# spi_slave

--- src/rtl/spi_slave.sv ---
// SPI register-access slave: 8-bit header {rw, addr[3:0], rsv[2:0]} followed by one data byte.
// Define SPI_SLAVE_HDRCHK_EN to reject headers whose reserved bits are non-zero.
module spi_slave (
    input  logic       clk,
    input  logic       reset,
    input  logic       sclk,
    input  logic       ss,
    input  logic       mosi,
    output logic       miso,
    output logic       spioe,
    output logic [3:0] addr,
    output logic [7:0] wr_data,
    output logic       wr_stb,
    output logic       rd_stb,
    input  logic [7:0] rd_data
);

    typedef enum logic [1:0] {IDLE, HEADER, DATA, DONE} state_t;

    state_t      state, state_n;
    logic        sclk_meta, sclk_s, sclk_d;
    logic        ss_meta, ss_s, ss_d;
    logic        mosi_meta, mosi_s;
    logic [1:0]  settle;
    logic        armed;
    logic        rise, start, hdr_bad;
    logic        do_shift, do_hdr, do_last;
    logic [3:0]  cnt;
    logic [7:0]  rx, rx_next, tx;
    logic        rw_q;

    // sclk idles high, so its chain resets high to avoid a phantom rising edge.
    always_ff @(posedge clk or posedge reset) begin
        if (reset) begin
            sclk_meta <= 1'b1;
            sclk_s    <= 1'b1;
            sclk_d    <= 1'b1;
            ss_meta   <= 1'b0;
            ss_s      <= 1'b0;
            ss_d      <= 1'b0;
            mosi_meta <= 1'b0;
            mosi_s    <= 1'b0;
            settle    <= 2'b00;
            armed     <= 1'b0;
        end else begin
            sclk_meta <= sclk;
            sclk_s    <= sclk_meta;
            sclk_d    <= sclk_s;
            ss_meta   <= ss;
            ss_s      <= ss_meta;
            ss_d      <= ss_s;
            mosi_meta <= mosi;
            mosi_s    <= mosi_meta;
            settle    <= {settle[0], 1'b1};
            // A select held high through reset must drop before it can start a transaction.
            if (settle[1] && !ss_s)
                armed <= 1'b1;
        end
    end

    assign rise    = sclk_s & ~sclk_d;
    assign start   = armed & ss_s & ~ss_d;
    assign rx_next = {rx[6:0], mosi_s};

`ifdef SPI_SLAVE_HDRCHK_EN
    assign hdr_bad = |rx_next[2:0];
`else
    assign hdr_bad = 1'b0;
`endif

    always_ff @(posedge clk or posedge reset) begin
        if (reset)
            state <= IDLE;
        else
            state <= state_n;
    end

    // A dropped select wins over a coincident sclk rise, discarding that bit.
    always_comb begin
        state_n  = state;
        do_shift = 1'b0;
        do_hdr   = 1'b0;
        do_last  = 1'b0;
        case (state)
            IDLE: begin
                if (start)
                    state_n = HEADER;
            end
            HEADER: begin
                if (!ss_s)
                    state_n = IDLE;
                else if (rise) begin
                    do_shift = 1'b1;
                    if (cnt == 4'd7) begin
                        do_hdr  = 1'b1;
                        state_n = hdr_bad ? DONE : DATA;
                    end
                end
            end
            DATA: begin
                if (!ss_s)
                    state_n = IDLE;
                else if (rise) begin
                    do_shift = 1'b1;
                    if (cnt == 4'd15) begin
                        do_last = 1'b1;
                        state_n = DONE;
                    end
                end
            end
            DONE: begin
                if (!ss_s)
                    state_n = IDLE;
            end
            default: state_n = IDLE;
        endcase
    end

    always_comb begin
        miso  = (state == DATA) & rw_q & tx[7];
        spioe = ss_s;
    end

    // Strobes are registered so addr is already stable when the register file sees rd_stb.
    always_ff @(posedge clk or posedge reset) begin
        if (reset) begin
            cnt     <= 4'd0;
            rx      <= 8'd0;
            tx      <= 8'd0;
            addr    <= 4'd0;
            wr_data <= 8'd0;
            rw_q    <= 1'b0;
            wr_stb  <= 1'b0;
            rd_stb  <= 1'b0;
        end else begin
            wr_stb <= 1'b0;
            rd_stb <= 1'b0;
            if (state == IDLE && start) begin
                cnt  <= 4'd0;
                rx   <= 8'd0;
                tx   <= 8'd0;
                rw_q <= 1'b0;
            end
            if (do_shift) begin
                rx <= rx_next;
                if (cnt != 4'd15)
                    cnt <= cnt + 4'd1;
            end
            if (do_hdr) begin
                addr   <= rx_next[6:3];
                rw_q   <= rx_next[7] & ~hdr_bad;
                rd_stb <= rx_next[7] & ~hdr_bad;
            end
            if (state == DATA && do_shift)
                tx <= {tx[6:0], 1'b0};
            if (rd_stb)
                tx <= rd_data;
            if (do_last && !rw_q) begin
                wr_stb  <= 1'b1;
                wr_data <= rx_next;
            end
        end
    end

endmodule

--- config.mk ---
export PLATFORM = sky130hd
export DESIGN_NAME = spi_slave
export DESIGN_NICKNAME = d
export VERILOG_FILES = /design/src/rtl/spi_slave.sv
export SDC_FILE = /design/constraint.sdc
export NUM_CORES = 1
export LEC_CHECK = 0
export CAP_MARGIN = 20
export CORE_MARGIN = 8
export CORE_UTILIZATION = 53
export DETAILED_ROUTE_END_ITERATION = 16
export PLACE_DENSITY = 0.8
export RECOVER_POWER = 100
export REMOVE_ABC_BUFFERS = 1
export SLEW_MARGIN = 40
export SYNTH_ARGS = -nofsm -noshare
export SYNTH_HDL_FRONTEND = slang
export SYNTH_SLANG_ARGS = --single-unit
--- constraint.sdc ---
create_clock -name clk -period 2.4 [get_ports clk]
set_input_delay 0.48 -clock clk [delete_from_list [all_inputs] [get_ports clk]]
set_output_delay 0.48 -clock clk [all_outputs]
set_load 0.01 [all_outputs]
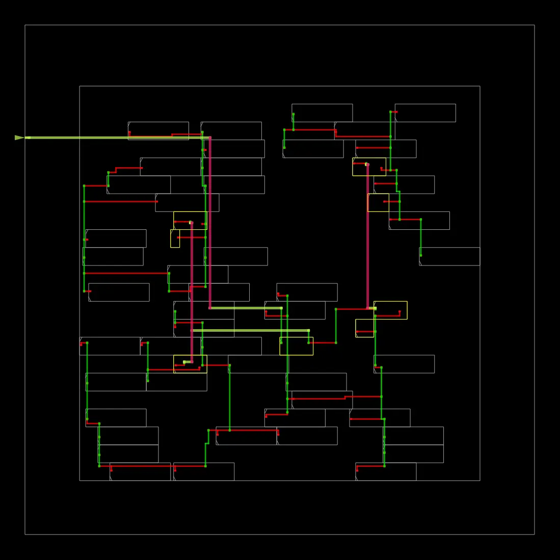
spi_slave/final_clocks.png
clock skew: 6.42 ps
clk sinks: 47

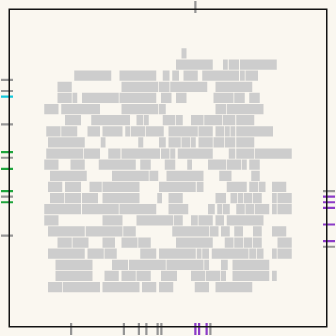
spi_slave/pins.png
Pins as bars across the die edge, other pins in gray.
Key: rd_data = purple [pins 8, direction input, edge 5 right, 3 bottom]; reset = cyan [pins 1, direction input, edge left]; addr = green [pins 4, direction output, edge left]
All pins by edge: 11 left, 10 bottom, 7 right, 1 top.
count of buffers from port buffering: 28
Die Span Y: 77.3 µm
Die X: 77.3 µm

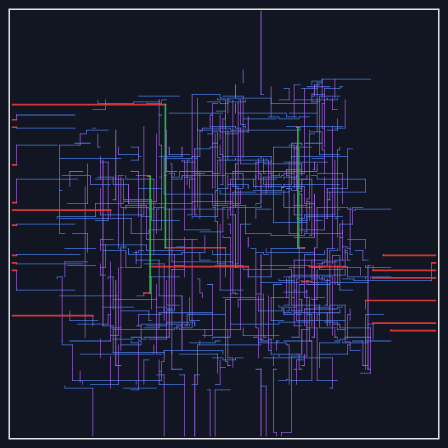
spi_slave/metal_stack.png
Key: met4 = green [wire length 68.7 µm]; met2 = purple [wire length 1930 µm]; met3 = red [wire length 170 µm]; met1 = blue [wire length 1670 µm]
vias: 1370
WL/cell: 16.0 µm
WL final: 3840 µm

==> flow_summary.toml <==
# synthesis and place-and-route metrics
[pwr]
seq_cell_power_w = 0.000903
top_power_group = "registers"
p_int_w = 0.00118
p_total_w = 0.00166

[clocking]
cts_resized = 0
cts_tree = "done"
clk_latency_ps = 300

[synthesis]
yosysCellCount = 159
topCellsByArea = "dfrtp_1 55%, mux2_2 6.2%, dfstp_2 4.0%"
synthXorXnorAreaFrac = 0.00440
edf_count = 0

[critical_path]
cp-start-kind = "register"
crit_arrival_ps = 1750

[outcome]
outcome = "finished, final reports clean"

[sta]
finalSetupViolCount = 0
fin_crit_ps = 2230
tightestPinTransition_ps = 679
worst_hold_slack_ps = 356

[finish]
largest_class = "sequential cells"
clkCellAreaFrac = 0.0369
mostFrequentLayoutCell = "dfrtp_1"
postLayoutCellArea_mm2 = 0.00240
nNonClkInverters = 4
n_antenna_cell = 0
fillCellCount = 280
logic_area_um2 = 753

[global_route]
grt_pass1_vias = 1410
antenna_found_initial = 0
gr-max-usage-layer = "met2"
grt_max_degree = 30

[drt]
drc = 0
highest_layer = "met4"
via_per_inst = 5.71

[floorplanning]
core_area_mm2 = 0.00363
std_cell_rows = 22

[min_path]
hold_path.class = "reg2reg"

[flow_run]
log.warning_count = 29

# smem_fill_ctrl_flat

smem_fill_ctrl_flat/final_clocks.png
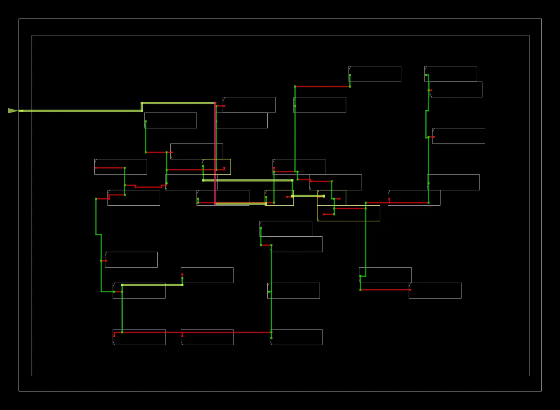
smem_fill_ctrl_flat/pins.png
Pins as bars across the die edge, other pins in gray.
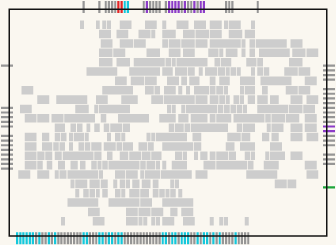
[config.mk]
export PLATFORM = sky130hd
export DESIGN_NAME = smem_fill_ctrl_flat
export DESIGN_NICKNAME = d
export VERILOG_FILES = /design/src/rtl/smem_fill_pkg.sv /design/src/rtl/smem_fill_if.sv /design/src/rtl/smem_fill_ctrl_wrap_counter.sv /design/src/rtl/smem_fill.sv /design/src/flat_wrapper.sv
export SDC_FILE = /design/constraint.sdc
export NUM_CORES = 1
export LEC_CHECK = 0
export CAP_MARGIN = 15
export CORE_ASPECT_RATIO = 0.7
export CORE_MARGIN = 2
export CORE_UTILIZATION = 39
export DETAILED_ROUTE_END_ITERATION = 10
export PLACE_DENSITY = 0.95
export SLEW_MARGIN = 5
export SYNTH_ARGS = -nofsm -noshare
export SYNTH_HDL_FRONTEND = slang
export SYNTH_SLANG_ARGS = --single-unit
[constraint.sdc]
create_clock -name clk -period 3.37 [get_ports clk]
set_input_delay 0.5055 -clock clk [delete_from_list [all_inputs] [get_ports clk]]
set_output_delay 0.5055 -clock clk [all_outputs]
set_load 0.02 [all_outputs]
[src/rtl/smem_fill_pkg.sv]
// Shared types and constants for the screen memory fill sequencer.
// Status word layout: {zeros, err, busy, remaining[AW:0]}.
package smem_fill_pkg;

  typedef enum logic [1:0] {
    IDLE,
    FILL,
    DONE
  } fill_state_t;

  localparam int NLOC     = 1200;
  localparam int AW       = $clog2(NLOC);
  localparam int ERR_BIT  = AW + 2;
  localparam int BUSY_BIT = AW + 1;

  function automatic int err_bit(input int aw);
    return aw + 2;
  endfunction

  function automatic int busy_bit(input int aw);
    return aw + 1;
  endfunction

endpackage

[src/rtl/smem_fill_if.sv]
// Screen memory port-1 write bus (enable, cell index, code).
// master: drives the bus; slave: screenmem side.
interface smem_fill_if #(
  parameter int AW    = 11,
  parameter int DBITS = 2
);

  logic             smem_wr;
  logic [AW-1:0]    smem_addr;
  logic [DBITS-1:0] smem_din;

  modport master (
    output smem_wr,
    output smem_addr,
    output smem_din
  );

  modport slave (
    input smem_wr,
    input smem_addr,
    input smem_din
  );

endinterface

[src/rtl/smem_fill_ctrl_wrap_counter.sv]
// Modulo-N index register with load and increment controls.
// Ports: clk, rst_n, load, inc, d (load value), q (index).
module wrap_counter #(
  parameter int N = 1200,
  parameter int W = $clog2(N)
) (
  input  logic         clk,
  input  logic         rst_n,
  input  logic         load,
  input  logic         inc,
  input  logic [W-1:0] d,
  output logic [W-1:0] q
);

  localparam logic [W-1:0] LAST = W'(N - 1);

  always_ff @(posedge clk or negedge rst_n) begin
    if (!rst_n) begin
      q <= '0;
    end else if (load) begin
      q <= d;
    end else if (inc) begin
      q <= (q == LAST) ? '0 : q + 1'b1;
    end
  end

endmodule

[src/rtl/smem_fill.sv]
// Screen memory fill/clear sequencer sharing port 1 with CPU stores.
// Ports: clk, reset_n, CPU store side, start/abort command, mem bus, busy/done/status.
module smem_fill_ctrl
  import smem_fill_pkg::*;
#(
  parameter  int Nloc     = 1200,
  parameter  int Dbits    = 2,
  parameter  int wordsize = 32,
  localparam int AW       = $clog2(Nloc)
) (
  input  logic                clk,
  input  logic                reset_n,
  input  logic                cpu_smem_wr,
  input  logic [wordsize-1:0] cpu_addr,
  input  logic [wordsize-1:0] cpu_writedata,
  input  logic                start,
  input  logic                abort,
  input  logic [Dbits-1:0]    fill_char,
  input  logic [AW-1:0]       start_idx,
  input  logic [AW:0]         count,
  smem_fill_if.master         mem,
  output logic                busy,
  output logic                done,
  output logic [wordsize-1:0] status
);

  localparam logic [AW:0] NLOC_C = (AW+1)'(Nloc);
  localparam int          EB     = err_bit(AW);
  localparam int          BB     = busy_bit(AW);

  fill_state_t      state;
  fill_state_t      state_nx;
  logic [AW-1:0]    ptr;
  logic [AW:0]      remaining;
  logic [Dbits-1:0] chr;
  logic             err;

  logic filling;
  logic idx_ok;
  logic cnt_nz;
  logic take;
  logic load;
  logic step;
  logic cpu_sel;

  logic unused_bits;
  assign unused_bits = ^{cpu_addr[wordsize-1:AW+2],
                         cpu_addr[1:0],
                         cpu_writedata[wordsize-1:Dbits]};

  assign idx_ok = {1'b0, start_idx} < NLOC_C;
  assign cnt_nz = |count;
  assign take   = (state == IDLE) & start;
  assign load   = take & idx_ok & cnt_nz;
  // Abort cycles hold the counters so the residual stays visible.
  assign step   = filling & ~cpu_smem_wr & ~abort;

  always_ff @(posedge clk or negedge reset_n) begin
    if (!reset_n) begin
      state <= IDLE;
    end else begin
      state <= state_nx;
    end
  end

  always_comb begin
    state_nx = state;
    unique case (state)
      IDLE: begin
        if (start) begin
          state_nx = load ? FILL : DONE;
        end
      end
      FILL: begin
        if (abort) begin
          state_nx = IDLE;
        end else if (!cpu_smem_wr && remaining == 1) begin
          state_nx = DONE;
        end
      end
      DONE: begin
        state_nx = IDLE;
      end
      default: begin
        state_nx = IDLE;
      end
    endcase
  end

  always_comb begin
    busy    = 1'b0;
    done    = 1'b0;
    filling = 1'b0;
    unique case (state)
      IDLE: begin
      end
      FILL: begin
        busy    = 1'b1;
        filling = 1'b1;
      end
      DONE: begin
        busy = 1'b1;
        done = 1'b1;
      end
      default: begin
      end
    endcase
  end

  wrap_counter #(
    .N (Nloc),
    .W (AW)
  ) u_ptr (
    .clk   (clk),
    .rst_n (reset_n),
    .load  (load),
    .inc   (step),
    .d     (start_idx),
    .q     (ptr)
  );

  always_ff @(posedge clk or negedge reset_n) begin
    if (!reset_n) begin
      remaining <= '0;
      chr       <= '0;
      err       <= 1'b0;
    end else if (take) begin
      err <= ~idx_ok;
      if (load) begin
        remaining <= (count > NLOC_C) ? NLOC_C : count;
        chr       <= fill_char;
      end
    end else if (step) begin
      remaining <= remaining - 1'b1;
    end
  end

  // CPU keeps the port whenever it stores or the engine is not filling,
  // so CPU reads through port 1 see their own address.
  assign cpu_sel = cpu_smem_wr | ~filling;

  always_comb begin
    mem.smem_wr   = cpu_smem_wr | filling;
    mem.smem_addr = cpu_sel ? cpu_addr[AW+1:2] : ptr;
    mem.smem_din  = cpu_sel ? cpu_writedata[Dbits-1:0] : chr;
  end

  always_comb begin
    status         = '0;
    status[AW:0]   = remaining;
    status[BB]     = busy;
    status[EB]     = err;
  end

endmodule

[src/flat_wrapper.sv]
// flat-port wrapper written by rule: the top's interface ports become plain ports
module smem_fill_ctrl_flat import smem_fill_pkg::*;
#(
  parameter  int Nloc     = 1200,
  parameter  int Dbits    = 2,
  parameter  int wordsize = 32,
  localparam int AW       = $clog2(Nloc)
)
  (clk, reset_n, cpu_smem_wr, cpu_addr, cpu_writedata, start, abort, fill_char, start_idx, count, busy, done, status, mem_smem_wr, mem_smem_addr, mem_smem_din);
  smem_fill_if #(.AW(11), .DBITS(2)) mem_i ();
  input  logic clk;
  input  logic reset_n;
  input  logic cpu_smem_wr;
  input  logic [wordsize-1:0] cpu_addr;
  input  logic [wordsize-1:0] cpu_writedata;
  input  logic start;
  input  logic abort;
  input  logic [Dbits-1:0] fill_char;
  input  logic [AW-1:0] start_idx;
  input  logic [AW:0] count;
  output logic busy;
  output logic done;
  output logic [wordsize-1:0] status;
  output wire logic [$bits(mem_i.smem_wr)-1:0] mem_smem_wr;
  output wire logic [$bits(mem_i.smem_addr)-1:0] mem_smem_addr;
  output wire logic [$bits(mem_i.smem_din)-1:0] mem_smem_din;
  assign mem_smem_wr = mem_i.smem_wr;
  assign mem_smem_addr = mem_i.smem_addr;
  assign mem_smem_din = mem_i.smem_din;
  smem_fill_ctrl #(.Nloc(Nloc), .Dbits(Dbits), .wordsize(wordsize)) u_core (.clk(clk), .reset_n(reset_n), .cpu_smem_wr(cpu_smem_wr), .cpu_addr(cpu_addr), .cpu_writedata(cpu_writedata), .start(start), .abort(abort), .fill_char(fill_char), .start_idx(start_idx), .count(count), .mem(mem_i), .busy(busy), .done(done), .status(status));
endmodule
==> flow_summary.toml <==
# synthesis and place-and-route metrics
[outcome]
outcome = "finished, final reports clean"

[pwr]
p_int_w = 0.00117
pg_comb_w = 0.00114
ir_worst_vdd_v = 0.000299
p_clk_frac = 0.131

[floorplanning]
std_cell_rows = 22
core_area_mm2 = 0.00523

[place]
detailedPlace.worstSlack_ps = 581

[flow_run]
log.warning_count = 80
cap_violations = 0

[drt]
wirelength_um = 5740
wl_per_cell_um = 14.8
drt_iter0_drc = 147

[synthesis]
syn_area_mm2 = 0.00211
ys_sh_simple = 0.212
flop_cell = "dfrtp_1"
compound_area_frac = 0.196

[critical_path]
cp_top_family = "buffers and inverters"
regToRegEndpoint = "u_core.remaining[10]"
crit_path_max_incr_delay_ps = 550

[clocking]
post_cts_buffers = 0
clk_pin_slew_ps = 100

[finish]
largest_class = "multi-input combinational cells"
post-route-util = 0.554

[sta]
tightestPinTransition_ps = 740
clock.fmax_mhz = 357
setup_ws_ps = 570
hold_violations = 0

[min_path]
holdPathStages = 2

[global_route]
grt-ovfl-total = 0
## Picture notes: smem_fill_ctrl_flat/final_clocks.png
clk sinks: 28
Worst-Skew Late Latency: 280 ps
clock buffers: 3
clock skew: 6.83 ps

## Picture notes: smem_fill_ctrl_flat/pins.png
Key: start_idx = purple [pins 11, direction input, edge 9 top, 2 right]; cpu_writedata = cyan [pins 32, direction input, edge 30 bottom, 2 top]; reset_n = green [pins 1, direction input, edge right]; mem_smem_din = red [pins 2, direction output, edge top]
Die Span Y: 65.5 µm
count of buffers from port buffering: 72
Die X: 91.8 µm


# alu_cmd_sequencer

## config.mk

```make
export PLATFORM = sky130hd
export DESIGN_NAME = alu_cmd_sequencer
export DESIGN_NICKNAME = d
export VERILOG_FILES = /design/src/rtl/alu_cmd_sequencer.sv
export SDC_FILE = /design/constraint.sdc
export NUM_CORES = 1
export LEC_CHECK = 0
export CAP_MARGIN = 0
export CORE_UTILIZATION = 42
export DETAILED_ROUTE_END_ITERATION = 10
export MAX_ROUTING_LAYER = met4
export PLACE_DENSITY_LB_ADDON = 0.1
export SYNTH_ARGS = -nofsm -noshare
export SYNTH_HDL_FRONTEND = slang
export SYNTH_SLANG_ARGS = --single-unit
```

## constraint.sdc

```tcl
create_clock -name clk -period 3.4 [get_ports clk]
set_input_delay 0.68 -clock clk [delete_from_list [all_inputs] [get_ports clk]]
set_output_delay 0.68 -clock clk [all_outputs]
set_load 0.02 [all_outputs]
```

## src/rtl/alu_cmd_sequencer.sv

```systemverilog
// alu_cmd_sequencer: command-side initiator for the 4-bit combinational ALU.
// Accepts register-based commands, drives the ALU for ALU_WAIT cycles, writes
// the result back into a 4 x 4-bit register file and returns it on a response
// channel.
//
// Optional feature: define ALU_CMD_SEQUENCER_CNT_EN to add op_count[7:0], a
// saturating count of error-free response handshakes.
//
// state | meaning
// IDLE  | waiting for a command, cmd_ready high
// ISSUE | ALU inputs driven, waiting ALU_WAIT cycles before capturing alu_c
// RESP  | response presented, held until rsp_ready
module alu_cmd_sequencer #(
    parameter int          ALU_WAIT    = 1,
    parameter logic [3:0]  DIV0_RESULT = 4'hF
) (
    input  logic       clk,
    input  logic       rst_n,
    input  logic       cmd_valid,
    output logic       cmd_ready,
    input  logic [3:0] cmd_op,
    input  logic [1:0] cmd_dst,
    input  logic [1:0] cmd_src_a,
    input  logic [1:0] cmd_src_b,
    input  logic [3:0] cmd_imm,
    output logic [3:0] alu_opcode,
    output logic [3:0] alu_a,
    output logic [3:0] alu_b,
    input  logic [3:0] alu_c,
    output logic       rsp_valid,
    input  logic       rsp_ready,
    output logic [3:0] rsp_data,
    output logic [1:0] rsp_dst,
    output logic       rsp_err
`ifdef ALU_CMD_SEQUENCER_CNT_EN
    ,
    output logic [7:0] op_count
`endif
);

    typedef enum logic [1:0] {
        IDLE  = 2'd0,
        ISSUE = 2'd1,
        RESP  = 2'd2
    } state_t;

    // Down-counter reload; terminal count zero marks the capture edge.
    localparam logic [1:0] WAIT_LOAD = 2'(ALU_WAIT - 1);

    state_t     state;
    state_t     state_nxt;
    logic [3:0] regs [4];
    logic [3:0] op_q;
    logic [3:0] a_q;
    logic [3:0] b_q;
    logic [1:0] dst_q;
    logic [1:0] wait_cnt;

    logic accept;
    logic op_alu;
    logic div0;
    logic issue_go;
    logic wait_done;
    logic rsp_hs;

    assign accept    = cmd_valid && cmd_ready;
    assign op_alu    = (cmd_op >= 4'd1) && (cmd_op <= 4'd8);
    assign div0      = (cmd_op == 4'd4) && (regs[cmd_src_b] == 4'd0);
    assign issue_go  = op_alu && !div0;
    assign wait_done = (wait_cnt == 2'd0);
    assign rsp_hs    = rsp_valid && rsp_ready;

    // State register.
    always_ff @(posedge clk or negedge rst_n) begin
        if (!rst_n) begin
            state <= IDLE;
        end else begin
            state <= state_nxt;
        end
    end

    // Next-state decode and state-derived outputs; ALU inputs are zero outside ISSUE.
    always_comb begin
        state_nxt  = state;
        cmd_ready  = 1'b0;
        rsp_valid  = 1'b0;
        alu_opcode = 4'd0;
        alu_a      = 4'd0;
        alu_b      = 4'd0;
        case (state)
            IDLE: begin
                cmd_ready = 1'b1;
                if (accept) begin
                    state_nxt = issue_go ? ISSUE : RESP;
                end
            end
            ISSUE: begin
                alu_opcode = op_q;
                alu_a      = a_q;
                alu_b      = b_q;
                if (wait_done) begin
                    state_nxt = RESP;
                end
            end
            RESP: begin
                rsp_valid = 1'b1;
                if (rsp_hs) begin
                    state_nxt = IDLE;
                end
            end
            default: state_nxt = IDLE;
        endcase
    end

    // Command capture, special-case resolution, ALU result capture and writeback.
    always_ff @(posedge clk or negedge rst_n) begin
        if (!rst_n) begin
            for (int i = 0; i < 4; i++) begin
                regs[i] <= 4'd0;
            end
            op_q     <= 4'd0;
            a_q      <= 4'd0;
            b_q      <= 4'd0;
            dst_q    <= 2'd0;
            wait_cnt <= 2'd0;
            rsp_data <= 4'd0;
            rsp_dst  <= 2'd0;
            rsp_err  <= 1'b0;
        end else begin
            case (state)
                IDLE: begin
                    if (accept) begin
                        op_q     <= cmd_op;
                        dst_q    <= cmd_dst;
                        a_q      <= regs[cmd_src_a];
                        b_q      <= regs[cmd_src_b];
                        wait_cnt <= WAIT_LOAD;
                        rsp_dst  <= cmd_dst;
                        if (cmd_op == 4'd0) begin
                            rsp_data      <= cmd_imm;
                            rsp_err       <= 1'b0;
                            regs[cmd_dst] <= cmd_imm;
                        end else if (div0) begin
                            rsp_data      <= DIV0_RESULT;
                            rsp_err       <= 1'b1;
                            regs[cmd_dst] <= DIV0_RESULT;
                        end else if (op_alu) begin
                            rsp_err <= 1'b0;
                        end else begin
                            rsp_data <= 4'd0;
                            rsp_err  <= 1'b1;
                        end
                    end
                end
                ISSUE: begin
                    if (wait_done) begin
                        rsp_data    <= alu_c;
                        regs[dst_q] <= alu_c;
                    end else begin
                        wait_cnt <= wait_cnt - 2'd1;
                    end
                end
                default: begin
                end
            endcase
        end
    end

`ifdef ALU_CMD_SEQUENCER_CNT_EN
    // Saturating count of error-free response handshakes.
    always_ff @(posedge clk or negedge rst_n) begin
        if (!rst_n) begin
            op_count <= 8'd0;
        end else if (rsp_hs && !rsp_err && (op_count != 8'hFF)) begin
            op_count <= op_count + 8'd1;
        end
    end
`endif

endmodule

```

==> flow_summary.toml <==
# synthesis and place-and-route metrics
[outcome]
outcome = "finished, final reports clean"

[pwr]
p_per_area_mw_per_mm2 = 738
powerClk_w = 0.000302
p_clk_frac = 0.148
p_total_w = 0.00205
pg_comb_w = 0.000955

[sta]
final.setup.tns_ps = 0
maxSlewViolCount = 0
worst_hold_slack_ps = 483
fin_skew_ps = 6.40

[global_route]
grt-ovfl-total = 0
grt_first_pass_wirelength_um = 8460
grt_use_met3 = 0.0461

[critical_path]
startpoint = "cmd_src_b[0]"
worstPathRequired_ps = 3630
cp-start-kind = "primary input"

[finish]
drive_above_1_share = 0.170
buffer_area_frac = 0.161
num-nonclk-buffers = 46

[drt]
drc = 0
highest_layer = "met4"

[synthesis]
top_cell_area_share = 0.445
fp_nets = 223
synth_warnings = 0
ys_ff = 39
yosysCellCount = 200

[clocking]
numCtsBuffers = 5

[min_path]
min_to = "wait_cnt[1]"
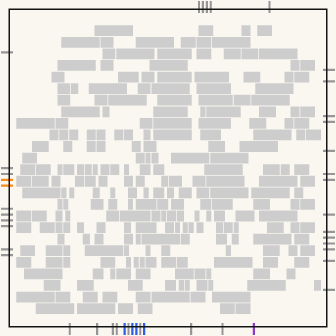
alu_cmd_sequencer/pins.png
Pins as bars across the die edge, other pins in gray.
Key: rsp_err = purple [pins 1, direction output, edge bottom]; alu_c = blue [pins 4, direction input, edge bottom]; rsp_dst = orange [pins 2, direction output, edge left]
Die X: 74.2 µm
count of buffers from port buffering: 42
Die Span Y: 74.2 µm

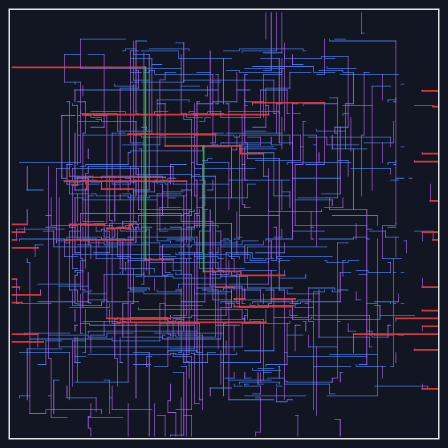
alu_cmd_sequencer/metal_stack.png
Key: met1 = blue [wire length 2350 µm]; met4 = green [wire length 55.1 µm]; met2 = purple [wire length 2460 µm]; met3 = red [wire length 322 µm]
WL/cell: 16.5 µm
total global-route track usage: 0.218
vias: 1774


# mem_stream_reader_flat

mem_stream_reader_flat/pins.png
Pins as bars across the die edge, other pins in gray.
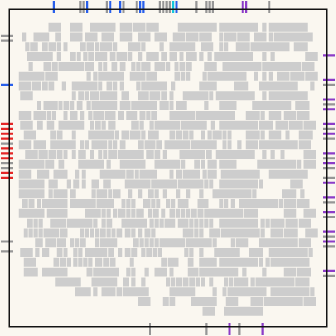
mem_stream_reader_flat/metal_stack.png
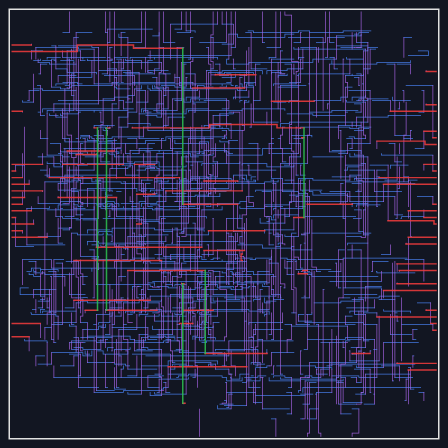
--- config.mk ---
export PLATFORM = sky130hd
export DESIGN_NAME = mem_stream_reader_flat
export DESIGN_NICKNAME = d
export VERILOG_FILES = /design/src/rtl/mem_stream_reader_if.sv /design/src/rtl/mem_stream_reader.sv /design/src/flat_wrapper.sv
export SDC_FILE = /design/constraint.sdc
export NUM_CORES = 1
export LEC_CHECK = 0
export ABC_AREA = 1
export ABC_CLOCK_PERIOD_IN_PS = 5720
export CORE_MARGIN = 2
export CORE_UTILIZATION = 57
export CTS_CLUSTER_DIAMETER = 80
export DETAILED_ROUTE_END_ITERATION = 10
export GPL_ROUTABILITY_DRIVEN = 0
export HOLD_SLACK_MARGIN = 0.06
export PLACE_DENSITY_LB_ADDON = 0.2
export SYNTH_ARGS = -nofsm -noshare
export SYNTH_HDL_FRONTEND = slang
export SYNTH_SLANG_ARGS = --single-unit
--- constraint.sdc ---
create_clock -name clk -period 5.72 [get_ports clk]
set_input_delay 1.716 -clock clk [delete_from_list [all_inputs] [get_ports clk]]
set_output_delay 1.716 -clock clk [all_outputs]
set_load 0.1 [all_outputs]
--- src/rtl/mem_stream_reader_if.sv ---
`default_nettype none
// ============================================================================
// Module      : mem_stream_reader_if
// Description : RAM read port plus valid/ready output stream of the reader.
// Revision    : 1.0 - initial release
// ============================================================================
interface mem_stream_reader_if #(
    parameter int RAM_WIDTH     = 18,
    parameter int RAM_ADDR_BITS = 8
);
    logic                     mem_en;
    logic                     mem_rd_en;
    logic                     mem_we;
    logic [RAM_ADDR_BITS-1:0] mem_addr;
    logic [RAM_WIDTH-1:0]     mem_rdata;
    logic [RAM_WIDTH-1:0]     out_data;
    logic                     out_valid;
    logic                     out_ready;
    logic                     out_last;

    modport master (
        output mem_en, mem_rd_en, mem_we, mem_addr,
        input  mem_rdata,
        output out_data, out_valid, out_last,
        input  out_ready
    );

    modport slave (
        input  mem_en, mem_rd_en, mem_we, mem_addr,
        output mem_rdata,
        input  out_data, out_valid, out_last,
        output out_ready
    );
endinterface
`default_nettype wire

--- src/rtl/mem_stream_reader.sv ---
`default_nettype none
// ============================================================================
// Module      : mem_stream_reader
// Description : Streams a wrap-around RAM address range out on valid/ready,
//               hiding the registered read latency behind a 2-entry FIFO.
//               Optional macro READER_SUM_EN adds the sum_o accumulator.
// Revision    : 1.0 - initial release
// ============================================================================
module mem_stream_reader #(
    parameter int RAM_WIDTH     = 18,
    parameter int RAM_ADDR_BITS = 8
) (
    input  wire                       clk,
    input  wire                       rst,
    input  wire                       start_i,
    input  wire [RAM_ADDR_BITS-1:0]   base_addr_i,
    input  wire [RAM_ADDR_BITS:0]     length_i,
    output logic                      busy_o,
    output logic                      done_o,
    mem_stream_reader_if.master       rd_if
`ifdef READER_SUM_EN
    ,
    output logic [RAM_WIDTH+RAM_ADDR_BITS-1:0] sum_o
`endif
);
    localparam int LW = RAM_ADDR_BITS + 1;

    localparam logic [1:0] S_IDLE = 2'd0;
    localparam logic [1:0] S_RUN  = 2'd1;
    localparam logic [1:0] S_FIN  = 2'd2;

    logic [1:0]               state_q, state_d;
    logic [RAM_ADDR_BITS-1:0] addr_q, addr_d;
    logic [LW-1:0]            issue_left_q, issue_left_d;
    logic [LW-1:0]            len_q, len_d;
    logic [LW-1:0]            pop_cnt_q, pop_cnt_d;
    logic                     inflight_q, inflight_d;

    logic [RAM_WIDTH-1:0]     fifo_q [2];
    logic                     wr_ptr_q, rd_ptr_q;
    logic [1:0]               count_q;

    logic                     w_accept;
    logic                     w_valid;
    logic                     w_pop;
    logic                     w_push;
    logic                     w_issue;
    logic                     w_last;
    logic [2:0]               w_occ;

    assign w_accept = (state_q == S_IDLE) && start_i;
    assign w_valid  = (count_q != 2'd0);
    assign w_pop    = w_valid && rd_if.out_ready;
    assign w_push   = inflight_q;
    // Occupancy after this cycle's pop; a pop implies count_q >= 1, so no underflow.
    assign w_occ    = {1'b0, count_q} + {2'b00, inflight_q} - {2'b00, w_pop};
    assign w_issue  = (state_q == S_RUN) && (issue_left_q != '0) && (w_occ < 3'd2);
    assign w_last   = w_valid && (pop_cnt_q == (len_q - LW'(1)));

    assign rd_if.out_valid = w_valid;
    assign rd_if.out_data  = fifo_q[rd_ptr_q];
    assign rd_if.out_last  = w_last;

    // State register
    always_ff @(posedge clk) begin
        if (rst) begin
            state_q <= S_IDLE;
        end else begin
            state_q <= state_d;
        end
    end

    // Next-state logic
    always_comb begin
        state_d = state_q;
        case (state_q)
            S_IDLE: if (start_i) state_d = (length_i == '0) ? S_FIN : S_RUN;
            S_RUN:  if (w_pop && w_last) state_d = S_FIN;
            S_FIN:  state_d = S_IDLE;
            default: state_d = S_IDLE;
        endcase
    end

    // Output logic
    always_comb begin
        busy_o          = (state_q != S_IDLE);
        done_o          = (state_q == S_FIN);
        rd_if.mem_en    = w_issue;
        rd_if.mem_rd_en = w_issue;
        rd_if.mem_we    = 1'b0;
        rd_if.mem_addr  = addr_q;
    end

    always_comb begin
        addr_d       = addr_q;
        issue_left_d = issue_left_q;
        len_d        = len_q;
        pop_cnt_d    = pop_cnt_q;
        inflight_d   = w_issue;
        if (w_accept) begin
            addr_d       = base_addr_i;
            issue_left_d = length_i;
            len_d        = length_i;
            pop_cnt_d    = '0;
        end else begin
            if (w_issue) begin
                addr_d       = addr_q + RAM_ADDR_BITS'(1);
                issue_left_d = issue_left_q - LW'(1);
            end
            if (w_pop) begin
                pop_cnt_d = pop_cnt_q + LW'(1);
            end
        end
    end

    always_ff @(posedge clk) begin
        if (rst) begin
            addr_q       <= '0;
            issue_left_q <= '0;
            len_q        <= '0;
            pop_cnt_q    <= '0;
            inflight_q   <= 1'b0;
        end else begin
            addr_q       <= addr_d;
            issue_left_q <= issue_left_d;
            len_q        <= len_d;
            pop_cnt_q    <= pop_cnt_d;
            inflight_q   <= inflight_d;
        end
    end

    // The issue rule keeps occupancy at or below two, so push never hits a full FIFO.
    always_ff @(posedge clk) begin
        if (rst) begin
            fifo_q[0] <= '0;
            fifo_q[1] <= '0;
            wr_ptr_q  <= 1'b0;
            rd_ptr_q  <= 1'b0;
            count_q   <= 2'd0;
        end else begin
            if (w_push) begin
                fifo_q[wr_ptr_q] <= rd_if.mem_rdata;
                wr_ptr_q         <= ~wr_ptr_q;
            end
            if (w_pop) begin
                rd_ptr_q <= ~rd_ptr_q;
            end
            case ({w_push, w_pop})
                2'b10:   count_q <= count_q + 2'd1;
                2'b01:   count_q <= count_q - 2'd1;
                default: count_q <= count_q;
            endcase
        end
    end

`ifdef READER_SUM_EN
    logic [RAM_WIDTH+RAM_ADDR_BITS-1:0] sum_q, sum_d;

    always_comb begin
        sum_d = sum_q;
        if (w_accept) begin
            sum_d = '0;
        end else if (w_pop) begin
            sum_d = sum_q + {{RAM_ADDR_BITS{1'b0}}, rd_if.out_data};
        end
    end

    always_ff @(posedge clk) begin
        if (rst) begin
            sum_q <= '0;
        end else begin
            sum_q <= sum_d;
        end
    end

    assign sum_o = sum_q;
`endif

endmodule
`default_nettype wire
--- src/flat_wrapper.sv ---
// flat-port wrapper written by rule: the top's interface ports become plain ports
module mem_stream_reader_flat 
#(
    parameter int RAM_WIDTH     = 18,
    parameter int RAM_ADDR_BITS = 8
)
  (clk, rst, start_i, base_addr_i, length_i, busy_o, done_o, rd_if_mem_en, rd_if_mem_rd_en, rd_if_mem_we, rd_if_mem_addr, rd_if_mem_rdata, rd_if_out_data, rd_if_out_valid, rd_if_out_last, rd_if_out_ready);
  mem_stream_reader_if #(.RAM_WIDTH(RAM_WIDTH), .RAM_ADDR_BITS(RAM_ADDR_BITS)) rd_if_i ();
  input  wire clk;
  input  wire rst;
  input  wire start_i;
  input  wire [RAM_ADDR_BITS-1:0] base_addr_i;
  input  wire [RAM_ADDR_BITS:0] length_i;
  output logic busy_o;
  output logic done_o;
  output wire logic [$bits(rd_if_i.mem_en)-1:0] rd_if_mem_en;
  output wire logic [$bits(rd_if_i.mem_rd_en)-1:0] rd_if_mem_rd_en;
  output wire logic [$bits(rd_if_i.mem_we)-1:0] rd_if_mem_we;
  output wire logic [$bits(rd_if_i.mem_addr)-1:0] rd_if_mem_addr;
  input wire logic [$bits(rd_if_i.mem_rdata)-1:0] rd_if_mem_rdata;
  output wire logic [$bits(rd_if_i.out_data)-1:0] rd_if_out_data;
  output wire logic [$bits(rd_if_i.out_valid)-1:0] rd_if_out_valid;
  output wire logic [$bits(rd_if_i.out_last)-1:0] rd_if_out_last;
  input wire logic [$bits(rd_if_i.out_ready)-1:0] rd_if_out_ready;
  assign rd_if_mem_en = rd_if_i.mem_en;
  assign rd_if_mem_rd_en = rd_if_i.mem_rd_en;
  assign rd_if_mem_we = rd_if_i.mem_we;
  assign rd_if_mem_addr = rd_if_i.mem_addr;
  assign rd_if_i.mem_rdata = rd_if_mem_rdata;
  assign rd_if_out_data = rd_if_i.out_data;
  assign rd_if_out_valid = rd_if_i.out_valid;
  assign rd_if_out_last = rd_if_i.out_last;
  assign rd_if_i.out_ready = rd_if_out_ready;
  mem_stream_reader #(.RAM_WIDTH(RAM_WIDTH), .RAM_ADDR_BITS(RAM_ADDR_BITS)) u_core (.clk(clk), .rst(rst), .start_i(start_i), .base_addr_i(base_addr_i), .length_i(length_i), .busy_o(busy_o), .done_o(done_o), .rd_if(rd_if_i));
endmodule
==> flow_summary.toml <==
# synthesis and place-and-route metrics
[sta]
final.setup.tns_ps = 0
fin_crit_ps = 5590
rsz0062_at_grt = "false"
tightestPinTransition_ps = 1010
worst_hold_slack_ps = 466
finalSetupViolCount = 0
worst_slew_margin_rel = 0.328

[drt]
ant_nets = 0
highest_layer = "met4"
wl_met3_um = 577
drt_iter0_drc = 191
via_per_inst = 5.19
drc = 0

[floorplanning]
fp_util = 0.588
io_pins = 72
std_cell_rows = 30
core_area_mm2 = 0.00679
chip_area_mm2 = 0.00770

[synthesis]
synthArstFlopShare = 0
synth_area_per_cell_um2 = 8.45
topCellsByArea = "edfxtp_1 27%, dfxtp_1 22%, nand2_1 7.4%"
top_cell_area_share = 0.270
common_cells = "79 x nand2_1, 73 x nor2_1, 63 x inv_1, 43 x dfxtp_1, 36 x edfxtp_1"
ys_ff = 79
synth_cell_type_count = 41
most_common_cell = "nand2_1"
top_area_cell = "edfxtp_1"
synthAdderAreaFrac = 0.0238

[clocking]
cts_tree = "done"
cts-root-buf = "clkbuf_8"
cts.sinks = 79
htree_levels = 3
numCtsBuffers = 9
clk_pin_slew_ps = 80
clk_latency_ps = 350
cts_resized = 0

[global_route]
grt_pass1_vias = 3147
grt-ovfl-total = 0
grt_first_pass_wirelength_um = 14200
grt_use_met3 = 0.0575
grt_max_degree = 26

[finish]
nets = 591
largest_reg_flops = 36
layout_top_cells = "79 x nand2_1, 72 x nor2_1, 68 x clkdlybuf4s50_1"
comb_cells = 310
mostFrequentLayoutCell = "nand2_1"
num-nonclk-buffers = 75
sh_comb_area = 0.344

[outcome]
outcome = "finished, final reports clean"

[critical_path]
endpoint_kind = "primary output"
endpoint = "rd_if_mem_rd_en"
cp_cell_sequence = "clkdlybuf4s50_1 > nand2_4 > inv_6 > ha_1 > nor2_2 > inv_1 > fa_1 > nand2_2 > nor2_4 > nand2_4 > clkinvlp_4 > buf_12"
startpoint = "rd_if_out_ready"
slowest_stage = "fa_1"
regToRegEndpoint = "u_core.rd_if.mem_addr[4]"
reg2reg_depth = 16

[place]
place_hpwl_um = 6280
dp.cells = 629

[pwr]
p_seq_frac = 0.389

[min_path]
min_from = "u_core.rd_ptr_q"
About mem_stream_reader_flat/pins.png:
Key: length_i = red [pins 9, direction input, edge left]; base_addr_i = blue [pins 8, direction input, edge 7 top, 1 left]; done_o = cyan [pins 1, direction output, edge top]; rd_if_out_data = purple [pins 18, direction output, edge 14 right, 2 top, 2 bottom]
Die Span Y: 87.7 µm
count of buffers from port buffering: 70

About mem_stream_reader_flat/metal_stack.png:
Key: met2 = purple [wire length 4170 µm]; met4 = green [wire length 167 µm]; met3 = red [wire length 578 µm]; met1 = blue [wire length 3830 µm]
WL final: 8750 µm
WL/cell: 13.5 µm
total global-route track usage: 0.238
vias: 3354


# uart_lite_slave

uart_lite_slave/final_clocks.png
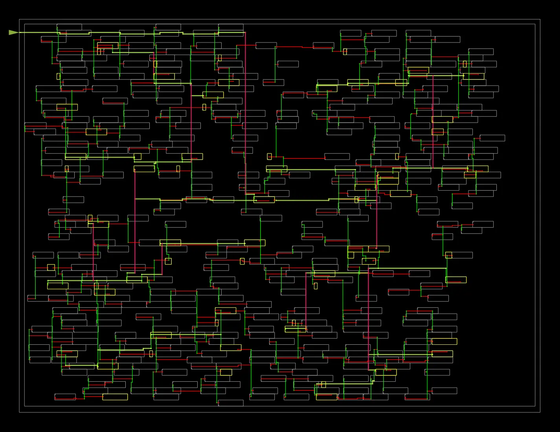
uart_lite_slave/metal_stack.png
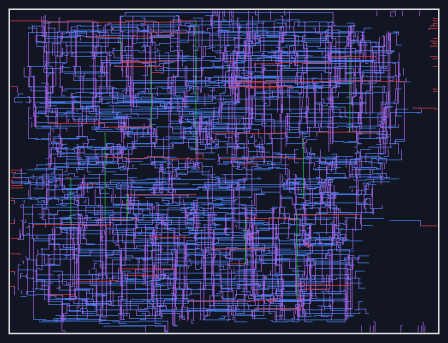
**src/rtl/uart_lite_slave.sv**
```systemverilog
// AXI4-Lite UART slave: RX/TX byte FIFOs, 8N1 serializer/deserializer, fixed baud divisor.
// Register map: 0x0 RX pop, 0x4 TX push, 0x8 STAT (read clears error flags), 0xC CTRL (flushes).

module uart_lite_fifo #(
  parameter int DEPTH = 16
) (
  input  logic       CLK,
  input  logic       RST,
  input  logic       push,
  input  logic       pop,
  input  logic       flush,
  input  logic [7:0] din,
  output logic [7:0] head,
  output logic       empty,
  output logic       full
);
  localparam int AW = $clog2(DEPTH);

  logic [7:0]    mem [DEPTH];
  logic [AW-1:0] rd_ptr, wr_ptr;
  logic [AW:0]   count;
  logic          do_push, do_pop;

  assign empty   = (count == '0);
  assign full    = (count == (AW+1)'(DEPTH));
  assign do_push = push && !full && !flush;
  assign do_pop  = pop && !empty && !flush;
  assign head    = mem[rd_ptr];

  always_ff @(posedge CLK or posedge RST) begin
    if (RST) begin
      rd_ptr <= '0;
      wr_ptr <= '0;
      count  <= '0;
    end else if (flush) begin
      rd_ptr <= '0;
      wr_ptr <= '0;
      count  <= '0;
    end else begin
      if (do_push) wr_ptr <= wr_ptr + AW'(1);
      if (do_pop)  rd_ptr <= rd_ptr + AW'(1);
      count <= count + (AW+1)'(do_push) - (AW+1)'(do_pop);
    end
  end

  always_ff @(posedge CLK) begin
    if (do_push) mem[wr_ptr] <= din;
  end
endmodule

module uart_lite_slave #(
  parameter int BAUD_DIV   = 868,
  parameter int FIFO_DEPTH = 16
) (
  input  logic        CLK,
  input  logic        RST,
  input  logic [3:0]  ARADDR,
  input  logic        ARVALID,
  output logic        ARREADY,
  output logic [31:0] RDATA,
  output logic [1:0]  RRESP,
  output logic        RVALID,
  input  logic        RREADY,
  input  logic [3:0]  AWADDR,
  input  logic        AWVALID,
  output logic        AWREADY,
  input  logic [31:0] WDATA,
  input  logic [3:0]  WSTRB,
  input  logic        WVALID,
  output logic        WREADY,
  output logic [1:0]  BRESP,
  output logic        BVALID,
  input  logic        BREADY,
  output logic        TX,
  input  logic        RX
);
  localparam int CW = $clog2(BAUD_DIV);

  typedef enum logic [1:0] {IDLE, START, DATA, STOP} uart_st_e;

  logic          aw_held, w_held, do_wr;
  logic [3:0]    awaddr_q;
  logic [7:0]    wdata_q;
  logic          wstrb0_q;
  logic          ar_hs, stat_rd, rx_pop;
  logic [31:0]   stat, rd_word;
  logic          frame_err, overrun, fe_set, ovr_set;
  logic          tx_push, tx_pop, tx_flush, tx_empty, tx_full;
  logic          rx_push, rx_flush, rx_empty, rx_full;
  logic [7:0]    tx_head, rx_head;
  uart_st_e      tx_st, rx_st;
  logic [CW-1:0] tx_cnt, rx_cnt;
  logic [2:0]    tx_bit, rx_bit;
  logic [7:0]    tx_sh, rx_sh;
  logic          tx_end, rx_end;
  logic          rx_s1, rx_s2, rx_prev, rx_fall;
  logic          unused_ok;

  assign unused_ok = ^{WDATA[31:8], WSTRB[3:1]};

  // ---- read channel ----
  assign ARREADY = !RVALID;
  assign RRESP   = 2'b00;
  assign ar_hs   = ARVALID && ARREADY;
  assign stat_rd = ar_hs && (ARADDR == 4'h8);
  assign rx_pop  = ar_hs && (ARADDR == 4'h0);
  assign stat    = {25'b0, frame_err, overrun, 1'b0, tx_full, tx_empty, rx_full, !rx_empty};

  always_comb begin
    rd_word = '0;
    case (ARADDR)
      4'h0:    rd_word = rx_empty ? 32'h0 : {24'b0, rx_head};
      4'h8:    rd_word = stat;
      default: rd_word = '0;
    endcase
  end

  always_ff @(posedge CLK or posedge RST) begin
    if (RST) begin
      RVALID <= 1'b0;
      RDATA  <= '0;
    end else if (ar_hs) begin
      RVALID <= 1'b1;
      RDATA  <= rd_word;
    end else if (RREADY) begin
      RVALID <= 1'b0;
    end
  end

  // ---- write channel: AW and W latch independently, write fires once both are held ----
  assign AWREADY  = !aw_held && !BVALID;
  assign WREADY   = !w_held && !BVALID;
  assign BRESP    = 2'b00;
  assign do_wr    = aw_held && w_held;
  assign tx_push  = do_wr && (awaddr_q == 4'h4) && wstrb0_q;
  assign tx_flush = do_wr && (awaddr_q == 4'hC) && wdata_q[0];
  assign rx_flush = do_wr && (awaddr_q == 4'hC) && wdata_q[1];

  always_ff @(posedge CLK or posedge RST) begin
    if (RST) begin
      aw_held  <= 1'b0;
      w_held   <= 1'b0;
      awaddr_q <= '0;
      wdata_q  <= '0;
      wstrb0_q <= 1'b0;
      BVALID   <= 1'b0;
    end else begin
      if (AWVALID && AWREADY) begin
        aw_held  <= 1'b1;
        awaddr_q <= AWADDR;
      end
      if (WVALID && WREADY) begin
        w_held   <= 1'b1;
        wdata_q  <= WDATA[7:0];
        wstrb0_q <= WSTRB[0];
      end
      if (do_wr) begin
        aw_held <= 1'b0;
        w_held  <= 1'b0;
        BVALID  <= 1'b1;
      end else if (BREADY) begin
        BVALID <= 1'b0;
      end
    end
  end

  // A flag raised in the same cycle as a STAT read survives the read.
  always_ff @(posedge CLK or posedge RST) begin
    if (RST) begin
      frame_err <= 1'b0;
      overrun   <= 1'b0;
    end else begin
      if (fe_set)       frame_err <= 1'b1;
      else if (stat_rd) frame_err <= 1'b0;
      if (ovr_set)      overrun   <= 1'b1;
      else if (stat_rd) overrun   <= 1'b0;
    end
  end

  uart_lite_fifo #(.DEPTH(FIFO_DEPTH)) u_tx_fifo (
    .CLK(CLK), .RST(RST), .push(tx_push), .pop(tx_pop), .flush(tx_flush),
    .din(wdata_q), .head(tx_head), .empty(tx_empty), .full(tx_full)
  );

  uart_lite_fifo #(.DEPTH(FIFO_DEPTH)) u_rx_fifo (
    .CLK(CLK), .RST(RST), .push(rx_push), .pop(rx_pop), .flush(rx_flush),
    .din(rx_sh), .head(rx_head), .empty(rx_empty), .full(rx_full)
  );

  // ---- TX: the next byte is loaded at the end of STOP so frames run back to back ----
  assign tx_end = (tx_cnt == CW'(BAUD_DIV - 1));
  assign tx_pop = ((tx_st == IDLE) || ((tx_st == STOP) && tx_end)) && !tx_empty && !tx_flush;

  always_ff @(posedge CLK or posedge RST) begin
    if (RST) begin
      tx_st  <= IDLE;
      tx_cnt <= '0;
      tx_bit <= '0;
      tx_sh  <= '0;
      TX     <= 1'b1;
    end else begin
      tx_cnt <= tx_end ? '0 : tx_cnt + CW'(1);
      case (tx_st)
        IDLE: begin
          tx_cnt <= '0;
          if (tx_pop) begin
            tx_st <= START;
            tx_sh <= tx_head;
            TX    <= 1'b0;
          end
        end
        START: if (tx_end) begin
          tx_st  <= DATA;
          tx_bit <= '0;
          TX     <= tx_sh[0];
        end
        DATA: if (tx_end) begin
          if (tx_bit == 3'd7) begin
            tx_st <= STOP;
            TX    <= 1'b1;
          end else begin
            tx_bit <= tx_bit + 3'd1;
            tx_sh  <= {1'b0, tx_sh[7:1]};
            TX     <= tx_sh[1];
          end
        end
        STOP: if (tx_end) begin
          if (tx_pop) begin
            tx_st <= START;
            tx_sh <= tx_head;
            TX    <= 1'b0;
          end else begin
            tx_st <= IDLE;
          end
        end
        default: tx_st <= IDLE;
      endcase
    end
  end

  // ---- RX: 2-FF synchronizer, mid-bit sampling after start-bit re-check ----
  always_ff @(posedge CLK or posedge RST) begin
    if (RST) begin
      rx_s1   <= 1'b1;
      rx_s2   <= 1'b1;
      rx_prev <= 1'b1;
    end else begin
      rx_s1   <= RX;
      rx_s2   <= rx_s1;
      rx_prev <= rx_s2;
    end
  end

  assign rx_fall = rx_prev && !rx_s2;
  assign rx_end  = (rx_cnt == CW'(BAUD_DIV - 1));
  assign fe_set  = (rx_st == STOP) && rx_end && !rx_s2;
  assign ovr_set = (rx_st == STOP) && rx_end && rx_s2 && rx_full;
  assign rx_push = (rx_st == STOP) && rx_end && rx_s2 && !rx_full;

  always_ff @(posedge CLK or posedge RST) begin
    if (RST) begin
      rx_st  <= IDLE;
      rx_cnt <= '0;
      rx_bit <= '0;
      rx_sh  <= '0;
    end else begin
      rx_cnt <= rx_end ? '0 : rx_cnt + CW'(1);
      case (rx_st)
        IDLE: begin
          rx_cnt <= '0;
          if (rx_fall) rx_st <= START;
        end
        START: if (rx_cnt == CW'(BAUD_DIV / 2 - 1)) begin
          rx_cnt <= '0;
          rx_bit <= '0;
          rx_st  <= rx_s2 ? IDLE : DATA;
        end
        DATA: if (rx_end) begin
          rx_sh  <= {rx_s2, rx_sh[7:1]};
          rx_bit <= rx_bit + 3'd1;
          if (rx_bit == 3'd7) rx_st <= STOP;
        end
        STOP: if (rx_end) rx_st <= IDLE;
        default: rx_st <= IDLE;
      endcase
    end
  end
endmodule

```
**config.mk**
```make
export PLATFORM = sky130hd
export DESIGN_NAME = uart_lite_slave
export DESIGN_NICKNAME = d
export VERILOG_FILES = /design/src/rtl/uart_lite_slave.sv
export SDC_FILE = /design/constraint.sdc
export NUM_CORES = 1
export LEC_CHECK = 0
export CAP_MARGIN = 40
export CORE_ASPECT_RATIO = 0.75
export CORE_MARGIN = 2
export CORE_UTILIZATION = 40
export DETAILED_ROUTE_END_ITERATION = 7
export PLACE_DENSITY_LB_ADDON = 0.08
export SYNTH_ARGS = -nofsm -noshare
export SYNTH_HDL_FRONTEND = slang
export SYNTH_SLANG_ARGS = --single-unit
```
**constraint.sdc**
```tcl
create_clock -name CLK -period 3.5 [get_ports CLK]
set_clock_uncertainty 0.05 [all_clocks]
set_input_delay 0.875 -clock CLK [delete_from_list [all_inputs] [get_ports CLK]]
set_output_delay 0.875 -clock CLK [all_outputs]
set_load 0.005 [all_outputs]
```
==> flow_summary.toml <==
# synthesis and place-and-route metrics
[outcome]
outcome = "finished, final reports clean"

[synthesis]
synthMuxAreaShare = 0.123
ys_sh_simple = 0.0757
topCellsByArea = "edfxtp_1 50%, dfrtp_1 16%, mux4_2 9.4%"
top_area_cell = "edfxtp_1"
common_cells = "256 x edfxtp_1, 99 x dfrtp_1, 74 x nor2_1, 64 x mux4_2, 39 x nand2_1"
synth_area_per_cell_um2 = 16.0
top_logic_kind = "multiplexers"
synthXorXnorAreaFrac = 0.0194
syn_inst = 957
synth_warnings = 0

[sta]
maxSlewViolCount = 0
hold_violations = 0
tightestPinTransition_ps = 822
clock.fmax_mhz = 319
worst_slew_margin_rel = 0.452

[critical_path]
slowest_stage = "or3_1"
reg2reg_depth = 14
cp-start-kind = "primary input"
startpoint = "ARADDR[1]"

[finish]
logic_area_mm2 = 0.00462
clock_buffers = 55
num-nonclk-buffers = 83
ff_count = 359
nets = 1129
drive_above_1_share = 0.201
sh_comb_area = 0.261
comb_cells = 519

[global_route]
grt_pass1_vias = 8134
grtUsageMet1 = 0.278

[place]
portBuffers = 38
place.gp.congestion = 0.727
dp.cells = 1512

[pwr]
p_clk_frac = 0.316
p_leak_nw = 6.07
switching_share = 0.298
p_seq_frac = 0.454

[clocking]
cts_resized = 0
cts-root-buf = "clkbuf_16"
htree_levels = 2
post_cts_buffers = 0
cts_hold_buf = 0
clk_pin_slew_ps = 60
clockBufferDepth = 3

[drt]
wl_met3_um = 1270
highest_layer = "met4"
dr.pass1.iters = 4

[floorplanning]
std_cell_rows = 62
fp_util = 0.403
chip_area_mm2 = 0.0399
tap_cells = 512
## Picture notes: uart_lite_slave/final_clocks.png
clock network power: 0.00401 W
Worst-Skew Late Latency: 540 ps
CTS Buf Count: 39

## Picture notes: uart_lite_slave/metal_stack.png
Key: met3 = red [wire length 1270 µm]; met1 = blue [wire length 17800 µm]; met4 = green [wire length 341 µm]; met2 = purple [wire length 12900 µm]
WL/cell: 20.4 µm
total global-route track usage: 0.165


# sensor_interval_timer

[src/rtl/sensor_interval_timer.sv]
// Debounces two track sensors and times S1->S2 transit in ticks.
// Optional SENSOR_BIDIR_EN adds dir output and S2->S1 timing.
`timescale 1ns/1ps
module sensor_interval_timer #(
   parameter int CLK_FREQ_HZ = 50000000,
   parameter int TICK_HZ     = 1000,
   parameter int CNT_W       = 15,
   parameter int DEB_CYCLES  = 16
) (
   input  logic             clk,
   input  logic             rst,
   input  logic             s1_in,
   input  logic             s2_in,
   output logic [CNT_W-1:0] interval_ms,
   output logic             interval_valid,
   output logic             busy,
   output logic             timeout
`ifdef SENSOR_BIDIR_EN
   ,
   output logic             dir
`endif
);

   localparam int DIV = CLK_FREQ_HZ / TICK_HZ;
   localparam int PW  = (DIV > 1) ? $clog2(DIV) : 1;
   localparam int DW  = $clog2(DEB_CYCLES + 1);
   localparam logic [PW-1:0]    P_LAST  = PW'(DIV - 1);
   localparam logic [DW-1:0]    D_LAST  = DW'(DEB_CYCLES - 1);
   localparam logic [CNT_W-1:0] CNT_MAX = '1;

   typedef enum logic {
      S_IDLE,
      S_TIMING
   } state_t;

   state_t r_state, w_state_nx;

   logic [1:0]    w_raw;
   logic [1:0]    r_meta, r_sync, r_deb, r_ev;
   logic [DW-1:0] r_dcnt [2];

   logic [PW-1:0]    r_presc;
   logic [CNT_W-1:0] r_cnt, w_cnt_inc, w_cnt_now;
   logic [CNT_W-1:0] r_interval;
   logic             r_valid, r_busy, r_timeout;
   logic             w_tick, w_start, w_close, w_retrig, w_tout;
   logic             w_start_ev, w_close_ev, w_re_ev;

   assign w_raw = {s2_in, s1_in};

   // Sync, debounce and rising-edge event, one lane per sensor
   always_ff @(posedge clk) begin
      if (rst) begin
         r_meta <= '0;
         r_sync <= '0;
         r_deb  <= '0;
         r_ev   <= '0;
         for (int i = 0; i < 2; i++) r_dcnt[i] <= '0;
      end else begin
         r_meta <= w_raw;
         r_sync <= r_meta;
         for (int i = 0; i < 2; i++) begin
            r_ev[i] <= 1'b0;
            if (r_sync[i] != r_deb[i]) begin
               if (r_dcnt[i] == D_LAST) begin
                  r_dcnt[i] <= '0;
                  r_deb[i]  <= r_sync[i];
                  r_ev[i]   <= r_sync[i];
               end else begin
                  r_dcnt[i] <= r_dcnt[i] + DW'(1);
               end
            end else begin
               r_dcnt[i] <= '0;
            end
         end
      end
   end

`ifdef SENSOR_BIDIR_EN
   logic r_run_dir, r_dir;
   logic w_start_dir;
   assign w_start_ev  = r_ev[0] | r_ev[1];
   assign w_start_dir = ~r_ev[0];
   assign w_close_ev  = r_run_dir ? r_ev[0] : r_ev[1];
   assign w_re_ev     = r_run_dir ? r_ev[1] : r_ev[0];
   assign dir         = r_dir;
`else
   assign w_start_ev  = r_ev[0];
   assign w_close_ev  = r_ev[1];
   assign w_re_ev     = r_ev[0];
`endif

   assign w_tick    = (r_state == S_TIMING) && (r_presc == P_LAST);
   assign w_cnt_inc = (r_cnt == CNT_MAX) ? r_cnt : r_cnt + CNT_W'(1);
   // Close uses the count including a tick landing in the same cycle
   assign w_cnt_now = w_tick ? w_cnt_inc : r_cnt;

   always_comb begin
      w_state_nx = r_state;
      w_start    = 1'b0;
      w_close    = 1'b0;
      w_retrig   = 1'b0;
      w_tout     = 1'b0;
      unique case (r_state)
         S_IDLE: begin
            if (w_start_ev) begin
               w_start    = 1'b1;
               w_state_nx = S_TIMING;
            end
         end
         S_TIMING: begin
            if (w_close_ev) begin
               w_close    = 1'b1;
               w_state_nx = S_IDLE;
            end else if (w_re_ev) begin
               w_retrig   = 1'b1;
            end else if (w_tick && (w_cnt_inc == CNT_MAX)) begin
               w_tout     = 1'b1;
               w_state_nx = S_IDLE;
            end
         end
         default: w_state_nx = S_IDLE;
      endcase
   end

   always_ff @(posedge clk) begin
      if (rst) r_state <= S_IDLE;
      else     r_state <= w_state_nx;
   end

   always_ff @(posedge clk) begin
      if (rst) begin
         r_presc    <= '0;
         r_cnt      <= '0;
         r_interval <= '0;
         r_valid    <= 1'b0;
         r_busy     <= 1'b0;
         r_timeout  <= 1'b0;
`ifdef SENSOR_BIDIR_EN
         r_run_dir  <= 1'b0;
         r_dir      <= 1'b0;
`endif
      end else begin
         r_valid   <= w_close;
         r_timeout <= w_tout;
         r_busy    <= (w_state_nx == S_TIMING);
         if (w_start || w_retrig) begin
            r_presc <= '0;
            r_cnt   <= '0;
         end else if (r_state == S_TIMING) begin
            r_presc <= (r_presc == P_LAST) ? '0 : r_presc + PW'(1);
            if (w_tick) r_cnt <= w_cnt_inc;
         end
         // Floor of 1 keeps the downstream divider away from zero
         if (w_close) begin
            r_interval <= (w_cnt_now == '0) ? CNT_W'(1) : w_cnt_now;
         end
`ifdef SENSOR_BIDIR_EN
         if (w_start) r_run_dir <= w_start_dir;
         if (w_close) r_dir <= r_run_dir;
`endif
      end
   end

   assign interval_ms    = r_interval;
   assign interval_valid = r_valid;
   assign busy           = r_busy;
   assign timeout        = r_timeout;

endmodule
[config.mk]
export PLATFORM = sky130hd
export DESIGN_NAME = sensor_interval_timer
export DESIGN_NICKNAME = d
export VERILOG_FILES = /design/src/rtl/sensor_interval_timer.sv
export SDC_FILE = /design/constraint.sdc
export NUM_CORES = 1
export LEC_CHECK = 0
export CORE_MARGIN = 1.5
export CORE_UTILIZATION = 65
export CTS_BUF_LIST = sky130_fd_sc_hd__clkbuf_4 sky130_fd_sc_hd__clkbuf_8
export CTS_CLUSTER_DIAMETER = 100
export CTS_CLUSTER_SIZE = 28
export DETAILED_ROUTE_END_ITERATION = 16
export PLACE_DENSITY = 0.93
export SLEW_MARGIN = 20
export SYNTH_ARGS = -nofsm -noshare
export SYNTH_HDL_FRONTEND = slang
export SYNTH_SLANG_ARGS = --single-unit
[constraint.sdc]
create_clock -name clk -period 3.4 [get_ports clk]
set_clock_uncertainty 0.05 [all_clocks]
set_input_delay 0.68 -clock clk [delete_from_list [all_inputs] [get_ports clk]]
set_output_delay 0.68 -clock clk [all_outputs]
set_load 0.03 [all_outputs]
==> flow_summary.toml <==
# synthesis and place-and-route metrics
[clocking]
cts-root-buf = "clkbuf_8"
htree_levels = 3
clockBufferDepth = 2

[pwr]
p_clk_frac = 0.486
p_int_w = 0.00132

[synthesis]
top_area_cell = "dfxtp_1"
ys_sh_simple = 0.273
ys_ff = 67
synthXorXnorAreaFrac = 0.0930
ys_seq_share = 0.437
synthMuxAreaShare = 0.0292
most_common_cell = "nor2_1"
synth_cell_type_count = 64

[drt]
ant_nets = 0
drt_iter0_drc = 316
highest_layer = "met4"
vias = 2760

[place]
place_hpwl_um = 5080
place.gp.congestion = 0.936
dp.cells = 439
dpl_cell_area_mm2 = 0.00356

[critical_path]
r2r-start = "r_cnt[0]"
endpoint = "interval_ms[0]"
worst-path-max-fanout = 11
regToRegEndpoint = "interval_ms[0]"
endpoint_kind = "register"
crit_arrival_ps = 2970
cp_num_cells = 8
crit_path_max_incr_delay_ps = 430
worstPathRequired_ps = 3610

[sta]
rsz0062_at_grt = "false"
clock.fmax_mhz = 361
hold_violations = 0
worst_slew_margin_rel = 0.620
setup_ws_ps = 632

[floorplanning]
tap_cells = 67
die_x_um = 74.2
core_area_mm2 = 0.00482
chip_area_mm2 = 0.00551

[global_route]
grt_max_degree = 17
antenna_found_initial = 0
grt_use_met3 = 0.0732
grt.met2_usage = 0.474

[finish]
clock_buffers = 9
num-nonclk-buffers = 26
nets = 393
post-route-util = 0.790
layout_top_cells = "67 x nor2_1, 57 x dfxtp_1, 24 x nand2_1"
drive_above_1_share = 0.0979

[outcome]
outcome = "finished, final reports clean"

[flow_run]
log.warning_count = 26

[min_path]
hold_path.class = "reg2reg"
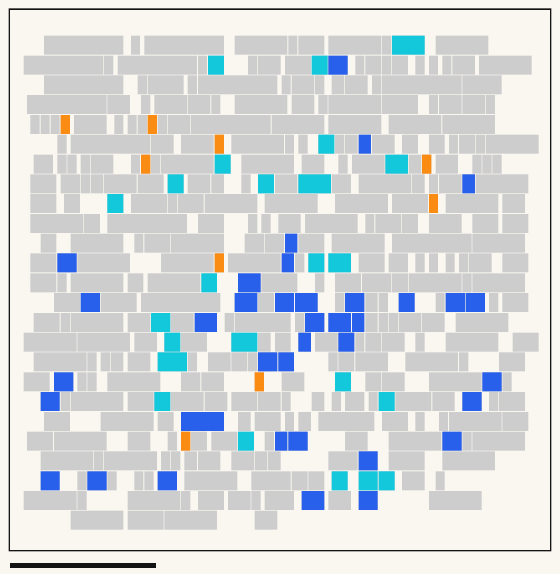
sensor_interval_timer/gate_families.png
Bar = 20 µm.
Key: inverters = orange [cells 9]; AND and OR gates = cyan [cells 24]; inverting AOI/OAI gates = blue [cells 37]
final std cells w/o fill: 455
Top cell excl fill/tap: nor2_1

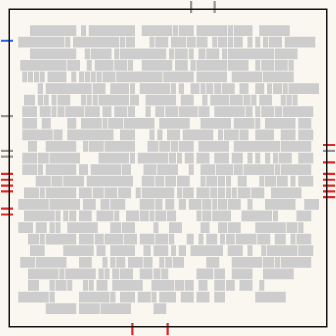
sensor_interval_timer/pins.png
Pins as bars across the die edge, other pins in gray.
Key: interval_ms = red [pins 15, direction output, edge 7 right, 6 left, 2 bottom]; clk = blue [pins 1, direction input, edge left]
Die Span Y: 74.2 µm
count of buffers from port buffering: 21

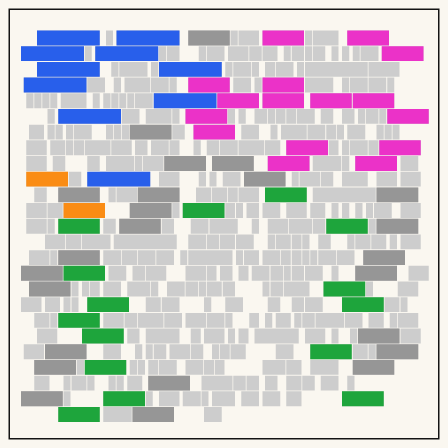
sensor_interval_timer/registers.png
Key: r_cnt = green [flops 15]; r_presc = magenta [flops 16]; r_meta = orange [flops 2]; r_dcnt = blue [flops 10, where top left]
Another 24 sequential cells are not colored.
area taken by flip-flops and latches: 0.00144 mm²
Seq power: 0.000818 W
Seq area share: 0.379



==> screenshots <==
Clock nets.
picture 1
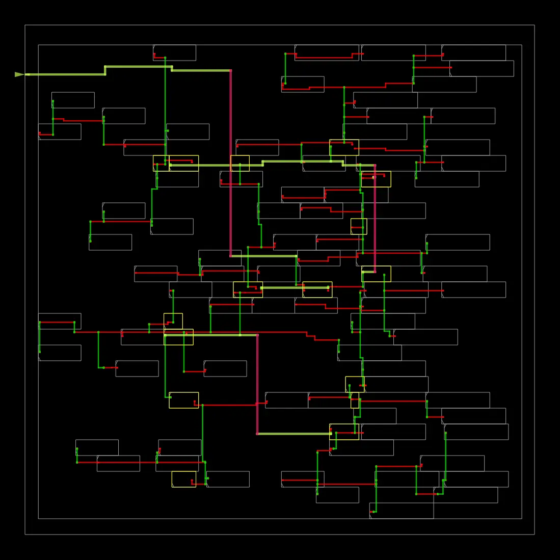
picture 2
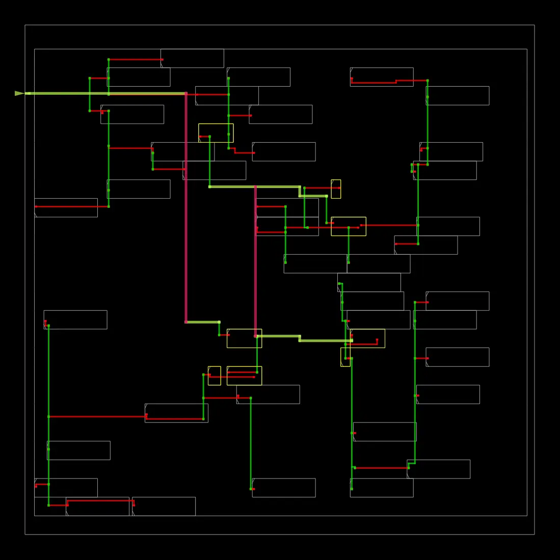
picture 3
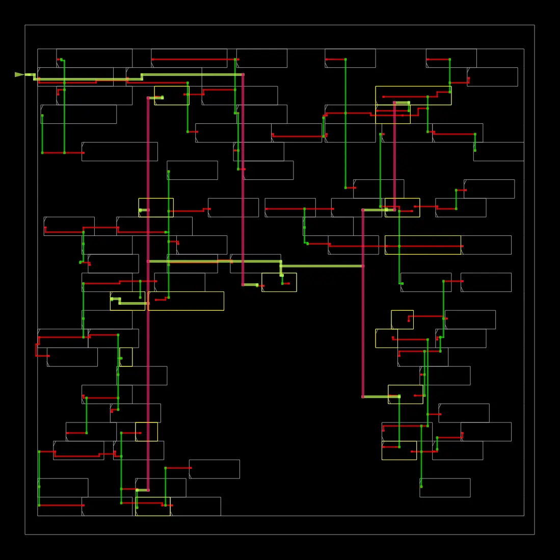
- fewest sequential cells: picture 2
Picture 1 is mem_stream_reader_flat.
Picture 2 is alu_cmd_sequencer.
Picture 3 is sensor_interval_timer.


==> gallery <==
Register map, names as in the netlist.
Plate I
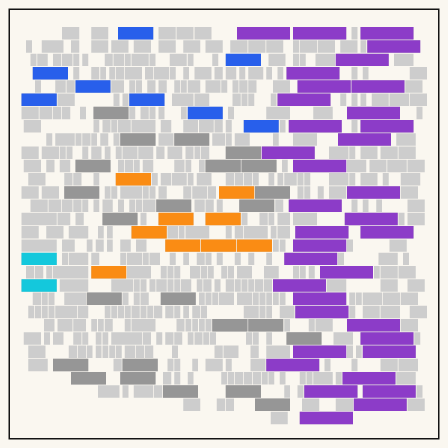
Plate II
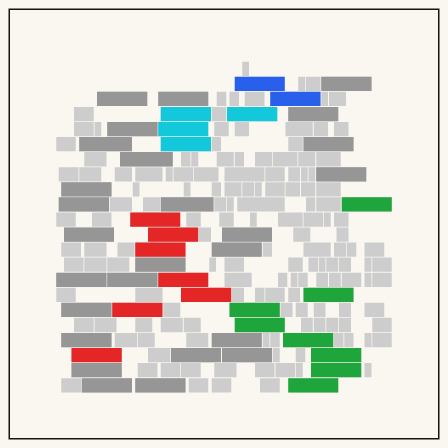
Plate III
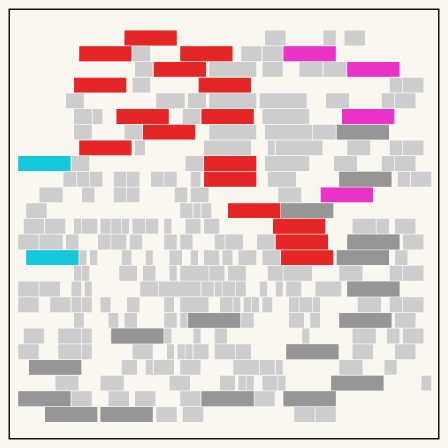
Plate IV
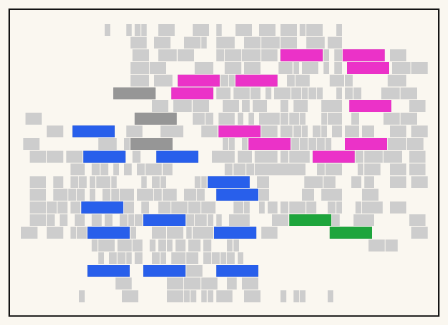
Plate V
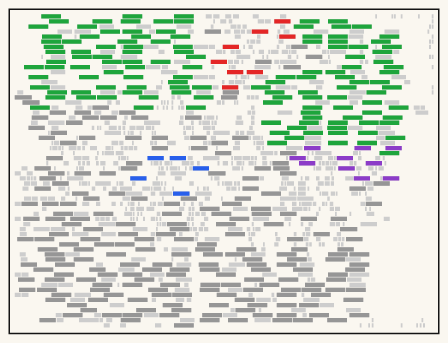
| from | picture |
|---|---|
| alu_cmd_sequencer | Plate III |
| spi_slave | Plate II |
| smem_fill_ctrl_flat | Plate IV |
| uart_lite_slave | Plate V |
| mem_stream_reader_flat | Plate I |

Key to Plate IV:
Key: u_core.remaining = blue [flops 12]; u_core.u_ptr.q = magenta [flops 11]; u_core.state = green [flops 2]
Another 3 sequential cells are not colored.

Power is estimated from default activity; no workload was simulated.
